# ---- bcd_conv_arbiter_flat ----
Fig. 1: bcd_conv_arbiter_flat, gate-type map
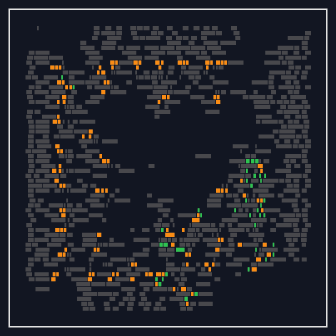

--- src/rtl/bcd_conv_arbiter_if.sv ---
// Signal bundle between the requesters, bcd_conv_arbiter and the shared binary-to-BCD converter.
// master is the arbiter's view; slave is the requester/converter environment's view.
interface bcd_conv_arbiter_if #(
  parameter int N_REQ = 4
);
  logic [N_REQ-1:0]    REQ;
  logic [32*N_REQ-1:0] BIN_FLAT;
  logic [N_REQ-1:0]    ACK;
  logic [2:0]          RESP_ID;
  logic [31:0]         BCD_OUT;
  logic                ERR;
  logic                OVF;
  logic                BUSY;
  logic                CONV_START;
  logic [31:0]         CONV_BIN;
  logic                CONV_DONE;
  logic [31:0]         CONV_BCD;

  modport master (
    input  REQ, BIN_FLAT, CONV_DONE, CONV_BCD,
    output ACK, RESP_ID, BCD_OUT, ERR, OVF, BUSY, CONV_START, CONV_BIN
  );

  modport slave (
    output REQ, BIN_FLAT, CONV_DONE, CONV_BCD,
    input  ACK, RESP_ID, BCD_OUT, ERR, OVF, BUSY, CONV_START, CONV_BIN
  );
endinterface

--- src/rtl/bcd_conv_arbiter.sv ---
// Round-robin arbiter sharing one START/DONE binary-to-BCD converter among N_REQ requesters.
// Optional macro BCD_OVF_SAT_EN: out-of-range operands saturate to 99999999 with OVF, bypassing the converter.
module bcd_conv_arbiter #(
  parameter int N_REQ   = 4,
  parameter int TIMEOUT = 40
) (
  input  logic               CLK,
  input  logic               RST_N,
  bcd_conv_arbiter_if.master bus
);
  localparam int          CW        = $clog2(TIMEOUT + 1);
  localparam logic [31:0] OVF_LIMIT = 32'd99_999_999;

  typedef enum logic [2:0] {ST_IDLE, ST_START, ST_CONV, ST_RESP, ST_GAP} state_t;

  state_t            state_reg;
  logic [2:0]        ptr_reg;
  logic              armed_reg;
  logic [CW-1:0]     cnt_reg;
  logic [N_REQ-1:0]  ack_reg;
  logic [2:0]        resp_id_reg;
  logic [31:0]       bcd_reg;
  logic              err_reg;
  logic              ovf_reg;
  logic              sat_pend_reg;
  logic              start_reg;
  logic [31:0]       conv_bin_reg;

  logic [31:0]       bin_arr [N_REQ];
  logic              grant_found;
  logic [2:0]        grant_idx;
  logic [31:0]       grant_bin;
  logic [2:0]        next_ptr;
  int                j;

  genvar gi;
  generate
    for (gi = 0; gi < N_REQ; gi++) begin : g_bin
      assign bin_arr[gi] = bus.BIN_FLAT[32*gi +: 32];
    end
  endgenerate

  // First asserted request at or after the pointer, wrapping around.
  always_comb begin
    grant_found = 1'b0;
    grant_idx   = 3'd0;
    grant_bin   = 32'd0;
    j           = 0;
    for (int k = 0; k < N_REQ; k++) begin
      j = int'(ptr_reg) + k;
      if (j >= N_REQ) j = j - N_REQ;
      if (!grant_found && bus.REQ[j]) begin
        grant_found = 1'b1;
        grant_idx   = 3'(j);
        grant_bin   = bin_arr[j];
      end
    end
    next_ptr = (grant_idx == 3'(N_REQ - 1)) ? 3'd0 : grant_idx + 3'd1;
  end

  always_ff @(posedge CLK or negedge RST_N) begin
    if (!RST_N) begin
      state_reg    <= ST_IDLE;
      ptr_reg      <= 3'd0;
      armed_reg    <= 1'b0;
      cnt_reg      <= '0;
      ack_reg      <= '0;
      resp_id_reg  <= 3'd0;
      bcd_reg      <= 32'd0;
      err_reg      <= 1'b0;
      ovf_reg      <= 1'b0;
      sat_pend_reg <= 1'b0;
      start_reg    <= 1'b0;
      conv_bin_reg <= 32'd0;
    end else begin
      case (state_reg)
        ST_IDLE: begin
          if (grant_found) begin
            resp_id_reg <= grant_idx;
            ptr_reg     <= next_ptr;
`ifdef BCD_OVF_SAT_EN
            if (grant_bin > OVF_LIMIT) begin
              bcd_reg      <= 32'h9999_9999;
              ovf_reg      <= 1'b1;
              err_reg      <= 1'b0;
              sat_pend_reg <= 1'b1;
              state_reg    <= ST_RESP;
            end else
`endif
            begin
              conv_bin_reg <= grant_bin;
              start_reg    <= 1'b1;
              state_reg    <= ST_START;
            end
          end
        end
        ST_START: begin
          start_reg <= 1'b0;
          armed_reg <= 1'b0;
          cnt_reg   <= CW'(1);
          state_reg <= ST_CONV;
        end
        ST_CONV: begin
          // DONE left high by the previous result must be seen low once before it counts.
          if (!bus.CONV_DONE) armed_reg <= 1'b1;
          if (armed_reg && bus.CONV_DONE) begin
            bcd_reg   <= bus.CONV_BCD;
            err_reg   <= 1'b0;
            ack_reg   <= N_REQ'(1) << resp_id_reg;
            state_reg <= ST_RESP;
          end else if (cnt_reg == CW'(TIMEOUT - 1)) begin
            cnt_reg   <= CW'(TIMEOUT);
            bcd_reg   <= 32'd0;
            err_reg   <= 1'b1;
            ack_reg   <= N_REQ'(1) << resp_id_reg;
            state_reg <= ST_RESP;
          end else begin
            cnt_reg <= cnt_reg + CW'(1);
          end
        end
        ST_RESP: begin
          // A saturated grant spends one extra RESP cycle so ACK lands one cycle after the grant.
          if (sat_pend_reg) begin
            sat_pend_reg <= 1'b0;
            ack_reg      <= N_REQ'(1) << resp_id_reg;
          end else begin
            ack_reg   <= '0;
            err_reg   <= 1'b0;
            ovf_reg   <= 1'b0;
            state_reg <= ST_GAP;
          end
        end
        ST_GAP:  state_reg <= ST_IDLE;
        default: state_reg <= ST_IDLE;
      endcase
    end
  end

  assign bus.ACK        = ack_reg;
  assign bus.RESP_ID    = resp_id_reg;
  assign bus.BCD_OUT    = bcd_reg;
  assign bus.ERR        = err_reg;
  assign bus.OVF        = ovf_reg;
  assign bus.BUSY       = (state_reg != ST_IDLE);
  assign bus.CONV_START = start_reg;
  assign bus.CONV_BIN   = conv_bin_reg;
endmodule

--- src/flat_wrapper.sv ---
// flat-port wrapper written by rule: the top's interface ports become plain ports
module bcd_conv_arbiter_flat 
#(
  parameter int N_REQ   = 4,
  parameter int TIMEOUT = 40
)
  (CLK, RST_N, bus_REQ, bus_BIN_FLAT, bus_CONV_DONE, bus_CONV_BCD, bus_ACK, bus_RESP_ID, bus_BCD_OUT, bus_ERR, bus_OVF, bus_BUSY, bus_CONV_START, bus_CONV_BIN);
  bcd_conv_arbiter_if #(.N_REQ(N_REQ)) bus_i ();
  input  logic CLK;
  input  logic RST_N;
  input wire logic [$bits(bus_i.REQ)-1:0] bus_REQ;
  input wire logic [$bits(bus_i.BIN_FLAT)-1:0] bus_BIN_FLAT;
  input wire logic [$bits(bus_i.CONV_DONE)-1:0] bus_CONV_DONE;
  input wire logic [$bits(bus_i.CONV_BCD)-1:0] bus_CONV_BCD;
  output wire logic [$bits(bus_i.ACK)-1:0] bus_ACK;
  output wire logic [$bits(bus_i.RESP_ID)-1:0] bus_RESP_ID;
  output wire logic [$bits(bus_i.BCD_OUT)-1:0] bus_BCD_OUT;
  output wire logic [$bits(bus_i.ERR)-1:0] bus_ERR;
  output wire logic [$bits(bus_i.OVF)-1:0] bus_OVF;
  output wire logic [$bits(bus_i.BUSY)-1:0] bus_BUSY;
  output wire logic [$bits(bus_i.CONV_START)-1:0] bus_CONV_START;
  output wire logic [$bits(bus_i.CONV_BIN)-1:0] bus_CONV_BIN;
  assign bus_i.REQ = bus_REQ;
  assign bus_i.BIN_FLAT = bus_BIN_FLAT;
  assign bus_i.CONV_DONE = bus_CONV_DONE;
  assign bus_i.CONV_BCD = bus_CONV_BCD;
  assign bus_ACK = bus_i.ACK;
  assign bus_RESP_ID = bus_i.RESP_ID;
  assign bus_BCD_OUT = bus_i.BCD_OUT;
  assign bus_ERR = bus_i.ERR;
  assign bus_OVF = bus_i.OVF;
  assign bus_BUSY = bus_i.BUSY;
  assign bus_CONV_START = bus_i.CONV_START;
  assign bus_CONV_BIN = bus_i.CONV_BIN;
  bcd_conv_arbiter #(.N_REQ(N_REQ), .TIMEOUT(TIMEOUT)) u_core (.CLK(CLK), .RST_N(RST_N), .bus(bus_i));
endmodule
--- config.mk ---
export PLATFORM = sky130hd
export DESIGN_NAME = bcd_conv_arbiter_flat
export DESIGN_NICKNAME = d
export VERILOG_FILES = /design/src/rtl/bcd_conv_arbiter_if.sv /design/src/rtl/bcd_conv_arbiter.sv /design/src/flat_wrapper.sv
export SDC_FILE = /design/constraint.sdc
export NUM_CORES = 1
export LEC_CHECK = 0
export CAP_MARGIN = 15
export CORE_MARGIN = 8
export CORE_UTILIZATION = 30
export CTS_BUF_LIST = sky130_fd_sc_hd__clkbuf_4 sky130_fd_sc_hd__clkbuf_8 sky130_fd_sc_hd__clkbuf_16
export DETAILED_ROUTE_END_ITERATION = 10
export HOLD_SLACK_MARGIN = 0.12
export REMOVE_ABC_BUFFERS = 1
export SLEW_MARGIN = 20
export SYNTH_ARGS = -nofsm -noshare
export SYNTH_HDL_FRONTEND = slang
export SYNTH_SLANG_ARGS = --single-unit
--- constraint.sdc ---
create_clock -name CLK -period 5.2 [get_ports CLK]
set_clock_uncertainty 0.1 [all_clocks]
set_input_delay 1.3 -clock CLK [delete_from_list [all_inputs] [get_ports CLK]]
set_output_delay 1.3 -clock CLK [all_outputs]
set_load 0.01 [all_outputs]
# ---- pin_entry_controller ----
[src/rtl/pin_entry_controller.sv]
// pin_entry_controller: card / account / PIN entry sequencer
// with retry lockout, idle timeout and a registered error strobe.
module pin_entry_controller #(
  parameter int MAX_ATTEMPTS   = 3,
  parameter int TIMEOUT_CYCLES = 1000
) (
  input  logic        clk,
  input  logic        rst_n,
  input  logic        card_inserted,
  input  logic        key_valid,
  input  logic [3:0]  key_code,
  input  logic        acc_found_stat,
  input  logic        acc_auth_stat,
  output logic [3:0]  acc_num,
  output logic [15:0] pin,
  output logic        session_ok,
  output logic        card_locked,
  output logic [1:0]  attempts_left,
  output logic        err_valid,
  output logic [2:0]  err_code,
  output logic [2:0]  state_dbg
);

  typedef enum logic [2:0] {
    IDLE    = 3'd0,
    GET_ACC = 3'd1,
    GET_PIN = 3'd2,
    CHECK   = 3'd3,
    AUTH_OK = 3'd4,
    LOCKED  = 3'd5
  } state_t;

  localparam logic [2:0] E_BAD_ACC = 3'd1;
  localparam logic [2:0] E_NO_ACC  = 3'd2;
  localparam logic [2:0] E_WRONG   = 3'd3;
  localparam logic [2:0] E_SHORT   = 3'd4;
  localparam logic [2:0] E_TIMEOUT = 3'd5;
  localparam logic [2:0] E_LOCKED  = 3'd6;

  localparam logic [1:0]  MAX_A    = 2'(MAX_ATTEMPTS);
  localparam logic [15:0] TMO_LAST = 16'(TIMEOUT_CYCLES - 1);

  state_t      state;
  state_t      state_nxt;
  logic [7:0]  acc_q;
  logic [7:0]  acc_d;
  logic [1:0]  acc_cnt;
  logic [1:0]  acc_cnt_d;
  logic [3:0]  acc_num_d;
  logic [15:0] pin_d;
  logic [2:0]  pin_cnt;
  logic [2:0]  pin_cnt_d;
  logic [1:0]  fail_cnt;
  logic [1:0]  fail_d;
  logic [1:0]  fail_inc;
  logic [15:0] timer;
  logic [15:0] timer_d;
  logic        err_v_d;
  logic [2:0]  err_c_d;
  logic        wipe;

  logic k_dig;
  logic k_ent;
  logic k_clr;
  logic k_can;
  logic in_entry;
  logic tmo;
  logic acc_bad;

  assign k_dig    = key_valid && (key_code <= 4'd9);
  assign k_ent    = key_valid && (key_code == 4'hA);
  assign k_clr    = key_valid && (key_code == 4'hB);
  assign k_can    = key_valid && (key_code == 4'hC);
  assign in_entry = (state == GET_ACC) ||
                    (state == GET_PIN);
  // a key in the same cycle always wins over expiry
  assign tmo      = in_entry && !key_valid &&
                    (timer == TMO_LAST);
  assign acc_bad  = (acc_q == 8'd0) || (acc_q > 8'd15);
  assign fail_inc = fail_cnt + 2'd1;

  always_ff @(posedge clk or negedge rst_n) begin
    if (!rst_n) state <= IDLE;
    else        state <= state_nxt;
  end

  always_comb begin
    state_nxt = state;
    if (!card_inserted) begin
      state_nxt = IDLE;
    end else begin
      unique case (state)
        IDLE: state_nxt = GET_ACC;
        GET_ACC: begin
          if (k_ent && acc_cnt != 2'd0 && !acc_bad)
            state_nxt = GET_PIN;
        end
        GET_PIN: begin
          if (tmo || k_can)
            state_nxt = GET_ACC;
          else if (k_ent && pin_cnt == 3'd4)
            state_nxt = CHECK;
        end
        CHECK: begin
          if (!acc_found_stat)     state_nxt = GET_ACC;
          else if (acc_auth_stat)  state_nxt = AUTH_OK;
          else if (fail_inc == MAX_A)
            state_nxt = LOCKED;
          else                     state_nxt = GET_PIN;
        end
        AUTH_OK: begin
          if (k_can) state_nxt = GET_ACC;
        end
        LOCKED:  state_nxt = LOCKED;
        default: state_nxt = IDLE;
      endcase
    end
  end

  always_comb begin
    acc_d     = acc_q;
    acc_cnt_d = acc_cnt;
    acc_num_d = acc_num;
    pin_d     = pin;
    pin_cnt_d = pin_cnt;
    fail_d    = fail_cnt;
    timer_d   = '0;
    err_v_d   = 1'b0;
    err_c_d   = err_code;
    wipe      = 1'b0;
    if (!card_inserted) begin
      wipe   = 1'b1;
      fail_d = '0;
    end else if (in_entry) begin
      if (!key_valid) timer_d = timer + 16'd1;
      unique case (1'b1)
        tmo: begin
          timer_d = '0;
          wipe    = 1'b1;
          err_v_d = 1'b1;
          err_c_d = E_TIMEOUT;
        end
        k_can: wipe = 1'b1;
        k_clr: begin
          if (state == GET_ACC) begin
            acc_d     = '0;
            acc_cnt_d = '0;
          end else begin
            pin_d     = '0;
            pin_cnt_d = '0;
          end
        end
        k_dig: begin
          if (state == GET_ACC) begin
            if (acc_cnt < 2'd2) begin
              acc_d     = acc_q * 8'd10 + {4'd0, key_code};
              acc_cnt_d = acc_cnt + 2'd1;
            end
          end else if (pin_cnt < 3'd4) begin
            pin_d     = pin * 16'd10 + {12'd0, key_code};
            pin_cnt_d = pin_cnt + 3'd1;
          end
        end
        k_ent: begin
          if (state == GET_ACC) begin
            if (acc_cnt != 2'd0) begin
              if (acc_bad) begin
                acc_d     = '0;
                acc_cnt_d = '0;
                err_v_d   = 1'b1;
                err_c_d   = E_BAD_ACC;
              end else begin
                acc_num_d = acc_q[3:0];
              end
            end
          end else if (pin_cnt != 3'd4) begin
            err_v_d = 1'b1;
            err_c_d = E_SHORT;
          end
        end
        default: ;
      endcase
    end else if (state == CHECK) begin
      err_v_d = !acc_auth_stat || !acc_found_stat;
      if (!acc_found_stat) begin
        wipe    = 1'b1;
        err_c_d = E_NO_ACC;
      end else if (acc_auth_stat) begin
        fail_d = '0;
      end else begin
        fail_d    = fail_inc;
        pin_d     = '0;
        pin_cnt_d = '0;
        err_c_d   = (fail_inc == MAX_A) ? E_LOCKED : E_WRONG;
      end
    end else if (state == AUTH_OK && k_can) begin
      wipe = 1'b1;
    end
    if (wipe) begin
      acc_d     = '0;
      acc_cnt_d = '0;
      acc_num_d = '0;
      pin_d     = '0;
      pin_cnt_d = '0;
    end
  end

  always_ff @(posedge clk or negedge rst_n) begin
    if (!rst_n) begin
      acc_q     <= '0;
      acc_cnt   <= '0;
      acc_num   <= '0;
      pin       <= '0;
      pin_cnt   <= '0;
      fail_cnt  <= '0;
      timer     <= '0;
      err_valid <= 1'b0;
      err_code  <= '0;
    end else begin
      acc_q     <= acc_d;
      acc_cnt   <= acc_cnt_d;
      acc_num   <= acc_num_d;
      pin       <= pin_d;
      pin_cnt   <= pin_cnt_d;
      fail_cnt  <= fail_d;
      timer     <= timer_d;
      err_valid <= err_v_d;
      err_code  <= err_c_d;
    end
  end

  always_comb begin
    session_ok    = (state == AUTH_OK);
    card_locked   = (state == LOCKED);
    attempts_left = (state == LOCKED) ? 2'd0
                                      : MAX_A - fail_cnt;
    state_dbg     = state;
  end

endmodule
[config.mk]
export PLATFORM = sky130hd
export DESIGN_NAME = pin_entry_controller
export DESIGN_NICKNAME = d
export VERILOG_FILES = /design/src/rtl/pin_entry_controller.sv
export SDC_FILE = /design/constraint.sdc
export NUM_CORES = 1
export LEC_CHECK = 0
export ABC_AREA = 1
export CAP_MARGIN = 20
export CORE_UTILIZATION = 40
export CTS_CLUSTER_DIAMETER = 120
export CTS_CLUSTER_SIZE = 16
export DETAILED_ROUTE_END_ITERATION = 12
export GPL_TIMING_DRIVEN = 0
export HOLD_SLACK_MARGIN = 0.03
export SKIP_LAST_GASP = 1
export SYNTH_ARGS = -nofsm -noshare
export SYNTH_HDL_FRONTEND = slang
export SYNTH_SLANG_ARGS = --single-unit
[constraint.sdc]
create_clock -name clk -period 2.3 [get_ports clk]
set_clock_uncertainty 0.05 [all_clocks]
set_input_delay 0.345 -clock clk [delete_from_list [all_inputs] [get_ports clk]]
set_output_delay 0.345 -clock clk [all_outputs]
set_load 0.02 [all_outputs]
# ---- wrr_arbiter ----
--- src/rtl/wrr_arbiter_pkg.sv ---
// Shared types and helpers for the weighted round-robin arbiter.
// Holds the FSM state type and the grant-index width helper used by the top
// and the priority-pick sub-module.
package wrr_arbiter_pkg;

    typedef enum logic {
        IDLE  = 1'b0,
        GRANT = 1'b1
    } wrr_state_t;

    // Supported requester count range.
    localparam int WRR_N_MIN = 2;
    localparam int WRR_N_MAX = 32;

    // Width of a requester index; never narrower than one bit.
    function automatic int wrr_idx_w(input int n);
        return (n > 2) ? $clog2(n) : 1;
    endfunction

endpackage

--- src/rtl/wrr_pick.sv ---
// Combinational round-robin priority pick.
// Returns the first requester at or after ptr (wrapping from N-1 to 0) as a
// one-hot vector, its index, and whether any request is present.
module wrr_pick
    import wrr_arbiter_pkg::*;
#(
    parameter int N  = 4,
    parameter int IW = wrr_idx_w(N)
) (
    input  logic [N-1:0]  req,
    input  logic [IW-1:0] ptr,
    output logic [N-1:0]  pick_oh,
    output logic [IW-1:0] pick_idx,
    output logic          pick_any
);

    logic [N-1:0] masked_req;
    logic         found;

    // Requests at or above ptr take priority over the wrapped-around ones.
    always_comb begin
        masked_req = '0;
        for (int i = 0; i < N; i++) begin
            masked_req[i] = req[i] && (IW'(i) >= ptr);
        end
    end

    // Lowest masked request wins; otherwise the lowest unmasked one.
    always_comb begin
        pick_oh  = '0;
        pick_idx = '0;
        found    = 1'b0;
        for (int i = 0; i < N; i++) begin
            if (masked_req[i] && !found) begin
                found       = 1'b1;
                pick_oh[i]  = 1'b1;
                pick_idx    = IW'(i);
            end
        end
        for (int i = 0; i < N; i++) begin
            if (req[i] && !found) begin
                found       = 1'b1;
                pick_oh[i]  = 1'b1;
                pick_idx    = IW'(i);
            end
        end
    end

    // Any request at all.
    always_comb begin
        pick_any = |req;
    end

endmodule

--- src/rtl/wrr_arbiter.sv ---
// Weighted round-robin arbiter with registered one-hot grant.
// A granted requester keeps the grant for weight[i] acknowledged transfers
// (a weight of 0 counts as 1), then priority rotates to the next index.
// Optional feature macro: WRR_ARBITER_LOCK_EN adds a 'last' input so that
// credit counts packets rather than single transfers.
//
// state | meaning
// IDLE  | no grant outstanding, gnt all-zero
// GRANT | exactly one requester holds the grant (gnt_id)
module wrr_arbiter
    import wrr_arbiter_pkg::*;
#(
    parameter int N  = 4,
    parameter int WW = 4
) (
    input  logic                          clk,
    input  logic                          reset_n,
    input  logic                          enable,
    input  logic [N-1:0]                  req,
    input  logic [N*WW-1:0]               weight,
    input  logic                          ack,
`ifdef WRR_ARBITER_LOCK_EN
    input  logic                          last,
`endif
    output logic [N-1:0]                  gnt,
    output logic                          gnt_valid,
    output logic [wrr_idx_w(N)-1:0]       gnt_id
);

    localparam int IW = wrr_idx_w(N);

    wrr_state_t    state_q,  state_d;
    logic [IW-1:0] ptr_q,    ptr_d;
    logic [WW-1:0] credit_q, credit_d;
    logic [N-1:0]  gnt_q,    gnt_d;
    logic [IW-1:0] id_q,     id_d;

    logic [IW-1:0] ptr_inc;
    logic [IW-1:0] pick_ptr;
    logic [N-1:0]  pick_oh;
    logic [IW-1:0] pick_idx;
    logic          pick_any;
    logic [WW-1:0] w_arr [N];
    logic [WW-1:0] w_load;
    logic          ack_unit;
    logic          holder_req;

    // Only an end-of-packet ack consumes credit when packet locking is built in.
`ifdef WRR_ARBITER_LOCK_EN
    always_comb begin
        ack_unit = ack & last;
    end
`else
    always_comb begin
        ack_unit = ack;
    end
`endif

    // Unpack the per-requester weights for indexed access.
    always_comb begin
        for (int i = 0; i < N; i++) begin
            w_arr[i] = weight[i*WW +: WW];
        end
    end

    // Index after the current holder, wrapping to 0; also the pick priority
    // while a grant is being handed over so the holder ranks last.
    always_comb begin
        ptr_inc  = (id_q == IW'(N-1)) ? '0 : id_q + IW'(1);
        pick_ptr = (state_q == GRANT) ? ptr_inc : ptr_q;
    end

    wrr_pick #(
        .N  (N),
        .IW (IW)
    ) u_pick (
        .req      (req),
        .ptr      (pick_ptr),
        .pick_oh  (pick_oh),
        .pick_idx (pick_idx),
        .pick_any (pick_any)
    );

    // Credit loaded for the new winner; zero weight still allows one transfer.
    always_comb begin
        w_load = (w_arr[pick_idx] == '0) ? WW'(1) : w_arr[pick_idx];
    end

    // Next-state, grant and credit decisions.
    always_comb begin
        state_d    = state_q;
        ptr_d      = ptr_q;
        credit_d   = credit_q;
        gnt_d      = gnt_q;
        id_d       = id_q;
        holder_req = req[id_q];

        unique case (state_q)
            IDLE: begin
                if (enable && pick_any) begin
                    state_d  = GRANT;
                    gnt_d    = pick_oh;
                    id_d     = pick_idx;
                    credit_d = w_load;
                end
            end
            GRANT: begin
                if (ack_unit && holder_req && (credit_q > WW'(1))) begin
                    credit_d = credit_q - WW'(1);
                end else if (ack_unit) begin
                    // Hand over on the same edge; holder only wins again if alone.
                    ptr_d = ptr_inc;
                    if (enable && pick_any) begin
                        gnt_d    = pick_oh;
                        id_d     = pick_idx;
                        credit_d = w_load;
                    end else begin
                        state_d  = IDLE;
                        gnt_d    = '0;
                        id_d     = '0;
                        credit_d = '0;
                    end
                end else if (!holder_req) begin
                    // Holder withdrew without finishing: revoke, drop credit.
                    ptr_d    = ptr_inc;
                    state_d  = IDLE;
                    gnt_d    = '0;
                    id_d     = '0;
                    credit_d = '0;
                end
            end
            default: begin
                state_d  = IDLE;
                gnt_d    = '0;
                id_d     = '0;
                credit_d = '0;
            end
        endcase
    end

    // State registers with synchronous active-low reset.
    always_ff @(posedge clk) begin
        if (!reset_n) begin
            state_q  <= IDLE;
            ptr_q    <= '0;
            credit_q <= '0;
            gnt_q    <= '0;
            id_q     <= '0;
        end else begin
            state_q  <= state_d;
            ptr_q    <= ptr_d;
            credit_q <= credit_d;
            gnt_q    <= gnt_d;
            id_q     <= id_d;
        end
    end

    // Registered outputs.
    always_comb begin
        gnt       = gnt_q;
        gnt_valid = |gnt_q;
        gnt_id    = id_q;
    end

endmodule

--- config.mk ---
export PLATFORM = sky130hd
export DESIGN_NAME = wrr_arbiter
export DESIGN_NICKNAME = d
export VERILOG_FILES = /design/src/rtl/wrr_arbiter_pkg.sv /design/src/rtl/wrr_pick.sv /design/src/rtl/wrr_arbiter.sv
export SDC_FILE = /design/constraint.sdc
export NUM_CORES = 1
export LEC_CHECK = 0
export CAP_MARGIN = 15
export CORE_MARGIN = 5
export CORE_UTILIZATION = 53
export CTS_CLUSTER_DIAMETER = 100
export DETAILED_ROUTE_END_ITERATION = 8
export MAX_ROUTING_LAYER = met4
export PLACE_DENSITY_LB_ADDON = 0.12
export RECOVER_POWER = 25
export SYNTH_ARGS = -nofsm -noshare
export SYNTH_HDL_FRONTEND = slang
export SYNTH_SLANG_ARGS = --single-unit
--- constraint.sdc ---
create_clock -name clk -period 6.9 [get_ports clk]
set_input_delay 1.38 -clock clk [delete_from_list [all_inputs] [get_ports clk]]
set_output_delay 1.38 -clock clk [all_outputs]
set_load 0.05 [all_outputs]

==> notes/layouts.md <==
Pictures saved along the way, in no particular order.

Cells colored by class.
picture 1
The bar under the picture is 20 um long.
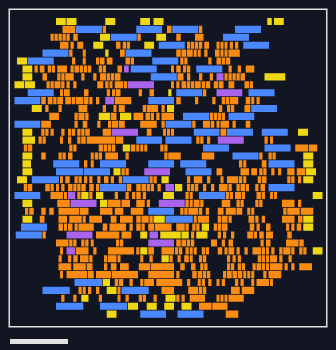
picture 2
The bar under the picture is 20 um long.
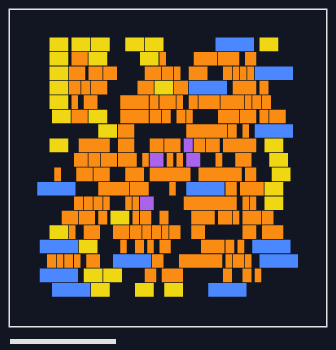
picture 3
The bar under the picture is 50 um long.
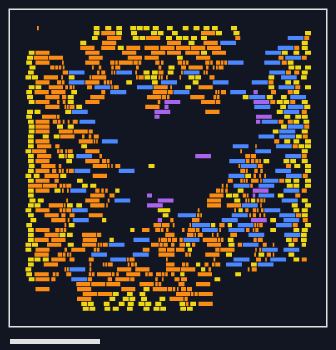
picture 1: pin_entry_controller
picture 2: wrr_arbiter
picture 3: bcd_conv_arbiter_flat
Of these, smallest die: picture 2
Of these, largest die: picture 3

Key to picture 2:
orange -> combinational and other logic  # cells 130, share of their area 62%
purple -> clock drivers and dummy loads  # cells 4, share of their area 1.8%
blue -> flops  # cells 13, share of their area 17%
yellow -> other buffers and delay cells  # cells 30, share of their area 19%

Fig. 2: bcd_conv_arbiter_flat, cell outlines without signal wires
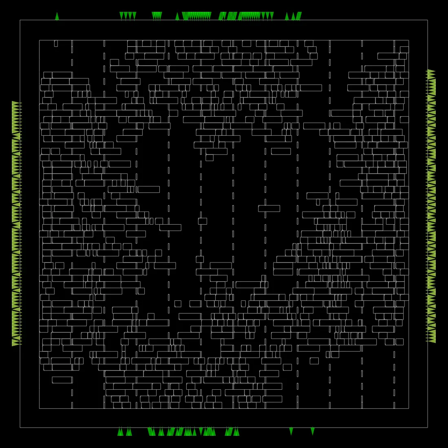
Tap Cells: 330
FILL cells: 2364
sequential share of cell area: 20.62%
final cell count without fillers: 1161

Fig. 3: bcd_conv_arbiter_flat, routed clock nets over the placement
The bar under the picture is 50 um long.
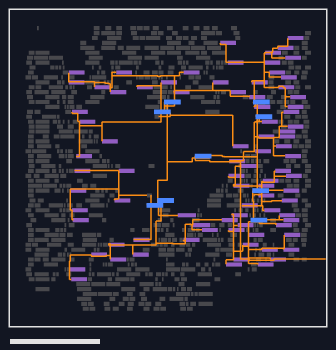
orange -> clock wires  # length 1520 um
purple -> flip-flops  # count 86
blue -> clock drivers  # count 9
routed clock nets = 10
Clk power: 0.632 mW
worst skew pair latency: 0.34 ns
clock power share: 10.2%

## Picture notes: Fig. 1
orange -> inverting AOI/OAI gates  # cells 124, most used o21ai_0
green -> NAND gates  # cells 38, most used nand2_1
commonest non-fill, non-tap cell in the layout: clkdlybuf4s50_1
logic share of the area: 48.53%

==> changes_impl.md, bcd_conv_arbiter_flat <==
### Metrics

- Status: completed
- Flop2flop setup slack: 1.15 ns
- Maximum vdd ir drop: 445.9 uV
- Area leader, netlist: mux4_2
- Share of the synthesized area in the top cell type: 38.80%
- Multi-input gates: 469
- Worst rel slew slack: 32.21%
- Flop pwr share: 19.4%
- Reg clk slew, reported paths: 0.07 ns
- Crit share post-route: 77.95%
- M3 GR Usage: 4.641%
- Antenna fix cells: 0
- Hold Path Depth: 2
- Count of final setup violators: 0
- Pre-Repair DR Iteration Count: 4
- Total length of routed met3 wires: 2.041 mm
- Worst path max stage delay: 0.78 ns
- Psw: 2.542 mW
- Via density: 5.572
- Height of the die: 174.6 um
- Post-synthesis compound-gate area fraction: 17.46%
- Top-count cell post-synth: mux4_2
- Synth area leaders: mux4_2, dfrtp_1, a22o_1
- TritonCTS clock tree: yes
- Max capacitance violation total: 0
- CP Launch Type: input pin
- Worst hold path type: flip-flop to flip-flop
- Ys flops: 86
- Via count: 6469
- Total Wirelength: 23.77 mm
- Tool Warnings: 31
- Layout clock area frac: 2.652%
- Placed insts: 1145
- Sequential fraction of the synthesis area: 28.52%
- Layout non-clock buf frac: 24.04%
- Met2 usage: 24.04%
- Worst Path Buf+Inv: 1
- FFs & Latches: 86
- Inverters: 6
- Yosys cell count: 633
- Setup WS pre-CTS: 0.7924 ns
- Grt peak-use layer: met2
- Final hold violation count: 0
- RSZ-0062 raised after global routing: false
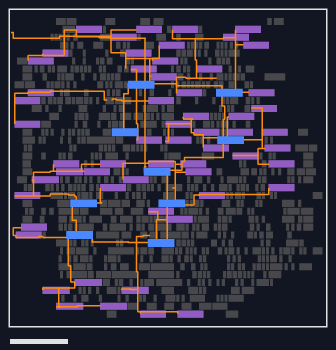
Fig. 4. Routed clock nets over the placement (pin_entry_controller).
The bar under the picture is 20 um long.
orange -> clock wires  # length 962 um
blue -> clock drivers  # count 9
purple -> flip-flops  # count 58
flops lie = spread over the die
routed clock nets = 10
worst skew pair latency: 0.33 ns
Clk power: 1.25 mW

==> changes_impl.md, pin_entry_controller <==
### Metrics

- Status: complete, but fails checks
- Violated checks: setup timing
- Synth Instances: 659
- CP delay by family, top: adder cells
- Comb pwr share: 30.6%
- And+or+nand+nor area frac: 35.49%
- Multiplexer share: 0%
- Count of final setup violators: 8
- Setup WS pre-CTS: -0.5739 ns
- Worst setup slack after layout: -0.2735 ns
- Clkbuf count: 9
- Psw: 1.257 mW
- EDFF count, synth: 0
- Worst hold path type: flip-flop to flip-flop
- WHS: 0.4196 ns
- Top_reg_cell synth: dfrtp_1
- Multi-input gates: 505
- Largest net degree at the start of global routing: 39
- Sequential fraction of the synthesis area: 31.89%
- Final core occ: 52.83%
- DIE AREA: 11810 sq um
- Layout non-clock buf frac: 10.74%
- Sequential share of cell area: 25.19%
- Worst path max stage delay: 0.57 ns
- DRT antenna net count: 0
- CTS-repair resized insts: 20
- Worst Path Buf+Inv: 2
- Worst rel slew slack: 65.90%
- Fraction of power spent switching nets: 35.93%
- Reg2Reg Depth: 15
- Root Buffer: clkbuf_16
- CP cell instances: ha_4, ha_4, fa_2, nand2_2, inv_2, nand4_1, nand2_1, nand2_2, inv_2, nand2_2, nor2_2, nand2_1, xor2_1, nand2_1, nand2_1
- GRT overflow: 0
- Non-clk bufs: 65
Fig. 5: wrr_arbiter, routed clock nets over the placement
The bar under the picture is 20 um long.
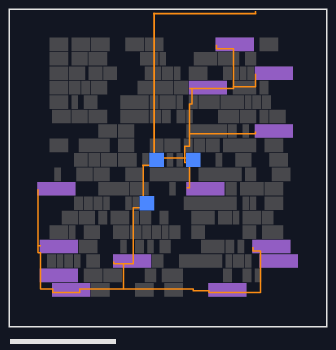
orange -> clock wires  # length 220 um
blue -> clock drivers  # count 3
purple -> flip-flops  # count 13
flops lie = spread over the die
routed clock nets = 4
clock power share: 18.5%
worst skew pair latency: 0.28 ns
clock skew: 0.006129 ns
Clk power: 0.0492 mW

Fig. 6: wrr_arbiter, gate-type map
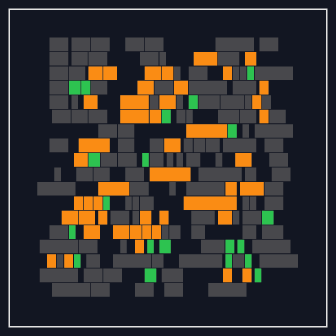
green -> NAND gates  # cells 20, most used nand2_1
orange -> inverting AOI/OAI gates  # cells 46, most used a21oi_1
logic share of the area: 58.66%
commonest non-fill, non-tap cell in the layout: clkdlybuf4s50_1
final cell count without fillers: 207

==> changes_impl.md, wrr_arbiter <==
### Metrics

- Status: completed
- Synth Instances: 150
- Grt met1 use: 27.58%
- Worst setup slack after layout: 3.388 ns
- Sequential share of cell area: 16.22%
- Asr flop ratio synth: 0%
- Most common logic cells in the final layout: clkdlybuf4s50_1, nor2_1, dfxtp_1
- Tap Cells: 30
- WP data required: 7.07 ns
- DIE AREA: 3540 sq um
- Hold Path Depth: 2
- Fa+ha+maj area frac: 2.890%
- Maximum buffer depth of the clock tree: 2
- Final Power: 0.2667 mW
- Fraction of power spent switching nets: 40.11%
- Post-route cell area: 1604 sq um
- Initial antenna violation count: 0
- Clkbuf count: 3
- Reg clk slew, reported paths: 0.09 ns
- Wire per inst: 16.11 um
- Comb pwr share: 46.7%
- Syn_nets: 177
- Top_reg_cell synth: dfxtp_1
- Crit path depth: 7
- Root Buffer: clkbuf_4
- Setup TNS: 0 ns
- Yosys chip area: 1299 sq um
- Uppermost layer routed: met4
- GRT overflow: 0
- Pre-Repair DR Iteration Count: 4
- Psw: 0.1070 mW
- Mapped cell area: 1299 sq um

# ---- voting_machine_param ----
Fig. 7: voting_machine_param, signal wires on met2
Cells faint in the background.
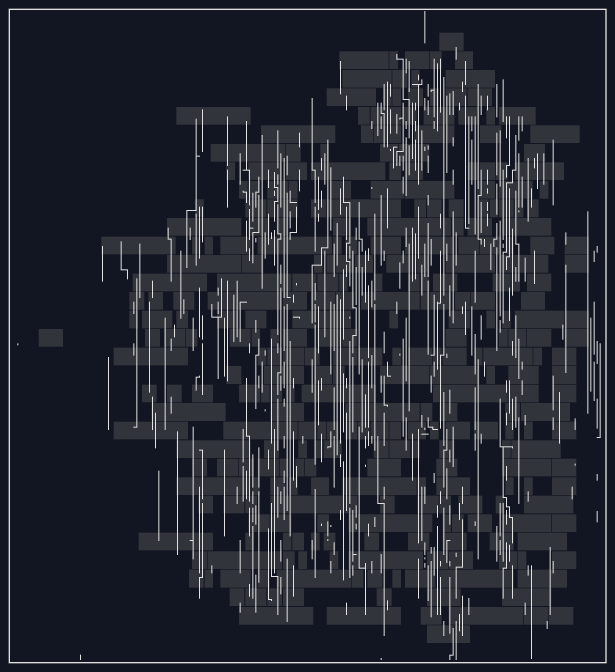

**src/rtl/voting_pkg.sv**
```systemverilog
// Shared types and helpers for the voting machine: press-FSM state encoding
// and one-hot decode utilities sized for up to 16 candidates.
package voting_pkg;

  typedef enum logic [1:0] {IDLE, HOLD, LOGGED, WAIT_REL} state_t;

  localparam int MAX_CAND = 16;

  function automatic logic is_onehot(input logic [MAX_CAND-1:0] v);
    int n;
    n = 0;
    for (int i = 0; i < MAX_CAND; i++) n += int'(v[i]);
    return (n == 1);
  endfunction

  function automatic logic [3:0] onehot_to_idx(input logic [MAX_CAND-1:0] v);
    logic [3:0] idx;
    idx = '0;
    for (int i = 0; i < MAX_CAND; i++) if (v[i]) idx = 4'(i);
    return idx;
  endfunction

endpackage

```
**src/rtl/vote_press_detect.sv**
```systemverilog
// Button-press qualifier: debounces a held press, checks the candidate select
// and produces accept/reject pulses plus the "vote logged" level.
module vote_press_detect
  import voting_pkg::*;
#(
  parameter int NUM_CAND    = 4,
  parameter int HOLD_CYCLES = 16
) (
  input  logic                clk,
  input  logic                reset,
  input  logic                mode,
  input  logic                button,
  input  logic [NUM_CAND-1:0] candidate,
  output logic                count_en,
  output logic                accept,
  output logic                reject,
  output logic [NUM_CAND-1:0] cand_q,
  output logic                logged
);

  localparam int HW = $clog2(HOLD_CYCLES + 1);

  state_t        state;
  logic [HW-1:0] hold_cnt;
  logic          hold_done;

  // count_en strobes in the same cycle the FSM decides to accept, so the
  // tally and the registered vote_ok pulse update on the same edge.
  assign hold_done = (state == HOLD) && !mode && button && (candidate == cand_q) &&
                     (hold_cnt == HW'(HOLD_CYCLES));
  assign count_en  = hold_done && is_onehot(MAX_CAND'(cand_q));

  // NOTE: sequential state uses non-blocking assignments only, so every
  // register samples the pre-edge values regardless of statement order.
  always_ff @(posedge clk) begin
    if (reset) begin
      state    <= IDLE;
      hold_cnt <= '0;
      cand_q   <= '0;
      accept   <= 1'b0;
      reject   <= 1'b0;
      logged   <= 1'b0;
    end else begin
      accept <= 1'b0;
      reject <= 1'b0;
      case (state)
        IDLE: begin
          if (!mode && button) begin
            cand_q   <= candidate;
            hold_cnt <= HW'(1);
            state    <= HOLD;
          end
        end
        HOLD: begin
          if (mode || !button) begin
            state <= IDLE;
          end else if (candidate != cand_q) begin
            reject <= 1'b1;
            state  <= WAIT_REL;
          end else if (hold_done) begin
            accept <= count_en;
            reject <= !count_en;
            logged <= count_en;
            state  <= count_en ? LOGGED : WAIT_REL;
          end else begin
            hold_cnt <= HW'(hold_cnt + 1'b1);
          end
        end
        LOGGED: begin
          if (!button) begin
            logged <= 1'b0;
            state  <= IDLE;
          end
        end
        WAIT_REL: begin
          if (!button) state <= IDLE;
        end
        default: state <= IDLE;
      endcase
    end
  end

endmodule

```
**src/rtl/voting_machine_param.sv**
```systemverilog
// Multi-candidate voting machine top: per-candidate saturating tallies and
// result mux. Define TOTAL_COUNT_EN to add the total_votes output.
module voting_machine_param
  import voting_pkg::*;
#(
  parameter int NUM_CAND    = 4,
  parameter int CNT_W       = 8,
  parameter int HOLD_CYCLES = 16
) (
  input  logic                clk,
  input  logic                reset,
  input  logic                mode,
  input  logic                button,
  input  logic [NUM_CAND-1:0] candidate,
  output logic                vote_ok,
  output logic                vote_led,
  output logic                vote_err,
  output logic [CNT_W-1:0]    count_out,
  output logic                sat
`ifdef TOTAL_COUNT_EN
  ,
  output logic [CNT_W+$clog2(NUM_CAND)-1:0] total_votes
`endif
);

  logic                count_en;
  logic [NUM_CAND-1:0] cand_q;
  logic [CNT_W-1:0]    tally [NUM_CAND];
  logic [3:0]          sel_idx;
  logic [CNT_W-1:0]    sel_tally;

  vote_press_detect #(
    .NUM_CAND    (NUM_CAND),
    .HOLD_CYCLES (HOLD_CYCLES)
  ) u_press (
    .clk       (clk),
    .reset     (reset),
    .mode      (mode),
    .button    (button),
    .candidate (candidate),
    .count_en  (count_en),
    .accept    (vote_ok),
    .reject    (vote_err),
    .cand_q    (cand_q),
    .logged    (vote_led)
  );

  // NOTE: the tally array is architectural state that reset must clear, so it
  // is a reset register file rather than an un-reset RAM.
  always_ff @(posedge clk) begin
    if (reset) begin
      for (int i = 0; i < NUM_CAND; i++) tally[i] <= '0;
    end else begin
      for (int i = 0; i < NUM_CAND; i++)
        if (count_en && cand_q[i] && (tally[i] != '1)) tally[i] <= tally[i] + 1'b1;
    end
  end

  assign sel_idx = onehot_to_idx(MAX_CAND'(candidate));

  // NOTE: every always_comb output gets a default first, so no path can
  // leave it unassigned and infer a latch.
  always_comb begin
    sel_tally = '0;
    sat       = 1'b0;
    for (int i = 0; i < NUM_CAND; i++) begin
      if (4'(i) == sel_idx) sel_tally = tally[i];
      if (tally[i] == '1)   sat       = 1'b1;
    end
  end

  always_ff @(posedge clk) begin
    if (reset)                                       count_out <= '0;
    else if (mode && is_onehot(MAX_CAND'(candidate))) count_out <= sel_tally;
    else                                             count_out <= '0;
  end

`ifdef TOTAL_COUNT_EN
  always_ff @(posedge clk) begin
    if (reset)                             total_votes <= '0;
    else if (count_en && total_votes != '1) total_votes <= total_votes + 1'b1;
  end
`endif

endmodule

```
**config.mk**
```make
export PLATFORM = sky130hd
export DESIGN_NAME = voting_machine_param
export DESIGN_NICKNAME = d
export VERILOG_FILES = /design/src/rtl/voting_pkg.sv /design/src/rtl/vote_press_detect.sv /design/src/rtl/voting_machine_param.sv
export SDC_FILE = /design/constraint.sdc
export NUM_CORES = 1
export LEC_CHECK = 0
export CAP_MARGIN = 10
export CORE_ASPECT_RATIO = 1.1
export CORE_MARGIN = 2
export CORE_UTILIZATION = 40
export DETAILED_ROUTE_END_ITERATION = 7
export PLACE_DENSITY = 0.69
export SYNTH_ARGS = -nofsm -noshare
export SYNTH_HDL_FRONTEND = slang
export SYNTH_SLANG_ARGS = --single-unit
```
**constraint.sdc**
```tcl
create_clock -name clk -period 4.11 [get_ports clk]
set_input_delay 1.0275 -clock clk [delete_from_list [all_inputs] [get_ports clk]]
set_output_delay 1.0275 -clock clk [all_outputs]
set_load 0.01 [all_outputs]
```
# ---- shift_left2 ----
### config.mk
export PLATFORM = sky130hd
export DESIGN_NAME = shift_left2
export DESIGN_NICKNAME = d
export VERILOG_FILES = /design/src/rtl/shift_left2.sv
export SDC_FILE = /design/constraint.sdc
export NUM_CORES = 1
export LEC_CHECK = 0
export CELL_PAD_IN_SITES_DETAIL_PLACEMENT = 1
export CELL_PAD_IN_SITES_GLOBAL_PLACEMENT = 1
export CORE_MARGIN = 2
export CORE_UTILIZATION = 33
export CTS_BUF_LIST = sky130_fd_sc_hd__clkbuf_2 sky130_fd_sc_hd__clkbuf_4 sky130_fd_sc_hd__clkbuf_8
export DETAILED_ROUTE_END_ITERATION = 8
export PLACE_DENSITY_LB_ADDON = 0.15
export REMOVE_ABC_BUFFERS = 1
export SLEW_MARGIN = 20
export SYNTH_ARGS = -nofsm -noshare
export SYNTH_HDL_FRONTEND = slang
export SYNTH_SLANG_ARGS = --single-unit
### constraint.sdc
create_clock -name clk -period 2.4 [get_ports clk]
set_clock_uncertainty 0.2 [all_clocks]
set_input_delay 0.24 -clock clk [delete_from_list [all_inputs] [get_ports clk]]
set_output_delay 0.24 -clock clk [all_outputs]
set_load 0.01 [all_outputs]
### src/rtl/shift_left2.sv
// -----------------------------------------------------------------------------
// shift_left2
//   Registered left-shift unit for jump/branch target computation. The W-bit
//   input field is zero- or sign-extended to OUT_W bits, shifted left by SH
//   (bits above OUT_W-1 are dropped, low SH bits are zero) and captured in a
//   single pipeline register that sits between decode and the PC-target adder.
//
// Parameters
//   W        : input field width (1..32)
//   OUT_W    : output width
//   SH       : left-shift amount (0..OUT_W-1)
//   SIGN_EXT : 0 = zero-extend, 1 = sign-extend from entrada[W-1]
//
// Ports
//   clk     : rising-edge clock
//   reset   : asynchronous, active-high; clears salida and valid immediately
//   en      : load enable; entrada is captured on the edge when high
//   entrada : field to shift (W bits)
//   salida  : registered shifted result (OUT_W bits)
//   valid   : high for each cycle whose salida came from an en-qualified edge
// -----------------------------------------------------------------------------
module shift_left2 #(
  parameter int W        = 26,
  parameter int OUT_W    = 32,
  parameter int SH       = 2,
  parameter int SIGN_EXT = 0
) (
  input  logic             clk,
  input  logic             reset,
  input  logic             en,
  input  logic [W-1:0]     entrada,
  output logic [OUT_W-1:0] salida,
  output logic             valid
);

  logic [OUT_W-1:0] ext;
  logic [OUT_W-1:0] shifted;
  logic [OUT_W-1:0] salida_d, salida_q;
  logic             valid_d,  valid_q;

  // Width adaptation. The W >= OUT_W branch avoids a zero-width replication
  // when the field already fills the output word.
  generate
    if (W >= OUT_W) begin : g_no_ext
      assign ext = entrada[OUT_W-1:0];
    end else if (SIGN_EXT != 0) begin : g_sign_ext
      assign ext = {{(OUT_W-W){entrada[W-1]}}, entrada};
    end else begin : g_zero_ext
      assign ext = {{(OUT_W-W){1'b0}}, entrada};
    end
  endgenerate

  // Shifting within OUT_W bits discards anything pushed past the MSB.
  assign shifted = ext << SH;

  // NOTE: every signal written in always_comb gets a default first, so no
  // path through the block can leave it unassigned and infer a latch.
  always_comb begin
    salida_d = salida_q;
    valid_d  = 1'b0;
    if (en) begin
      salida_d = shifted;
      valid_d  = 1'b1;
    end
  end

  // NOTE: state is updated with non-blocking assignments so every register
  // samples pre-edge values regardless of statement order.
  always_ff @(posedge clk or posedge reset) begin
    if (reset) begin
      salida_q <= '0;
      valid_q  <= 1'b0;
    end else begin
      salida_q <= salida_d;
      valid_q  <= valid_d;
    end
  end

  assign salida = salida_q;
  assign valid  = valid_q;

endmodule

# ---- alu_arbiter ----
[src/rtl/alu_arbiter.sv]
// alu_arbiter: shares one external combinational ALU between two requesters.
// Each cycle at most one eligible request is granted; its operands go to the
// ALU, and the ALU result is captured into that requester's response slot on
// the next rising edge. A full slot blocks its requester until consumed,
// but a slot being consumed in the same cycle may be refilled immediately.
//
// Handshake semantics (both channels): a beat transfers on a rising edge
// where valid & ready are both high; valid may drop without a transfer and
// no state is kept for requests that were never accepted.
module alu_arbiter #(
   parameter bit RR_EN = 1'b1
) (
   input  logic        clk,
   input  logic        rst,
   input  logic [1:0]  req_valid,
   output logic [1:0]  req_ready,
   input  logic [31:0] req0_a,
   input  logic [31:0] req1_a,
   input  logic [31:0] req0_b,
   input  logic [31:0] req1_b,
   input  logic [3:0]  req0_funct,
   input  logic [3:0]  req1_funct,
   output logic [1:0]  rsp_valid,
   input  logic [1:0]  rsp_ready,
   output logic [31:0] rsp0_o,
   output logic [31:0] rsp1_o,
   output logic        rsp0_zero,
   output logic        rsp1_zero,
   output logic [31:0] alu_a,
   output logic [31:0] alu_b,
   output logic [3:0]  alu_funct,
   input  logic [31:0] alu_o,
   input  logic        alu_zero,
   output logic        busy
);

   logic [1:0]  w_elig;
   logic [1:0]  w_grant;
   logic [1:0]  r_rsp_valid;
   logic [31:0] r_rsp0_o;
   logic [31:0] r_rsp1_o;
   logic        r_rsp0_zero;
   logic        r_rsp1_zero;
   logic        r_last_grant;   // index of the requester that last transferred

   // A requester may be granted when its slot is empty or being drained now.
   assign w_elig = req_valid & (~r_rsp_valid | rsp_ready);

   // One-hot grant; forced to zero while reset is asserted.
   always_comb begin
      w_grant = 2'b00;
      if (!rst) begin
         if (RR_EN) begin
            if (&w_elig) begin
               w_grant = r_last_grant ? 2'b01 : 2'b10;
            end else begin
               w_grant = w_elig;
            end
         end else begin
            if (w_elig[0]) begin
               w_grant = 2'b01;
            end else if (w_elig[1]) begin
               w_grant = 2'b10;
            end
         end
      end
   end

   // Steer the granted operands to the ALU; drive zeros when idle.
   always_comb begin
      alu_a     = 32'd0;
      alu_b     = 32'd0;
      alu_funct = 4'd0;
      if (w_grant[0]) begin
         alu_a     = req0_a;
         alu_b     = req0_b;
         alu_funct = req0_funct;
      end else if (w_grant[1]) begin
         alu_a     = req1_a;
         alu_b     = req1_b;
         alu_funct = req1_funct;
      end
   end

   // Capture ALU results into response slots and track the last winner.
   always_ff @(posedge clk or posedge rst) begin
      if (rst) begin
         r_rsp_valid  <= 2'b00;
         r_rsp0_o     <= 32'd0;
         r_rsp1_o     <= 32'd0;
         r_rsp0_zero  <= 1'b0;
         r_rsp1_zero  <= 1'b0;
         r_last_grant <= 1'b1;
      end else begin
         if (w_grant[0]) begin
            r_rsp0_o       <= alu_o;
            r_rsp0_zero    <= alu_zero;
            r_rsp_valid[0] <= 1'b1;
         end else if (rsp_ready[0]) begin
            r_rsp_valid[0] <= 1'b0;
         end
         if (w_grant[1]) begin
            r_rsp1_o       <= alu_o;
            r_rsp1_zero    <= alu_zero;
            r_rsp_valid[1] <= 1'b1;
         end else if (rsp_ready[1]) begin
            r_rsp_valid[1] <= 1'b0;
         end
         if (|w_grant) begin
            r_last_grant <= w_grant[1];
         end
      end
   end

   assign req_ready = w_grant;
   assign rsp_valid = r_rsp_valid;
   assign rsp0_o    = r_rsp0_o;
   assign rsp1_o    = r_rsp1_o;
   assign rsp0_zero = r_rsp0_zero;
   assign rsp1_zero = r_rsp1_zero;
   assign busy      = |r_rsp_valid;

endmodule

[config.mk]
export PLATFORM = sky130hd
export DESIGN_NAME = alu_arbiter
export DESIGN_NICKNAME = d
export VERILOG_FILES = /design/src/rtl/alu_arbiter.sv
export SDC_FILE = /design/constraint.sdc
export NUM_CORES = 1
export LEC_CHECK = 0
export CAP_MARGIN = 20
export CORE_AREA = 2 2 123 125
export DETAILED_ROUTE_END_ITERATION = 6
export DIE_AREA = 0 0 125 127
export PLACE_DENSITY = 0.67
export REMOVE_ABC_BUFFERS = 1
export SLEW_MARGIN = 20
export SYNTH_ARGS = -nofsm -noshare
export SYNTH_HDL_FRONTEND = slang
export SYNTH_SLANG_ARGS = --single-unit
[constraint.sdc]
create_clock -name clk -period 4 [get_ports clk]
set_input_delay 0.4 -clock clk [delete_from_list [all_inputs] [get_ports clk]]
set_output_delay 0.4 -clock clk [all_outputs]
set_load 0.01 [all_outputs]
# ---- window_stddev ----
===== src/rtl/window_stddev.sv =====
`timescale 1ns/1ps
// window_stddev: standard deviation of a detection window from four
// integral-image corner beats. It accumulates sum/sqsum with a +,-,+,- corner
// pattern and forms var = AREA*sqsum - sum^2, clamped to [0, 2^W_VAR-1].
// A restoring square root then produces one bit per cycle, and the root is
// presented on a valid/ready stream.
module window_stddev #(
  parameter int W_DATA      = 18,
  parameter int W_SQDATA    = 26,
  parameter int WINDOW_AREA = 529,
  parameter int W_STDDEV    = 36
) (
  input  logic                clk,
  input  logic                rst,
  input  logic                din_valid,
  output logic                din_ready,
  input  logic [W_DATA-1:0]   din_ii,
  input  logic [W_SQDATA-1:0] din_sii,
  output logic                stddev_valid,
  input  logic                stddev_ready,
  output logic [W_STDDEV-1:0] stddev_data
);

  localparam int W_AREA  = $clog2(WINDOW_AREA + 1);
  localparam int W_VAR   = W_SQDATA + W_AREA + 1;
  localparam int W_ROOT  = (W_VAR + 1) / 2;
  localparam int W_SUM   = W_DATA + 2;
  localparam int W_SQSUM = W_SQDATA + 2;
  localparam int W_PROD  = W_VAR + W_DATA + 4;
  localparam int W_RAD   = 2 * W_ROOT;
  localparam int W_REM   = W_ROOT + 3;
  localparam int W_IDX   = (W_ROOT > 1) ? $clog2(W_ROOT) : 1;

  localparam logic signed [W_PROD-1:0] AREA_S  = W_PROD'(WINDOW_AREA);
  localparam logic signed [W_PROD-1:0] VAR_MAX =
    {{(W_PROD - W_VAR){1'b0}}, {W_VAR{1'b1}}};

  typedef enum logic [2:0] {IDLE, ACC, MUL, SQRT, OUT} state_t;

  state_t                    state;
  logic [1:0]                beat_cnt;
  logic signed [W_SUM-1:0]   sum;
  logic signed [W_SQSUM-1:0] sqsum;
  logic [W_RAD-1:0]          rad;
  logic [W_REM-1:0]          rem;
  logic [W_ROOT-1:0]         root;
  logic [W_IDX-1:0]          idx;
  logic                      sqrt_done;

  logic signed [W_SUM-1:0]   ii_ext;
  logic signed [W_SQSUM-1:0] sii_ext;
  logic signed [W_PROD-1:0]  sum_x;
  logic signed [W_PROD-1:0]  sqsum_x;
  logic signed [W_PROD-1:0]  var_full;
  logic [W_REM-1:0]          rem_shift;
  logic [W_REM-1:0]          trial;
  logic                      take;
  logic [W_REM-1:0]          rem_next;
  logic [W_ROOT-1:0]         root_next;
  logic                      accept;

  // Negative variance (or a garbage negative sqsum) maps to 0; values above
  // the radicand range pin to all-ones.
  function automatic logic [W_VAR-1:0] clamp_var(
    input logic signed [W_PROD-1:0] v,
    input logic                     sq_neg
  );
    if (sq_neg || (v < 0))
      return '0;
    else if (v > VAR_MAX)
      return {W_VAR{1'b1}};
    else
      return v[W_VAR-1:0];
  endfunction

  // Operand extension, variance arithmetic and one restoring-root step.
  always_comb begin
    accept    = din_valid & din_ready;
    ii_ext    = {2'b00, din_ii};
    sii_ext   = {2'b00, din_sii};
    sum_x     = {{(W_PROD - W_SUM){sum[W_SUM-1]}}, sum};
    sqsum_x   = {{(W_PROD - W_SQSUM){sqsum[W_SQSUM-1]}}, sqsum};
    var_full  = AREA_S * sqsum_x - sum_x * sum_x;
    rem_shift = (rem << 2) | W_REM'(rad[W_RAD-1 -: 2]);
    trial     = {1'b0, root, 2'b01};
    take      = (rem_shift >= trial);
    rem_next  = take ? (rem_shift - trial) : rem_shift;
    root_next = {root[W_ROOT-2:0], take};
  end

  // Control FSM with registered handshake outputs and datapath registers.
  always_ff @(posedge clk or negedge rst) begin
    if (!rst) begin
      state        <= IDLE;
      beat_cnt     <= '0;
      sum          <= '0;
      sqsum        <= '0;
      rad          <= '0;
      rem          <= '0;
      root         <= '0;
      idx          <= '0;
      sqrt_done    <= 1'b0;
      din_ready    <= 1'b0;
      stddev_valid <= 1'b0;
      stddev_data  <= '0;
    end else begin
      case (state)
        IDLE: begin
          din_ready <= 1'b1;
          if (accept) begin
            sum      <= ii_ext;
            sqsum    <= sii_ext;
            beat_cnt <= 2'd1;
            state    <= ACC;
          end
        end
        ACC: begin
          if (accept) begin
            if (beat_cnt[0]) begin
              sum   <= sum - ii_ext;
              sqsum <= sqsum - sii_ext;
            end else begin
              sum   <= sum + ii_ext;
              sqsum <= sqsum + sii_ext;
            end
            if (beat_cnt == 2'd3) begin
              beat_cnt  <= '0;
              din_ready <= 1'b0;
              state     <= MUL;
            end else begin
              beat_cnt <= beat_cnt + 2'd1;
            end
          end
        end
        MUL: begin
          rad       <= W_RAD'(clamp_var(var_full, sqsum[W_SQSUM-1]));
          rem       <= '0;
          root      <= '0;
          idx       <= W_IDX'(W_ROOT - 1);
          sqrt_done <= 1'b0;
          state     <= SQRT;
        end
        SQRT: begin
          if (!sqrt_done) begin
            rem  <= rem_next;
            root <= root_next;
            rad  <= rad << 2;
            if (idx == '0)
              sqrt_done <= 1'b1;
            else
              idx <= idx - 1'b1;
          end else begin
            stddev_data  <= W_STDDEV'(root);
            stddev_valid <= 1'b1;
            state        <= OUT;
          end
        end
        OUT: begin
          if (stddev_ready) begin
            stddev_valid <= 1'b0;
            din_ready    <= 1'b1;
            state        <= IDLE;
          end
        end
        default: begin
          din_ready    <= 1'b0;
          stddev_valid <= 1'b0;
          state        <= IDLE;
        end
      endcase
    end
  end

endmodule

===== config.mk =====
export PLATFORM = sky130hd
export DESIGN_NAME = window_stddev
export DESIGN_NICKNAME = d
export VERILOG_FILES = /design/src/rtl/window_stddev.sv
export SDC_FILE = /design/constraint.sdc
export NUM_CORES = 2
export LEC_CHECK = 0
export ABC_AREA = 1
export CORE_MARGIN = 3
export CORE_UTILIZATION = 60
export CTS_CLUSTER_DIAMETER = 100
export DETAILED_ROUTE_END_ITERATION = 8
export PLACE_DENSITY = 0.78
export SKIP_CTS_REPAIR_TIMING = 1
export SYNTH_ARGS = -nofsm -noshare
export SYNTH_HDL_FRONTEND = slang
export SYNTH_SLANG_ARGS = --single-unit

===== constraint.sdc =====
create_clock -name clk -period 9.27 [get_ports clk]
set_input_delay 1.3905 -clock clk [delete_from_list [all_inputs] [get_ports clk]]
set_output_delay 1.3905 -clock clk [all_outputs]
set_load 0.02 [all_outputs]

# ---- if_stage ----
File: config.mk
export PLATFORM = sky130hd
export DESIGN_NAME = if_stage
export DESIGN_NICKNAME = d
export VERILOG_FILES = /design/src/rtl/if_stage.sv
export SDC_FILE = /design/constraint.sdc
export NUM_CORES = 1
export LEC_CHECK = 0
export ABC_CLOCK_PERIOD_IN_PS = 2600
export CORE_MARGIN = 10
export CORE_UTILIZATION = 45
export DETAILED_ROUTE_END_ITERATION = 10
export PLACE_DENSITY = 0.85
export SYNTH_ARGS = -nofsm -noshare
export SYNTH_HDL_FRONTEND = slang
export SYNTH_SLANG_ARGS = --single-unit
File: constraint.sdc
create_clock -name clk -period 2.6 [get_ports clk]
set_clock_uncertainty 0.05 [all_clocks]
set_input_delay 0.39 -clock clk [delete_from_list [all_inputs] [get_ports clk]]
set_output_delay 0.39 -clock clk [all_outputs]
set_load 0.01 [all_outputs]
File: src/rtl/if_stage.sv
// Instruction fetch stage: PC register, IF/ID pipeline register and a
// FETCH/WAIT/HOLD controller talking to a ready-based instruction memory.
//
// Ports
//   clk, rst_n          : clock, asynchronous active-low reset
//   PC_Write            : 0 stalls the PC (hazard detection)
//   IF_ID_Write         : 0 holds the IF/ID register (hazard detection)
//   branch_taken        : redirect from EX; flushes IF/ID
//   branch_target       : redirect address (word aligned on use)
//   imem_req/imem_addr  : instruction memory request and address (= pc)
//   imem_ready/rdata    : memory completion and returned instruction
//   pc_ID/instr_ID      : IF/ID payload
//   valid_ID            : 1 = real instruction, 0 = bubble
//   fetch_pending       : 1 while waiting on the memory
module if_stage #(
  parameter logic [31:0] RESET_PC  = 32'h0000_0000,
  parameter logic [31:0] NOP_INSTR = 32'h0000_0013
) (
  input  logic        clk,
  input  logic        rst_n,
  input  logic        PC_Write,
  input  logic        IF_ID_Write,
  input  logic        branch_taken,
  input  logic [31:0] branch_target,
  output logic        imem_req,
  output logic [31:0] imem_addr,
  input  logic        imem_ready,
  input  logic [31:0] imem_rdata,
  output logic [31:0] pc_ID,
  output logic [31:0] instr_ID,
  output logic        valid_ID,
  output logic        fetch_pending
);

  localparam int unsigned XLEN = 32;

  typedef enum logic [1:0] {
    FETCH = 2'd0,
    WAIT  = 2'd1,
    HOLD  = 2'd2
  } state_e;

  state_e            state_q, state_d;
  logic [XLEN-1:0]   pc_q, pc_d;
  logic [XLEN-1:0]   pc_id_q, pc_id_d;
  logic [XLEN-1:0]   instr_id_q, instr_id_d;
  logic              valid_id_q, valid_id_d;
  logic [XLEN-1:0]   buf_q, buf_d;
  logic [XLEN-1:0]   pc_plus4;
  logic              advance;

  assign pc_plus4 = pc_q + XLEN'(4);
  assign advance  = PC_Write && IF_ID_Write;

  // Next-state and IF/ID update; a taken branch overrides everything.
  always_comb begin
    state_d    = state_q;
    pc_d       = pc_q;
    pc_id_d    = pc_id_q;
    instr_id_d = instr_id_q;
    valid_id_d = valid_id_q;
    buf_d      = buf_q;

    if (branch_taken) begin
      pc_d       = {branch_target[31:2], 2'b00};
      pc_id_d    = '0;
      instr_id_d = NOP_INSTR;
      valid_id_d = 1'b0;
      buf_d      = '0;
      state_d    = FETCH;
    end else begin
      case (state_q)
        FETCH, WAIT: begin
          if (!imem_ready) begin
            state_d = WAIT;
            if (IF_ID_Write) begin
              pc_id_d    = pc_q;
              instr_id_d = NOP_INSTR;
              valid_id_d = 1'b0;
            end
          end else if (advance) begin
            pc_id_d    = pc_q;
            instr_id_d = imem_rdata;
            valid_id_d = 1'b1;
            pc_d       = pc_plus4;
            state_d    = FETCH;
          end else begin
            // Memory has completed but the pipeline is stalled: park the data.
            buf_d   = imem_rdata;
            state_d = HOLD;
          end
        end
        HOLD: begin
          if (advance) begin
            pc_id_d    = pc_q;
            instr_id_d = buf_q;
            valid_id_d = 1'b1;
            pc_d       = pc_plus4;
            state_d    = FETCH;
          end
        end
        default: state_d = FETCH;
      endcase
    end
  end

  // State and pipeline registers.
  always_ff @(posedge clk or negedge rst_n) begin
    if (!rst_n) begin
      state_q    <= FETCH;
      pc_q       <= RESET_PC;
      pc_id_q    <= '0;
      instr_id_q <= NOP_INSTR;
      valid_id_q <= 1'b0;
      buf_q      <= '0;
    end else begin
      state_q    <= state_d;
      pc_q       <= pc_d;
      pc_id_q    <= pc_id_d;
      instr_id_q <= instr_id_d;
      valid_id_q <= valid_id_d;
      buf_q      <= buf_d;
    end
  end

  // Request is gated by reset so nothing is issued while rst_n is low.
  assign imem_req      = rst_n && (state_q != HOLD);
  assign imem_addr     = pc_q;
  assign pc_ID         = pc_id_q;
  assign instr_ID      = instr_id_q;
  assign valid_ID      = valid_id_q;
  assign fetch_pending = (state_q == WAIT);

endmodule
Fig. 8: alu_arbiter, cells colored by class
The bar under the picture is 50 um long.
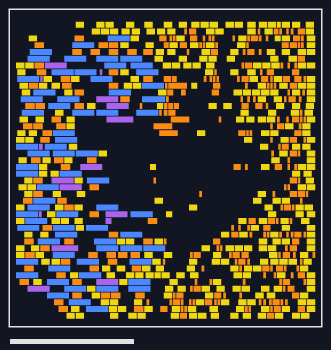
yellow -> other buffers and delay cells  # cells 319, share of their area 44%
orange -> combinational and other logic  # cells 291, share of their area 28%
purple -> clock drivers and dummy loads  # cells 16, share of their area 4.3%
blue -> flops  # cells 69, share of their area 24%
post-route cell area: 7470 sq um
final core occ: 51.79%

==> changes_impl.md, alu_arbiter <==
### Metrics

- Status: completed
- Total Wirelength: 15.65 mm
- Synth Instances: 395
- Number of port buffers: 313
- Synth area leaders: dfrtp_1, o32ai_1, mux2_1
- Sequential fraction of the synthesis area: 44.04%
- Total length of routed met3 wires: 1.178 mm
- CP Launch Type: input pin
- DP HPWL: 12.03 mm
- DIE AREA: 15880 sq um
- Multiplexer share: 18.94%
- Slew @ Worst Pin: 0.8839 ns
- Clock skew: 0.006587 ns
- WP data required: 3.60 ns
- Sequential share of cell area: 23.13%
- M3 GR Usage: 5.570%
- DR iter-0 viols: 218
- GRT overflow: 0
- Reg clk slew, reported paths: 0.05 ns
- Flop2flop setup slack: 2.14 ns
- Met2 usage: 33.63%
- First-pass GRT wire length: 24.10 mm
- Yosys cell count: 395
- Worst path max stage delay: 0.59 ns
- RePlAce Congestion: 0.9173
- Tap Cells: 184
- Top_reg_cell synth: dfrtp_1
- Share of the synthesized area in the top cell type: 43.37%
- Worst Path Buf+Inv: 3
- Inverters: 71
- EDFF count, synth: 0
- Largest net degree at the start of global routing: 88
- Grt met1 use: 21.46%
- Reg2reg start: r_last_grant
- Most common library cells after synthesis: nand2_1, inv_1, dfrtp_1, o32ai_1, mux2_1
- Fa+ha+maj area frac: 0%
- Core area: 14420 sq um
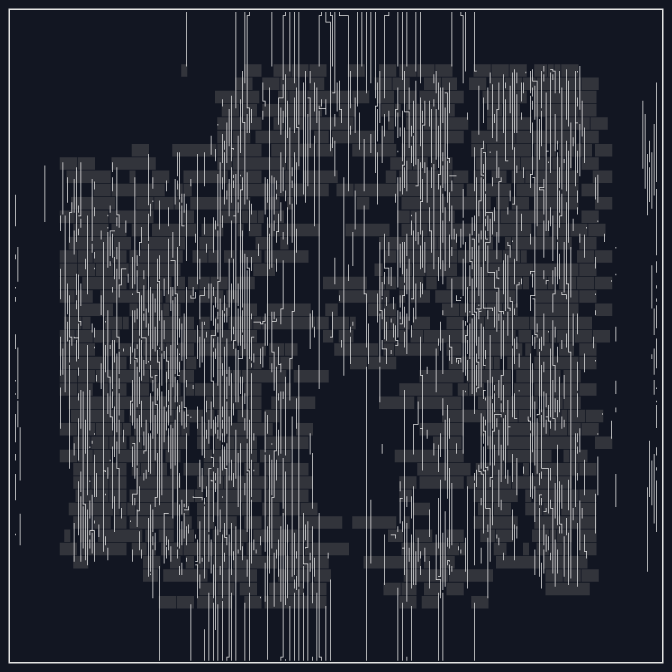
Fig. 9. Signal wires on met2 (if_stage).
Cells faint in the background.
nets with wire on the layer = 690
wire length on this layer = 8490 um
share of all routed wire = 49%
longest straight run = 63.2 um
Total Wirelength: 17.38 mm
met2 usage: 32.87%
via count: 4920

==> changes_impl.md, if_stage <==
### Metrics

- Fa+ha+maj area frac: 0.2162%
- Top-count cell post-synth: dfrtp_1
- Fin. max-slew vios: 0
- Sequential fraction of the synthesis area: 55.85%
- Ys Warns: 0
- Reg2Reg Depth: 5
- Top Ports: 169
- Multi-input gates: 340
- Worst rel slew slack: 50.62%
- Uppermost layer routed: met4
- GRT overflow: 0
- Die width: 133.4 um
- RePlAce Congestion: 0.9030
- Max Fclk: 0.4181 GHz
- Status: completed
- CP delay by family, top: buffers and inverters
- MI comb area: 2390 sq um
- XOR/XNOR Fraction of Synth Area: 4.389%
- TritonCTS clock tree: yes
- Post-route cell area: 8356 sq um
- Top non-seq family: AND-OR/OR-AND gates
- DR WL met2: 8.491 mm
- Placed Area: 7722 sq um
- Largest net degree at the start of global routing: 59
- Worst setup EP type: output port
- Setup WS pre-CTS: 0.1412 ns
- RSZ-0062 raised after global routing: false
- Height of the die: 133.4 um
- CTS H-tree lvls: 4
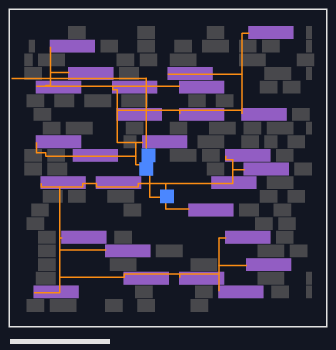
Fig. 10. Routed clock nets over the placement (shift_left2).
The bar under the picture is 20 um long.
orange -> clock wires  # length 345 um
blue -> clock drivers  # count 3
purple -> flip-flops  # count 27
routed clock nets = 4
worst skew pair latency: 0.31 ns

==> changes_impl.md, shift_left2 <==
### Metrics

- CP cell instances: clkdlybuf4s50_1
- Number of port buffers: 55
- Multiplexer share: 32.06%
- Antenna fix cells: 0
- Max capacitance violation total: 0
- Ys Warns: 0
- Worst hold path type: input pin to asynchronous set/reset pin
- Worst Path Buf+Inv: 1
- Commonest non-fill, non-tap cell in the layout: clkdlybuf4s50_1
- Number of buffers created by CTS: 3
- Register Area: 675.6 sq um
- Non-clk bufs: 56
- Slew @ Worst Pin: 0.7885 ns
- Sequential fraction of the synthesis area: 58.89%
- Netlist cell types: 8
- Floorplan Utilization: 34.38%
- DRT antenna net count: 0
- Max Fclk: 0.5904 GHz
- Post-synthesis compound-gate area fraction: 0%
- Reg clk slew, reported paths: 0.15 ns
- FFs & Latches: 27
- Worst setup slack after layout: 0.7062 ns
- Mapped cell area: 1147 sq um
- Sequential share of cell area: 39.50%
- EDFF count, synth: 0
- Setup TNS: 0 ns
- Fraction of layout cells with a size suffix above 1: 26.67%
- Number of cell rows: 21
- Layout clock area frac: 1.756%
- Status: completed
- RePlAce Congestion: 0.6349
- Placed Area: 1680 sq um
- GRT Total Usage: 12.59%
- WP data required: 1.96 ns
- Area grow syn2layout: 49.07%
- First-pass GRT wire length: 3.939 mm
- Tap Cells: 46
- Most common logic cells in the final layout: clkdlybuf4s50_1, dfrtp_1, mux2_4
- Synth Instances: 64
- Total length of routed met3 wires: 220 um
- Clkbuf count: 4
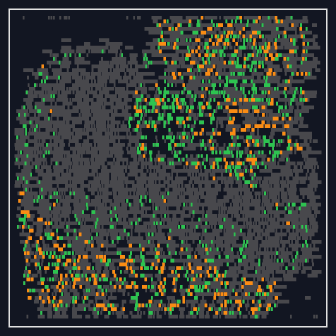
Fig. 11. Gate-type map (window_stddev).
orange -> inverting AOI/OAI gates  # cells 459, most used a21oi_1, where spread over the die
green -> NAND gates  # cells 902, most used nand2_1, where spread over the die
final cell count without fillers: 4502
commonest non-fill, non-tap cell in the layout: inv_1
logic share of the area: 68.53%

Fig. 12: window_stddev, cells colored by class
The bar under the picture is 50 um long.
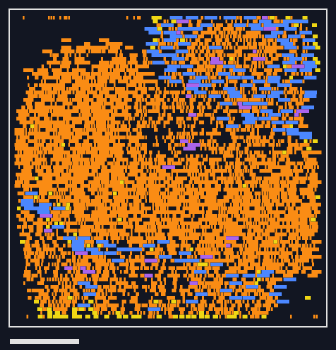
purple -> clock drivers and dummy loads  # cells 32, share of their area 2.0%
orange -> combinational and other logic  # cells 3547, share of their area 82%
yellow -> other buffers and delay cells  # cells 102, share of their area 3.0%
blue -> flops  # cells 157, share of their area 13%
final core occ: 65.04%
number of cell rows: 81

==> changes_impl.md, window_stddev <==
### Metrics

- Root Buffer: clkbuf_16
- Worst hold start: stddev_data[15]
- WHS: 0.4849 ns
- Tool Warnings: 36
- Netlist cell types: 60
- Setup crit end: rad[11]
- Pre-Repair DR Iteration Count: 6
- Worst setup slack after layout: 0.9717 ns
- Total Wirelength: 77.59 mm
- Yosys chip area: 30120 sq um
- Placed Area: 31420 sq um
- And+or+nand+nor area frac: 16.05%
- Yosys cell count: 3803
- Tap Cells: 664
- Synth area leaders: fa_1, dfrtp_1, inv_1
- Via count: 24160
- Floorplan Utilization: 61.15%
- Fin crit period: 8.298 ns
- Multi-input gates: 2547
- Post-route cell area: 32040 sq um
- Setup TNS: 0 ns
- Fraction of layout cells with a size suffix above 1: 3.622%
- Share of the synthesized area in the top cell type: 32.50%
- Critical Path Fanout Max: 21
- Status: completed
- Arrival time of the worst setup path: 8.66 ns
- FF-to-FF End: rad[11]
- GRT overflow: 0
- CP delay by family, top: adder cells
- Top-count cell post-synth: inv_1
- Asr flop ratio synth: 100.0%
- Slew @ Worst Pin: 1.088 ns
- Worst hold path type: flip-flop to flip-flop
Fig. 13: voting_machine_param, cells colored by class
The bar under the picture is 20 um long.
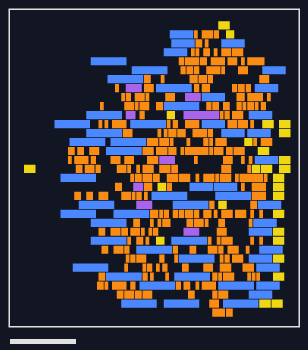
blue -> flops  # cells 54, share of their area 42%
orange -> combinational and other logic  # cells 240, share of their area 47%
purple -> clock drivers and dummy loads  # cells 8, share of their area 3.5%
yellow -> other buffers and delay cells  # cells 26, share of their area 7.3%
sequential share of cell area: 40.67%
number of cell rows: 33
post-route cell area: 3446 sq um

## Picture notes: Fig. 7
longest straight run = 32.0 um
share of all routed wire = 46%
main direction = vertical
nets with wire on the layer = 281
via count: 2229
met2 usage: 24.94%

==> changes_impl.md, voting_machine_param <==
### Metrics

- Status: completed
- Synth Instances: 306
- XOR/XNOR Fraction of Synth Area: 8.007%
- Uppermost layer routed: met4
- Non-clk bufs: 26
- Wire per inst: 14.75 um
- Logic share of the area: 43.79%
- Maximum buffer depth of the clock tree: 2
- Vias in the first global route: 2117
- Final hold violation count: 0
- Arrival time of the worst setup path: 2.14 ns
- Fraction of layout cells with a size suffix above 1: 13.11%
- Total Wirelength: 6.120 mm
- FF-to-FF End: tally[2][7]
- DR WL met2: 2.809 mm
- M3 GR Usage: 2.316%
- Top non-seq family: simple AND/OR/NAND/NOR gates
- Fin crit period: 3.171 ns
- Postcts setup bufs: 0
- Height of the die: 95.78 um
- Grt peak-use layer: met2
- CP delay by family, top: simple AND/OR/NAND/NOR gates
- DRT antenna net count: 0
- Tap Cells: 87
- RePlAce Congestion: 0.8417
- Most common library cells after synthesis: edfxtp_1, nor2_1, nand2_1, dfxtp_1, nor2_2
- CP Launch Type: flip-flop
- Sequential fraction of the synthesis area: 45.75%
- Mapped cell area: 3063 sq um
- Layout clock area frac: 3.377%
- Setup crit end: sat
- Crit Path Class: flip-flop to output port
- Fin. max-slew vios: 0
- Max capacitance violation total: 0
- Multi-input gates: 222

# ---- tc_ps_gp_rd_arb ----
Fig. 14: tc_ps_gp_rd_arb, gate-type map
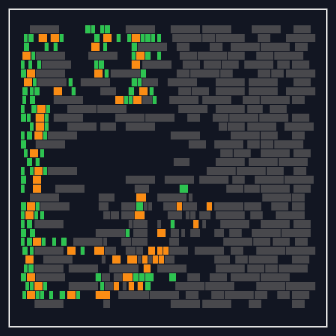

<file path="config.mk">
export PLATFORM = sky130hd
export DESIGN_NAME = tc_ps_gp_rd_arb
export DESIGN_NICKNAME = d
export VERILOG_FILES = /design/src/rtl/tc_ps_gp_rd_arb.sv
export SDC_FILE = /design/constraint.sdc
export NUM_CORES = 1
export LEC_CHECK = 0
export CORE_MARGIN = 3
export CORE_UTILIZATION = 58
export DETAILED_ROUTE_END_ITERATION = 10
export DONT_BUFFER_PORTS = 1
export PLACE_DENSITY = 0.74
export SLEW_MARGIN = 5
export SYNTH_ARGS = -nofsm -noshare
export SYNTH_HDL_FRONTEND = slang
export SYNTH_SLANG_ARGS = --single-unit
</file>
<file path="constraint.sdc">
create_clock -name clk -period 4 [get_ports clk]
set_input_delay 0.8 -clock clk [delete_from_list [all_inputs] [get_ports clk]]
set_output_delay 0.8 -clock clk [all_outputs]
set_load 0.005 [all_outputs]
</file>
<file path="src/rtl/tc_ps_gp_rd_arb.sv">
// Two-requester round-robin arbiter and sequencer for the shared register read port.
// One read is in flight at a time: accept, single-cycle rden, wait out the
// register-file latency, capture, then hold the response until the owner takes it.
//
// state | meaning
// IDLE  | no read in flight; a valid request is granted combinationally
// ISSUE | rden pulse with the latched address; latency counter loaded
// WAIT  | counting down register-file latency; capture data when count hits 1
// RESP  | owner's response valid, held until its rsp_ready handshake
module tc_ps_gp_rd_arb #(
  parameter int ADDR_W = 32,
  parameter int DATA_W = 32,
  parameter int RD_LAT = 1
) (
  input  logic              clk,
  input  logic              rst,
  input  logic              req0_valid,
  input  logic [ADDR_W-1:0] req0_addr,
  output logic              req0_ready,
  output logic              rsp0_valid,
  output logic [DATA_W-1:0] rsp0_data,
  input  logic              rsp0_ready,
  input  logic              req1_valid,
  input  logic [ADDR_W-1:0] req1_addr,
  output logic              req1_ready,
  output logic              rsp1_valid,
  output logic [DATA_W-1:0] rsp1_data,
  input  logic              rsp1_ready,
  output logic [ADDR_W-1:0] addr,
  output logic              rden,
  input  logic [DATA_W-1:0] data,
  output logic              busy
);

  typedef enum logic [1:0] {IDLE, ISSUE, WAIT, RESP} state_e;

  localparam logic [3:0] LAT_LD = 4'(RD_LAT);

  state_e            state_q;
  logic              owner_q;
  logic              rr_last_q;
  logic [ADDR_W-1:0] addr_q;
  logic [3:0]        lat_cnt_q;
  logic              rden_q;
  logic              busy_q;
  logic              rsp0_valid_q;
  logic              rsp1_valid_q;
  logic [DATA_W-1:0] rsp0_data_q;
  logic [DATA_W-1:0] rsp1_data_q;
  logic              grant0;
  logic              grant1;
  logic              rsp_hs;

  // Winner select in IDLE; on a tie the requester that did not go last wins.
  // Gated by rst so no accept pulse escapes while reset is held.
  always_comb begin
    grant0 = 1'b0;
    grant1 = 1'b0;
    if (rst && (state_q == IDLE)) begin
      if (req0_valid && req1_valid) begin
        grant0 = rr_last_q;
        grant1 = ~rr_last_q;
      end else begin
        grant0 = req0_valid;
        grant1 = req1_valid;
      end
    end
  end

  assign rsp_hs = owner_q ? (rsp1_valid_q & rsp1_ready) : (rsp0_valid_q & rsp0_ready);

  // Sequencer FSM with registered strobe, busy and response outputs.
  always_ff @(posedge clk or negedge rst) begin
    if (!rst) begin
      state_q      <= IDLE;
      owner_q      <= 1'b0;
      rr_last_q    <= 1'b1;
      addr_q       <= '0;
      lat_cnt_q    <= '0;
      rden_q       <= 1'b0;
      busy_q       <= 1'b0;
      rsp0_valid_q <= 1'b0;
      rsp1_valid_q <= 1'b0;
      rsp0_data_q  <= '0;
      rsp1_data_q  <= '0;
    end else begin
      rden_q <= 1'b0;
      case (state_q)
        IDLE: begin
          if (grant0 || grant1) begin
            owner_q <= grant1;
            addr_q  <= grant1 ? req1_addr : req0_addr;
            rden_q  <= 1'b1;
            busy_q  <= 1'b1;
            state_q <= ISSUE;
          end
        end
        ISSUE: begin
          lat_cnt_q <= LAT_LD;
          state_q   <= WAIT;
        end
        WAIT: begin
          lat_cnt_q <= lat_cnt_q - 4'd1;
          if (lat_cnt_q == 4'd1) begin
            if (owner_q) begin
              rsp1_data_q  <= data;
              rsp1_valid_q <= 1'b1;
            end else begin
              rsp0_data_q  <= data;
              rsp0_valid_q <= 1'b1;
            end
            state_q <= RESP;
          end
        end
        RESP: begin
          if (rsp_hs) begin
            rsp0_valid_q <= 1'b0;
            rsp1_valid_q <= 1'b0;
            rr_last_q    <= owner_q;
            busy_q       <= 1'b0;
            state_q      <= IDLE;
          end
        end
        default: state_q <= IDLE;
      endcase
    end
  end

  assign req0_ready = grant0;
  assign req1_ready = grant1;
  assign rsp0_valid = rsp0_valid_q;
  assign rsp1_valid = rsp1_valid_q;
  assign rsp0_data  = rsp0_data_q;
  assign rsp1_data  = rsp1_data_q;
  assign addr       = addr_q;
  assign rden       = rden_q;
  assign busy       = busy_q;

endmodule

</file>
# ---- stopwatch_digits ----
## src/rtl/stopwatch_digits.sv

```systemverilog
// 4-digit BCD stopwatch (SS.hh) with start/stop, lap freeze and sticky wrap flag.
// Buttons are synchronized and edge-detected; displayed digits are registered.
module stopwatch_digits #(
   parameter int unsigned TICK_DIV = 500000,
   parameter int unsigned D3_MAX   = 5
) (
   input  logic       CLK,
   input  logic       CLEAR,
   input  logic       START,
   input  logic       LAP,
   output logic [3:0] D0,
   output logic [3:0] D1,
   output logic [3:0] D2,
   output logic [3:0] D3,
   output logic       RUNNING,
   output logic       OVF
);

   localparam int unsigned PW       = $clog2(TICK_DIV);
   localparam logic [PW-1:0] PRE_MAX = PW'(TICK_DIV - 1);
   localparam logic [3:0]   D3_TOP  = 4'(D3_MAX);

   localparam logic [1:0] S_IDLE  = 2'd0;
   localparam logic [1:0] S_RUN   = 2'd1;
   localparam logic [1:0] S_LAP   = 2'd2;
   localparam logic [1:0] S_PAUSE = 2'd3;

   logic start_s1_q, start_s2_q, start_prev_q;
   logic lap_s1_q, lap_s2_q, lap_prev_q;
   logic start_pulse, lap_pulse;

   logic [1:0]    state_q, state_d;
   logic [PW-1:0] pre_q, pre_d;
   logic [15:0]   live_q, live_d;
   logic [15:0]   snap_q, snap_d;
   logic [15:0]   disp_q, disp_d;
   logic          ovf_q, ovf_d;
   logic          running_q, running_d;
   logic          counting, tick;

   // Button synchronizers and rising-edge detectors
   always_ff @(posedge CLK) begin
      if (CLEAR) begin
         start_s1_q   <= 1'b0;
         start_s2_q   <= 1'b0;
         start_prev_q <= 1'b0;
         lap_s1_q     <= 1'b0;
         lap_s2_q     <= 1'b0;
         lap_prev_q   <= 1'b0;
      end else begin
         start_s1_q   <= START;
         start_s2_q   <= start_s1_q;
         start_prev_q <= start_s2_q;
         lap_s1_q     <= LAP;
         lap_s2_q     <= lap_s1_q;
         lap_prev_q   <= lap_s2_q;
      end
   end

   assign start_pulse = start_s2_q & ~start_prev_q;
   assign lap_pulse   = lap_s2_q & ~lap_prev_q;

   always_ff @(posedge CLK) begin
      if (CLEAR) begin
         state_q   <= S_IDLE;
         pre_q     <= '0;
         live_q    <= '0;
         snap_q    <= '0;
         disp_q    <= '0;
         ovf_q     <= 1'b0;
         running_q <= 1'b0;
      end else begin
         state_q   <= state_d;
         pre_q     <= pre_d;
         live_q    <= live_d;
         snap_q    <= snap_d;
         disp_q    <= disp_d;
         ovf_q     <= ovf_d;
         running_q <= running_d;
      end
   end

   always_comb begin
      state_d   = state_q;
      pre_d     = pre_q;
      live_d    = live_q;
      snap_d    = snap_q;
      ovf_d     = ovf_q;
      counting  = (state_q == S_RUN) || (state_q == S_LAP);
      tick      = counting && (pre_q == PRE_MAX);

      if (counting) begin
         pre_d = tick ? '0 : PW'(pre_q + 1'b1);
      end else if (state_q == S_IDLE) begin
         pre_d = '0;
      end

      // BCD cascade; the top digit wraps at D3_TOP and raises the sticky flag
      if (tick) begin
         if (live_q[3:0] != 4'd9) begin
            live_d[3:0] = 4'(live_q[3:0] + 4'd1);
         end else begin
            live_d[3:0] = 4'd0;
            if (live_q[7:4] != 4'd9) begin
               live_d[7:4] = 4'(live_q[7:4] + 4'd1);
            end else begin
               live_d[7:4] = 4'd0;
               if (live_q[11:8] != 4'd9) begin
                  live_d[11:8] = 4'(live_q[11:8] + 4'd1);
               end else begin
                  live_d[11:8] = 4'd0;
                  if (live_q[15:12] != D3_TOP) begin
                     live_d[15:12] = 4'(live_q[15:12] + 4'd1);
                  end else begin
                     live_d[15:12] = 4'd0;
                     ovf_d         = 1'b1;
                  end
               end
            end
         end
      end

      case (state_q)
         S_IDLE: begin
            if (start_pulse) state_d = S_RUN;
         end
         S_RUN: begin
            if (start_pulse) begin
               state_d = S_PAUSE;
            end else if (lap_pulse) begin
               state_d = S_LAP;
               snap_d  = live_q;
            end
         end
         S_LAP: begin
            if (start_pulse)    state_d = S_PAUSE;
            else if (lap_pulse) state_d = S_RUN;
         end
         S_PAUSE: begin
            if (start_pulse) begin
               state_d = S_RUN;
            end else if (lap_pulse) begin
               state_d = S_IDLE;
               live_d  = '0;
               pre_d   = '0;
               ovf_d   = 1'b0;
            end
         end
         default: state_d = S_IDLE;
      endcase

      disp_d    = (state_d == S_LAP) ? snap_d : live_d;
      running_d = (state_d == S_RUN) || (state_d == S_LAP);
   end

   assign D0      = disp_q[3:0];
   assign D1      = disp_q[7:4];
   assign D2      = disp_q[11:8];
   assign D3      = disp_q[15:12];
   assign RUNNING = running_q;
   assign OVF     = ovf_q;

endmodule

```

## config.mk

```make
export PLATFORM = sky130hd
export DESIGN_NAME = stopwatch_digits
export DESIGN_NICKNAME = d
export VERILOG_FILES = /design/src/rtl/stopwatch_digits.sv
export SDC_FILE = /design/constraint.sdc
export NUM_CORES = 1
export LEC_CHECK = 0
export CAP_MARGIN = 20
export CORE_UTILIZATION = 60
export DETAILED_ROUTE_END_ITERATION = 10
export DONT_BUFFER_PORTS = 1
export GPL_TIMING_DRIVEN = 0
export PLACE_DENSITY_LB_ADDON = 0.3
export SLEW_MARGIN = 20
export SYNTH_ARGS = -nofsm -noshare
export SYNTH_HDL_FRONTEND = slang
export SYNTH_SLANG_ARGS = --single-unit
```

## constraint.sdc

```tcl
create_clock -name CLK -period 3.16 [get_ports CLK]
set_clock_uncertainty 0.15 [all_clocks]
set_input_delay 0.632 -clock CLK [delete_from_list [all_inputs] [get_ports CLK]]
set_output_delay 0.632 -clock CLK [all_outputs]
set_load 0.1 [all_outputs]
```

# ---- fetch_sequencer ----
File: config.mk
export PLATFORM = sky130hd
export DESIGN_NAME = fetch_sequencer
export DESIGN_NICKNAME = d
export VERILOG_FILES = /design/src/rtl/fetch_sequencer_pkg.sv /design/src/rtl/fetch_sequencer.sv
export SDC_FILE = /design/constraint.sdc
export NUM_CORES = 1
export LEC_CHECK = 0
export CAP_MARGIN = 20
export CORE_ASPECT_RATIO = 1.75
export CORE_MARGIN = 2
export CORE_UTILIZATION = 37
export CTS_CLUSTER_DIAMETER = 100
export DETAILED_ROUTE_END_ITERATION = 8
export PLACE_DENSITY_LB_ADDON = 0.12
export SETUP_SLACK_MARGIN = 0.1
export SYNTH_ARGS = -nofsm -noshare
export SYNTH_HDL_FRONTEND = slang
export SYNTH_SLANG_ARGS = --single-unit
File: constraint.sdc
create_clock -name clk -period 1.84 [get_ports clk]
set_input_delay 0.276 -clock clk [delete_from_list [all_inputs] [get_ports clk]]
set_output_delay 0.276 -clock clk [all_outputs]
set_load 0.05 [all_outputs]
File: src/rtl/fetch_sequencer_pkg.sv
// fetch_sequencer_pkg: shared widths and state encoding for the fetch sequencer
package fetch_sequencer_pkg;

    localparam int WIDTH       = 16;
    localparam int INSTR_BYTES = 2;

    localparam logic [1:0] ST_ISSUE      = 2'd0;
    localparam logic [1:0] ST_FETCH_RESP = 2'd1;
    localparam logic [1:0] ST_DATA_RESP  = 2'd2;

endpackage

File: src/rtl/fetch_sequencer.sv
// fetch_sequencer: owns the PC and shares one sync-read memory port between fetch and data accesses
module fetch_sequencer
    import fetch_sequencer_pkg::*;
#(
    parameter int               WIDTH          = fetch_sequencer_pkg::WIDTH,
    parameter logic [WIDTH-1:0] RESET_PC       = '0,
    parameter int               MAX_DATA_BURST = 4
) (
    input  logic             clk,
    input  logic             rst,
    input  logic             fetch_en,
    input  logic             branch_taken,
    input  logic [WIDTH-1:0] branch_target,
    input  logic             dmem_req,
    input  logic             dmem_we,
    input  logic [WIDTH-1:0] dmem_addr,
    input  logic [WIDTH-1:0] dmem_wdata,
    output logic             dmem_grant,
    output logic             dmem_rvalid,
    output logic [WIDTH-1:0] dmem_rdata,
    output logic [WIDTH-1:0] mem_addr,
    output logic             mem_we,
    output logic [WIDTH-1:0] mem_wdata,
    input  logic [WIDTH-1:0] mem_rdata,
    output logic [WIDTH-1:0] ir,
    output logic             ir_valid,
    output logic [WIDTH-1:0] currpc,
    output logic [WIDTH-1:0] newpc
);

    localparam int               CW        = $clog2(MAX_DATA_BURST + 1);
    localparam logic [CW-1:0]    BURST_MAX = CW'(MAX_DATA_BURST);
    localparam logic [WIDTH-1:0] PC_RST    = RESET_PC & ~WIDTH'(1);

    logic [1:0]       state, state_nxt;
    logic [CW-1:0]    burst_cnt;
    logic [WIDTH-1:0] pc, pc_inc, branch_pc;
    logic             data_go, fetch_go, fetch_done;

    // arbitration: data wins unless its burst allowance is spent while fetch waits
    always_comb begin
        pc_inc     = pc + WIDTH'(INSTR_BYTES);
        branch_pc  = branch_target & ~WIDTH'(1);
        data_go    = (state == ST_ISSUE) && dmem_req && !(burst_cnt == BURST_MAX && fetch_en);
        fetch_go   = (state == ST_ISSUE) && !data_go && fetch_en && !branch_taken;
        fetch_done = (state == ST_FETCH_RESP) && !branch_taken;
    end

    // state register
    always_ff @(posedge clk or negedge rst) begin
        if (!rst)
            state <= ST_ISSUE;
        else
            state <= state_nxt;
    end

    // next state: reads wait a cycle for data, writes complete in the issue cycle
    always_comb begin
        state_nxt = ST_ISSUE;
        if (data_go)
            state_nxt = dmem_we ? ST_ISSUE : ST_DATA_RESP;
        else if (fetch_go)
            state_nxt = ST_FETCH_RESP;
    end

    // memory port and data-side handshake
    always_comb begin
        dmem_grant  = data_go;
        dmem_rvalid = (state == ST_DATA_RESP);
        dmem_rdata  = dmem_rvalid ? mem_rdata : '0;
        mem_addr    = data_go ? dmem_addr : pc;
        mem_we      = data_go && dmem_we;
        mem_wdata   = data_go ? dmem_wdata : '0;
    end

    // PC: a redirect in any state wins over the sequential advance
    always_ff @(posedge clk or negedge rst) begin
        if (!rst)
            pc <= PC_RST;
        else if (branch_taken)
            pc <= branch_pc;
        else if (fetch_done)
            pc <= pc_inc;
    end

    // consecutive data grants, cleared whenever a fetch gets the port
    always_ff @(posedge clk or negedge rst) begin
        if (!rst)
            burst_cnt <= '0;
        else if (data_go)
            burst_cnt <= (burst_cnt == BURST_MAX) ? burst_cnt : burst_cnt + CW'(1);
        else if (fetch_go)
            burst_cnt <= '0;
    end

    // decode-facing instruction registers, updated only by an unsquashed fetch
    always_ff @(posedge clk or negedge rst) begin
        if (!rst) begin
            ir       <= '0;
            ir_valid <= 1'b0;
            currpc   <= '0;
            newpc    <= PC_RST;
        end else begin
            ir_valid <= fetch_done;
            if (fetch_done) begin
                ir     <= mem_rdata;
                currpc <= pc;
                newpc  <= pc_inc;
            end
        end
    end

endmodule

# ---- alu_decode_issue ----
### config.mk
export PLATFORM = sky130hd
export DESIGN_NAME = alu_decode_issue
export DESIGN_NICKNAME = d
export VERILOG_FILES = /design/src/rtl/alu_decode_issue.sv
export SDC_FILE = /design/constraint.sdc
export NUM_CORES = 1
export LEC_CHECK = 0
export ABC_AREA = 1
export CAP_MARGIN = 10
export CORE_MARGIN = 3
export CORE_UTILIZATION = 30
export CTS_BUF_LIST = sky130_fd_sc_hd__clkbuf_16
export DETAILED_ROUTE_END_ITERATION = 10
export PLACE_DENSITY_LB_ADDON = 0.2
export SYNTH_ARGS = -nofsm -noshare
export SYNTH_HDL_FRONTEND = slang
export SYNTH_SLANG_ARGS = --single-unit
### constraint.sdc
create_clock -name clk -period 5.5 [get_ports clk]
set_input_delay 1.65 -clock clk [delete_from_list [all_inputs] [get_ports clk]]
set_output_delay 1.65 -clock clk [all_outputs]
set_load 0.01 [all_outputs]
### src/rtl/alu_decode_issue.sv
// alu_decode_issue: decode/issue stage between instruction fetch and
// register-read/ALU. Decodes a 32-bit instruction word into ALU opcode,
// register indices and a sign-extended immediate, and issues entries through
// a 2-entry skid buffer with valid/ready on both sides. Also tracks HALT
// and discards buffered work on a branch flush.

package alu_decode_issue_pkg;

  // Instruction memory addresses are byte addresses of 32-bit words.
  typedef logic [31:0] instruction_memory_address_t;

  // ALU opcodes share their encoding with the instruction op field.
  typedef enum logic [4:0] {
    OP_ADD  = 5'd0,
    OP_SUB  = 5'd1,
    OP_MUL  = 5'd2,
    OP_DIV  = 5'd3,
    OP_ABS  = 5'd4,
    OP_SLT  = 5'd5,
    OP_SEQ  = 5'd6,
    OP_SNEZ = 5'd7,
    OP_MIN  = 5'd8,
    OP_SLL  = 5'd9,
    OP_ADDI = 5'd10,
    OP_MULI = 5'd11,
    OP_DIVI = 5'd12,
    OP_SLLI = 5'd13,
    OP_SEQI = 5'd14,
    OP_BEQO = 5'd15,
    OP_BEQZ = 5'd16,
    OP_JAL  = 5'd17,
    OP_HALT = 5'd31
  } alu_instruction_t;

endpackage

module alu_decode_issue
  import alu_decode_issue_pkg::*;
#(
  parameter int DATA_W     = 32,  // operand / immediate width
  parameter int REG_ADDR_W = 5,   // register index width
  parameter int SKID_DEPTH = 2    // output buffer entries; only 2 is supported
) (
  input  logic                        clk,
  input  logic                        reset,
  // fetch side
  input  logic                        in_valid,
  output logic                        in_ready,
  input  instruction_memory_address_t in_pc,
  input  logic [31:0]                 in_instr,
  // taken branch / jump: drop everything buffered
  input  logic                        flush,
  // issue side
  output logic                        out_valid,
  input  logic                        out_ready,
  output instruction_memory_address_t out_pc,
  output alu_instruction_t            out_op,
  output logic [REG_ADDR_W-1:0]       out_rd,
  output logic [REG_ADDR_W-1:0]       out_rs1,
  output logic [REG_ADDR_W-1:0]       out_rs2,
  output logic [DATA_W-1:0]           out_imm,
  output logic                        out_reg_write,
  output logic                        out_is_branch,
  output logic                        out_is_jump,
  output logic                        out_illegal,
  output logic                        halted
);

  localparam int CNT_W = $clog2(SKID_DEPTH + 1);

  // One decoded instruction as it sits in the skid buffer.
  typedef struct packed {
    instruction_memory_address_t pc;
    alu_instruction_t            op;
    logic [REG_ADDR_W-1:0]       rd;
    logic [REG_ADDR_W-1:0]       rs1;
    logic [REG_ADDR_W-1:0]       rs2;
    logic [DATA_W-1:0]           imm;
    logic                        reg_write;
    logic                        is_branch;
    logic                        is_jump;
    logic                        illegal;
    logic                        is_halt;
  } entry_t;

  typedef enum logic {
    ST_RUN       = 1'b0,
    ST_HALT_SEEN = 1'b1
  } state_t;

  // ---------------------------------------------------------------------------
  // Combinational decode of the incoming word
  // ---------------------------------------------------------------------------
  logic [4:0]            w_opcode;
  logic [REG_ADDR_W-1:0] w_f_rd;
  logic [REG_ADDR_W-1:0] w_f_rs1;
  logic [REG_ADDR_W-1:0] w_f_rs2;
  logic [DATA_W-1:0]     w_imm_short;
  logic [DATA_W-1:0]     w_imm_jal;
  entry_t                w_dec;

  assign w_opcode    = in_instr[31:27];
  assign w_f_rd      = REG_ADDR_W'(in_instr[26:22]);
  assign w_f_rs1     = REG_ADDR_W'(in_instr[21:17]);
  assign w_f_rs2     = REG_ADDR_W'(in_instr[16:12]);
  assign w_imm_short = {{(DATA_W-17){in_instr[16]}}, in_instr[16:0]};
  assign w_imm_jal   = {{(DATA_W-22){in_instr[21]}}, in_instr[21:0]};

  // Build the decoded entry; unused fields stay zero so the ALU sees clean operands.
  always_comb begin
    w_dec     = '0;
    w_dec.pc  = in_pc;
    w_dec.op  = OP_ADD;
    case (w_opcode)
      // R-type
      5'd0, 5'd1, 5'd2, 5'd3, 5'd4, 5'd5, 5'd6, 5'd7, 5'd8, 5'd9: begin
        w_dec.op        = alu_instruction_t'(w_opcode);
        w_dec.rd        = w_f_rd;
        w_dec.rs1       = w_f_rs1;
        // ABS and SNEZ are unary: the rs2 field carries no meaning
        w_dec.rs2       = (w_opcode == 5'd4 || w_opcode == 5'd7) ? '0 : w_f_rs2;
        w_dec.reg_write = 1'b1;
      end
      // I-type
      5'd10, 5'd11, 5'd12, 5'd13, 5'd14: begin
        w_dec.op        = alu_instruction_t'(w_opcode);
        w_dec.rd        = w_f_rd;
        w_dec.rs1       = w_f_rs1;
        w_dec.imm       = w_imm_short;
        w_dec.reg_write = 1'b1;
      end
      // conditional branches: no destination register
      5'd15, 5'd16: begin
        w_dec.op        = alu_instruction_t'(w_opcode);
        w_dec.rs1       = w_f_rs1;
        w_dec.imm       = w_imm_short;
        w_dec.is_branch = 1'b1;
      end
      // JAL writes the link register, uses the long immediate
      5'd17: begin
        w_dec.op        = OP_JAL;
        w_dec.rd        = w_f_rd;
        w_dec.imm       = w_imm_jal;
        w_dec.reg_write = 1'b1;
        w_dec.is_jump   = 1'b1;
      end
      // HALT issues as a harmless ADD with no writeback
      5'd31: begin
        w_dec.is_halt = 1'b1;
      end
      // 18..30 are undefined: issue as a flagged no-op
      default: begin
        w_dec.illegal = 1'b1;
      end
    endcase
  end

  // ---------------------------------------------------------------------------
  // Skid buffer: slot 0 is always the head, slot 1 the entry behind it
  // ---------------------------------------------------------------------------
  entry_t           r_slot [SKID_DEPTH];
  entry_t           w_slot_din [SKID_DEPTH];
  logic [SKID_DEPTH-1:0] w_slot_we;
  logic [CNT_W-1:0] r_count;
  logic             w_push;
  logic             w_pop;
  logic             w_accept_open;

  state_t r_state;
  state_t w_state_next;
  logic   r_halted;

  assign out_valid = (r_count != '0);
  assign in_ready  = w_accept_open & ~r_halted &
                     ((r_count < CNT_W'(SKID_DEPTH)) | out_ready);
  // a flushed cycle's word is accepted on the wire but never stored
  assign w_push    = in_valid & in_ready & ~flush;
  assign w_pop     = out_valid & out_ready;

  // Slot steering: a pop shifts slot 1 forward, a push lands behind the survivors.
  always_comb begin
    w_slot_we = '0;
    for (int i = 0; i < SKID_DEPTH; i++) begin
      w_slot_din[i] = w_dec;
    end
    if (!flush) begin
      if (w_pop) begin
        if (r_count == CNT_W'(2)) begin
          w_slot_we[0]  = 1'b1;
          w_slot_din[0] = r_slot[1];
          w_slot_we[1]  = w_push;
        end else begin
          w_slot_we[0]  = w_push;
        end
      end else if (w_push) begin
        if (r_count == '0) begin
          w_slot_we[0] = 1'b1;
        end else begin
          w_slot_we[1] = 1'b1;
        end
      end
    end
  end

  generate
    for (genvar gi = 0; gi < SKID_DEPTH; gi++) begin : g_slot
      // Each slot loads its steered value; reset clears it so out_* read zero.
      always_ff @(posedge clk) begin
        if (reset) begin
          r_slot[gi] <= '0;
        end else if (w_slot_we[gi]) begin
          r_slot[gi] <= w_slot_din[gi];
        end
      end
    end
  endgenerate

  // Occupancy: flush empties the buffer, otherwise track push minus pop.
  always_ff @(posedge clk) begin
    if (reset || flush) begin
      r_count <= '0;
    end else begin
      r_count <= r_count + CNT_W'(w_push) - CNT_W'(w_pop);
    end
  end

  // ---------------------------------------------------------------------------
  // HALT tracking FSM
  // ---------------------------------------------------------------------------

  // State register.
  always_ff @(posedge clk) begin
    if (reset) begin
      r_state <= ST_RUN;
    end else begin
      r_state <= w_state_next;
    end
  end

  // Next state: an accepted HALT closes the input until a flush.
  always_comb begin
    w_state_next = r_state;
    if (flush) begin
      w_state_next = ST_RUN;
    end else if (r_state == ST_RUN && w_push && w_dec.is_halt) begin
      w_state_next = ST_HALT_SEEN;
    end
  end

  // State outputs: the input side is only open while running.
  always_comb begin
    w_accept_open = (r_state == ST_RUN);
  end

  // halted rises once the HALT entry has actually been consumed downstream.
  always_ff @(posedge clk) begin
    if (reset || flush) begin
      r_halted <= 1'b0;
    end else if (w_pop && r_slot[0].is_halt) begin
      r_halted <= 1'b1;
    end
  end

  assign halted        = r_halted;
  assign out_pc        = r_slot[0].pc;
  assign out_op        = r_slot[0].op;
  assign out_rd        = r_slot[0].rd;
  assign out_rs1       = r_slot[0].rs1;
  assign out_rs2       = r_slot[0].rs2;
  assign out_imm       = r_slot[0].imm;
  assign out_reg_write = r_slot[0].reg_write;
  assign out_is_branch = r_slot[0].is_branch;
  assign out_is_jump   = r_slot[0].is_jump;
  assign out_illegal   = r_slot[0].illegal;

endmodule
Fig. 15: alu_decode_issue, gate-type map
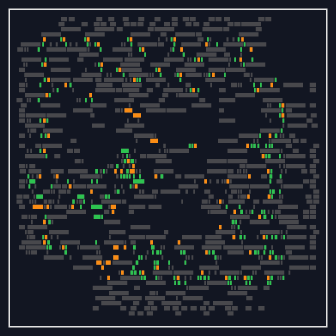
orange -> inverting AOI/OAI gates  # cells 91, most used a21oi_1, where spread over the die
green -> NAND gates  # cells 200, most used nand2_1, where spread over the die
commonest non-fill, non-tap cell in the layout: clkdlybuf4s50_1
logic share of the area: 20.87%

==> changes_impl.md, alu_decode_issue <==
### Metrics

- DRC errors left: 0
- Register Area: 4825 sq um
- Number of port buffers: 159
- Top Ports: 160
- CP Launch Type: input pin
- Ys flops: 162
- M3 GR Usage: 2.702%
- Worst skew pair latency: 0.42 ns
- Uppermost layer routed: met4
- Leakage: 4.134 nW
- Clk power: 1.20 mW
- CP max stage cell: clkdlybuf4s50_1
- Syn_nets: 891
- Max Fclk: 0.2163 GHz
- Worst Path Buf+Inv: 3
- Status: completed
- Fa+ha+maj area frac: 0.3124%
- Total Wirelength: 18.54 mm
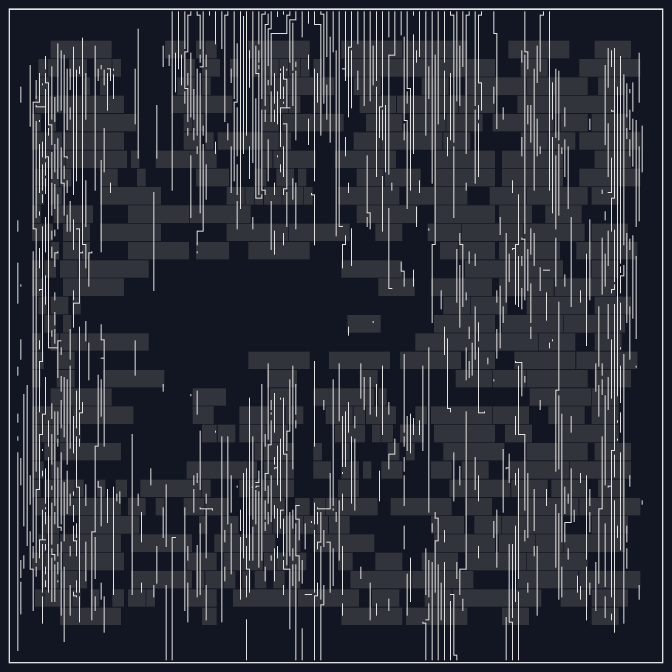
Fig. 16. Signal wires on met2 (tc_ps_gp_rd_arb).
Cells faint in the background.
wire length on this layer = 4870 um
longest straight run = 45.9 um
nets with wire on the layer = 409
share of all routed wire = 47%
Total Wirelength: 10.36 mm
via count: 3020
met2 usage: 35.83%

About Fig. 14:
orange -> inverting AOI/OAI gates  # cells 53, most used o211ai_1
green -> NAND gates  # cells 107, most used nand2_1
final cell count without fillers: 486
commonest non-fill, non-tap cell in the layout: dfrtp_1
logic share of the area: 37.90%

==> changes_impl.md, tc_ps_gp_rd_arb <==
### Metrics

- MI comb area: 1881 sq um
- Netlist cell types: 42
- DR WL met2: 4.866 mm
- Reg clk slew, reported paths: 0.10 ns
- Inverters: 10
- Syn_nets: 497
- Status: completed
- Flop2flop setup slack: 1.66 ns
- Maximum vdd ir drop: 361.2 uV
- WP data required: 3.20 ns
- Sequential power: 2.13 mW
- Worst setup slack after layout: 1.468 ns
- Fin crit period: 2.532 ns
- Hold-fix buffers, CTS: 0
- Initial antenna violation count: 0
- Final Power: 4.103 mW
- FFs & Latches: 108
- Sequential share of cell area: 54.49%
- Flop pwr share: 51.9%
- Critical Path Fanout Max: 7
Fig. 17: stopwatch_digits, signal wires on met2
Cells faint in the background.
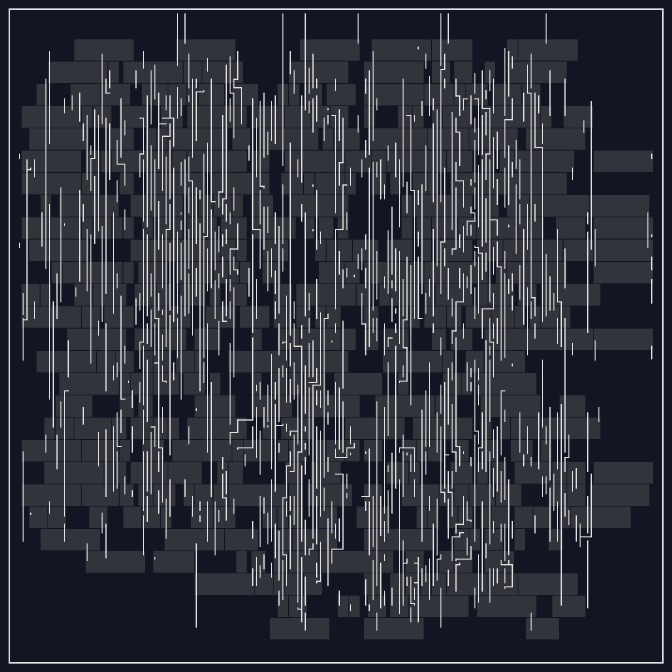
main direction = vertical
nets with wire on the layer = 350
share of all routed wire = 45%
Total Wirelength: 7.948 mm
via count: 3023
met2 usage: 40.26%

==> changes_impl.md, stopwatch_digits <==
### Metrics

- Setup WS pre-CTS: 0.3431 ns
- Fin. max-slew vios: 0
- Status: completed
- Register Area: 1541 sq um
- Synth Instances: 404
- Grt peak-use layer: met2
- Total length of routed met3 wires: 387 um
- Crit share post-route: 91.09%
- Worst path max stage delay: 0.48 ns
- Share of the synthesized area in the top cell type: 42.56%
- Placed Area: 3712 sq um
- Maximum vdd ir drop: 354.2 uV
- Final Power: 1.940 mW
- CTS-repair resized insts: 0
- Sequential fraction of the synthesis area: 42.56%
- Post-synthesis compound-gate area fraction: 16.30%
- Most common library cells after synthesis: dfxtp_1, nor2_1, nand2_1, a21oi_1, nand3_1
- FF-to-FF End: disp_q[7]
- Fraction of power spent switching nets: 23.80%
- CP Launch Point: start_prev_q
- Leakage: 1.471 nW
- FILL cells: 432
- Final cell count without fillers: 492
- WP data required: 3.24 ns
- Clkbuf count: 10
- Flop2flop setup slack: 0.28 ns
- Crit Path Class: flip-flop to flip-flop
- Power Density: 491.9 nW/um^2
- DRC errors left: 0
- CP delay by family, top: AND-OR/OR-AND gates
- Ys flops: 77
- Syn Area/Cell: 8.966 sq um
- WHS: 0.2434 ns
- Clock power share: 44.3%
- CP Launch Type: flip-flop
- Commonest non-fill, non-tap cell in the layout: dfxtp_1
- Worst Path Buf+Inv: 2
- Psw: 0.4618 mW
- Max FFs per register: 19
- Internal power: 1.478 mW
- Nets@finish: 425
- P_comb: 0.0926 mW
- Number of port buffers: 0
Fig. 18: fetch_sequencer, routed clock nets over the placement
The bar under the picture is 20 um long.
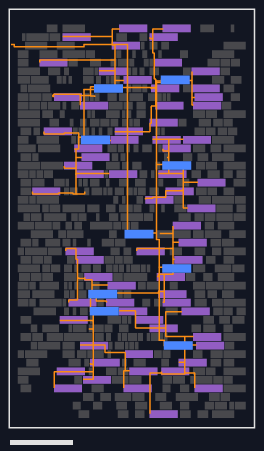
purple -> flip-flops  # count 67
blue -> clock drivers  # count 9
orange -> clock wires  # length 863 um
routed clock nets = 10
clock power share: 19.8%
Clk power: 1.68 mW
worst skew pair latency: 0.33 ns

Fig. 19: fetch_sequencer, gate-type map
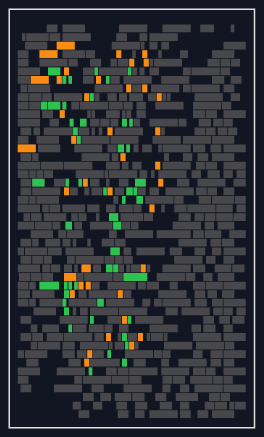
orange -> inverting AOI/OAI gates  # cells 39, most used o21ai_0
green -> NAND gates  # cells 50, most used nand2_1
final cell count without fillers: 656
commonest non-fill, non-tap cell in the layout: clkdlybuf4s50_1
logic share of the area: 29.51%

==> changes_impl.md, fetch_sequencer <==
### Metrics

- Status: complete, but fails checks
- Violated checks: setup timing
- Maximum vdd ir drop: 640.8 uV
- Met2 usage: 41.79%
- Count of final setup violators: 34
- Largest net degree at the start of global routing: 68
- Maximum buffer depth of the clock tree: 2
- Comb pwr share: 53.8%
- Final Power: 8.495 mW
- Worst setup slack after layout: -0.2495 ns
- Grt met1 use: 22.85%
- Leakage: 2.846 nW
- Syn Area/Cell: 10.15 sq um
- Hold-fix buffers, CTS: 1
- XOR/XNOR Fraction of Synth Area: 6.540%

==> notes/layouts.md <==
Pictures saved along the way, in no particular order.

Cell outlines without signal wires.
shot_01.png
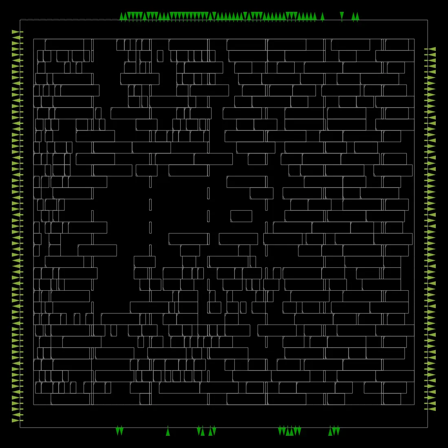
shot_02.png
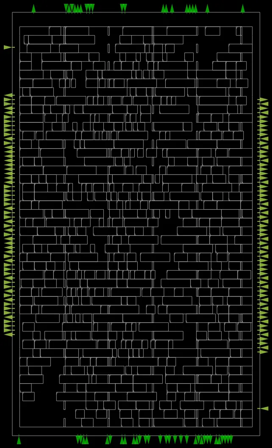
shot_03.png
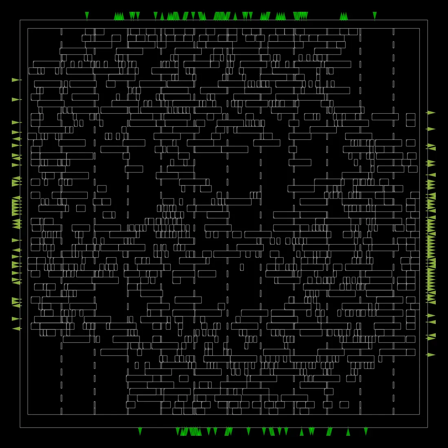
shot_04.png
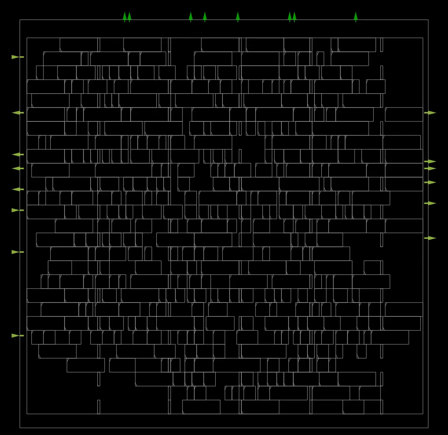
Of these, lowest utilization: shot_03.png
Of these, most sequential cells: shot_03.png
For tc_ps_gp_rd_arb, see shot_01.png.
For stopwatch_digits, see shot_04.png.
For alu_decode_issue, see shot_03.png.
For fetch_sequencer, see shot_02.png.



## Gallery

Cells colored by class.
panel A
The bar under the picture is 20 um long.
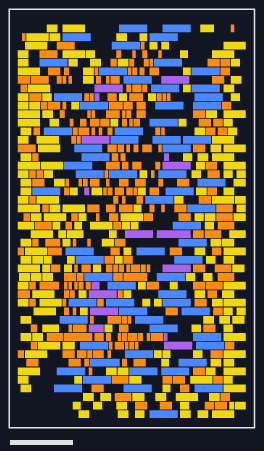
panel B
The bar under the picture is 20 um long.
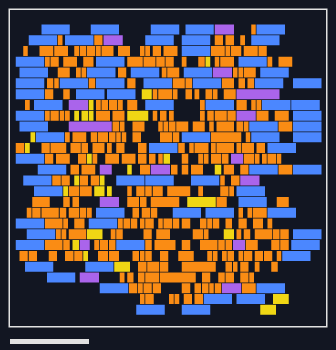
panel C
The bar under the picture is 50 um long.
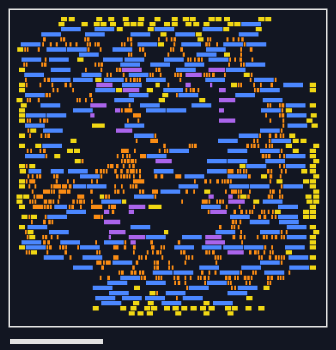
panel D
The bar under the picture is 20 um long.
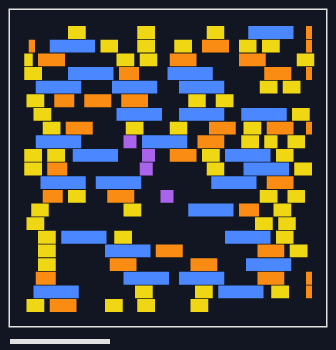
panel E
The bar under the picture is 20 um long.
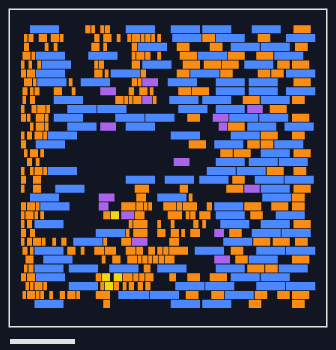
panel F
The bar under the picture is 50 um long.
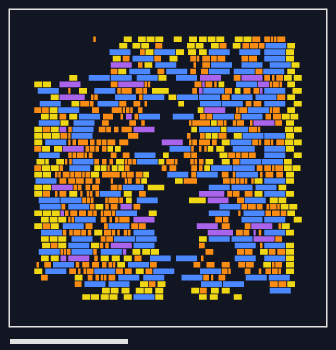
if_stage: panel F
alu_decode_issue: panel C
tc_ps_gp_rd_arb: panel E
shift_left2: panel D
fetch_sequencer: panel A
stopwatch_digits: panel B

Key to panel B:
blue -> flops  # cells 77, share of their area 40%
purple -> clock drivers and dummy loads  # cells 16, share of their area 6.0%
orange -> combinational and other logic  # cells 301, share of their area 50%
yellow -> other buffers and delay cells  # cells 26, share of their area 4.4%


==> notes/layouts.md <==
Pictures saved along the way, in no particular order.

Signal wires on met2.
Cells faint in the background.
Plate I
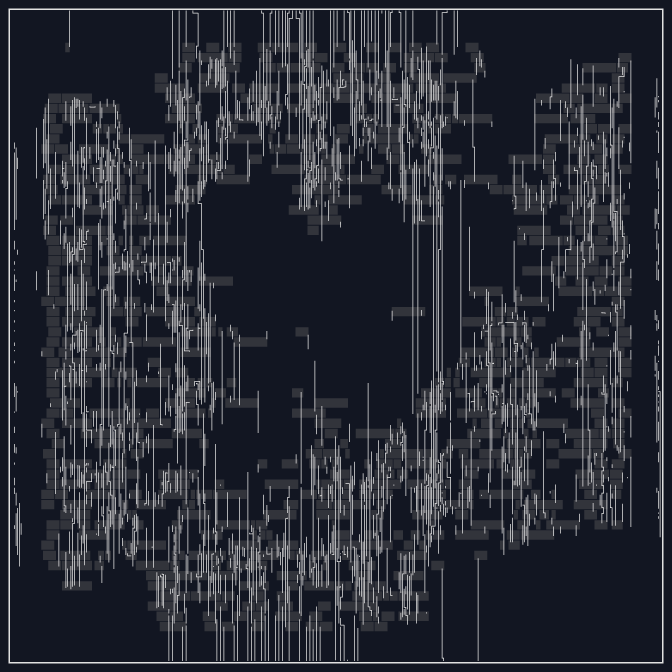
Plate II
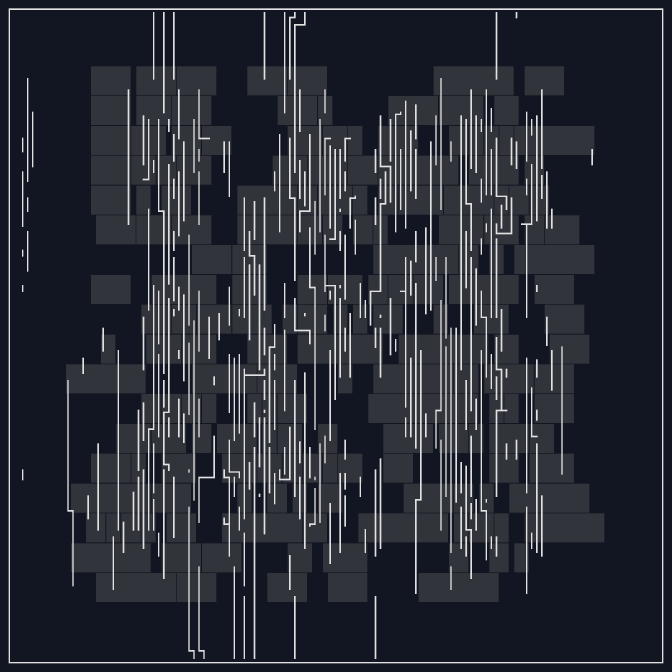
Plate III
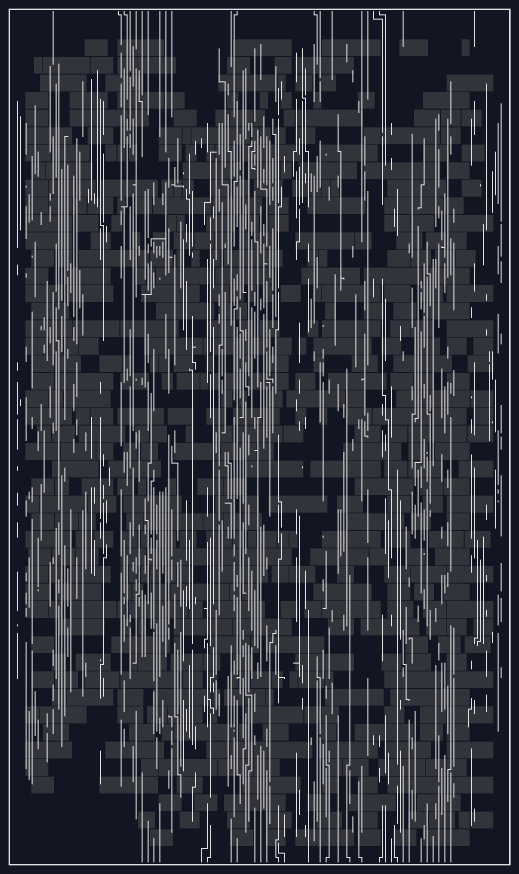
Plate IV
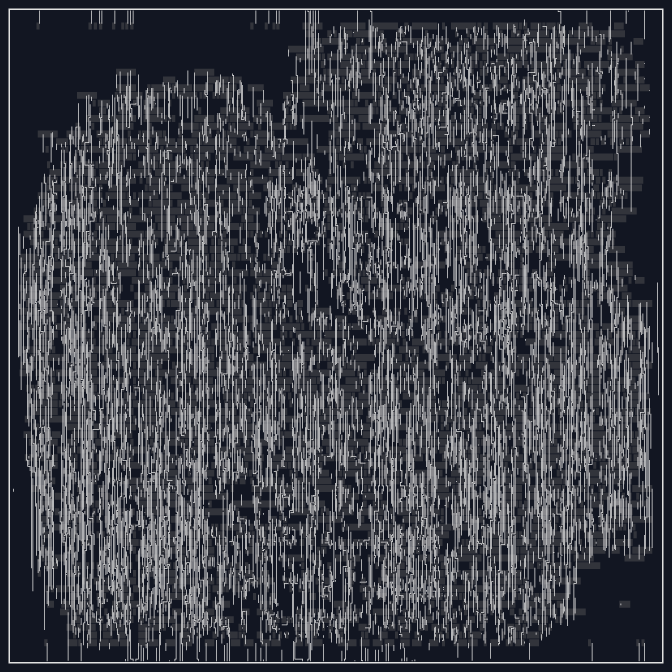
Plate V
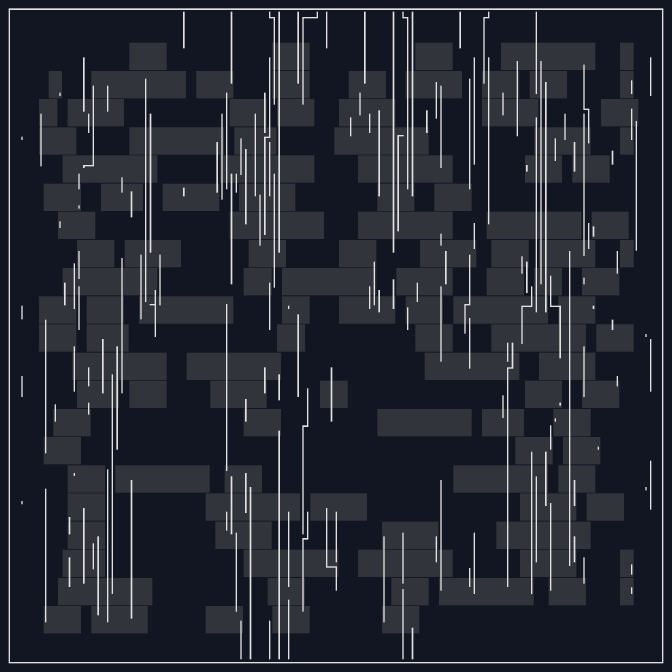
Plate VI
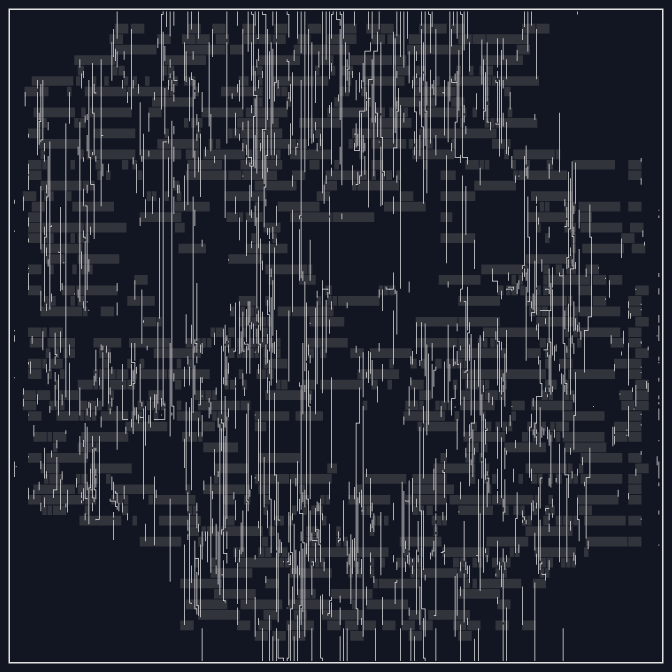
Plate II is wrr_arbiter.
Plate VI is alu_decode_issue.
Plate IV is window_stddev.
Plate III is fetch_sequencer.
Plate I is bcd_conv_arbiter_flat.
Plate V is shift_left2.

Power figures rest on the tool's default switching activity, not on a simulated workload.
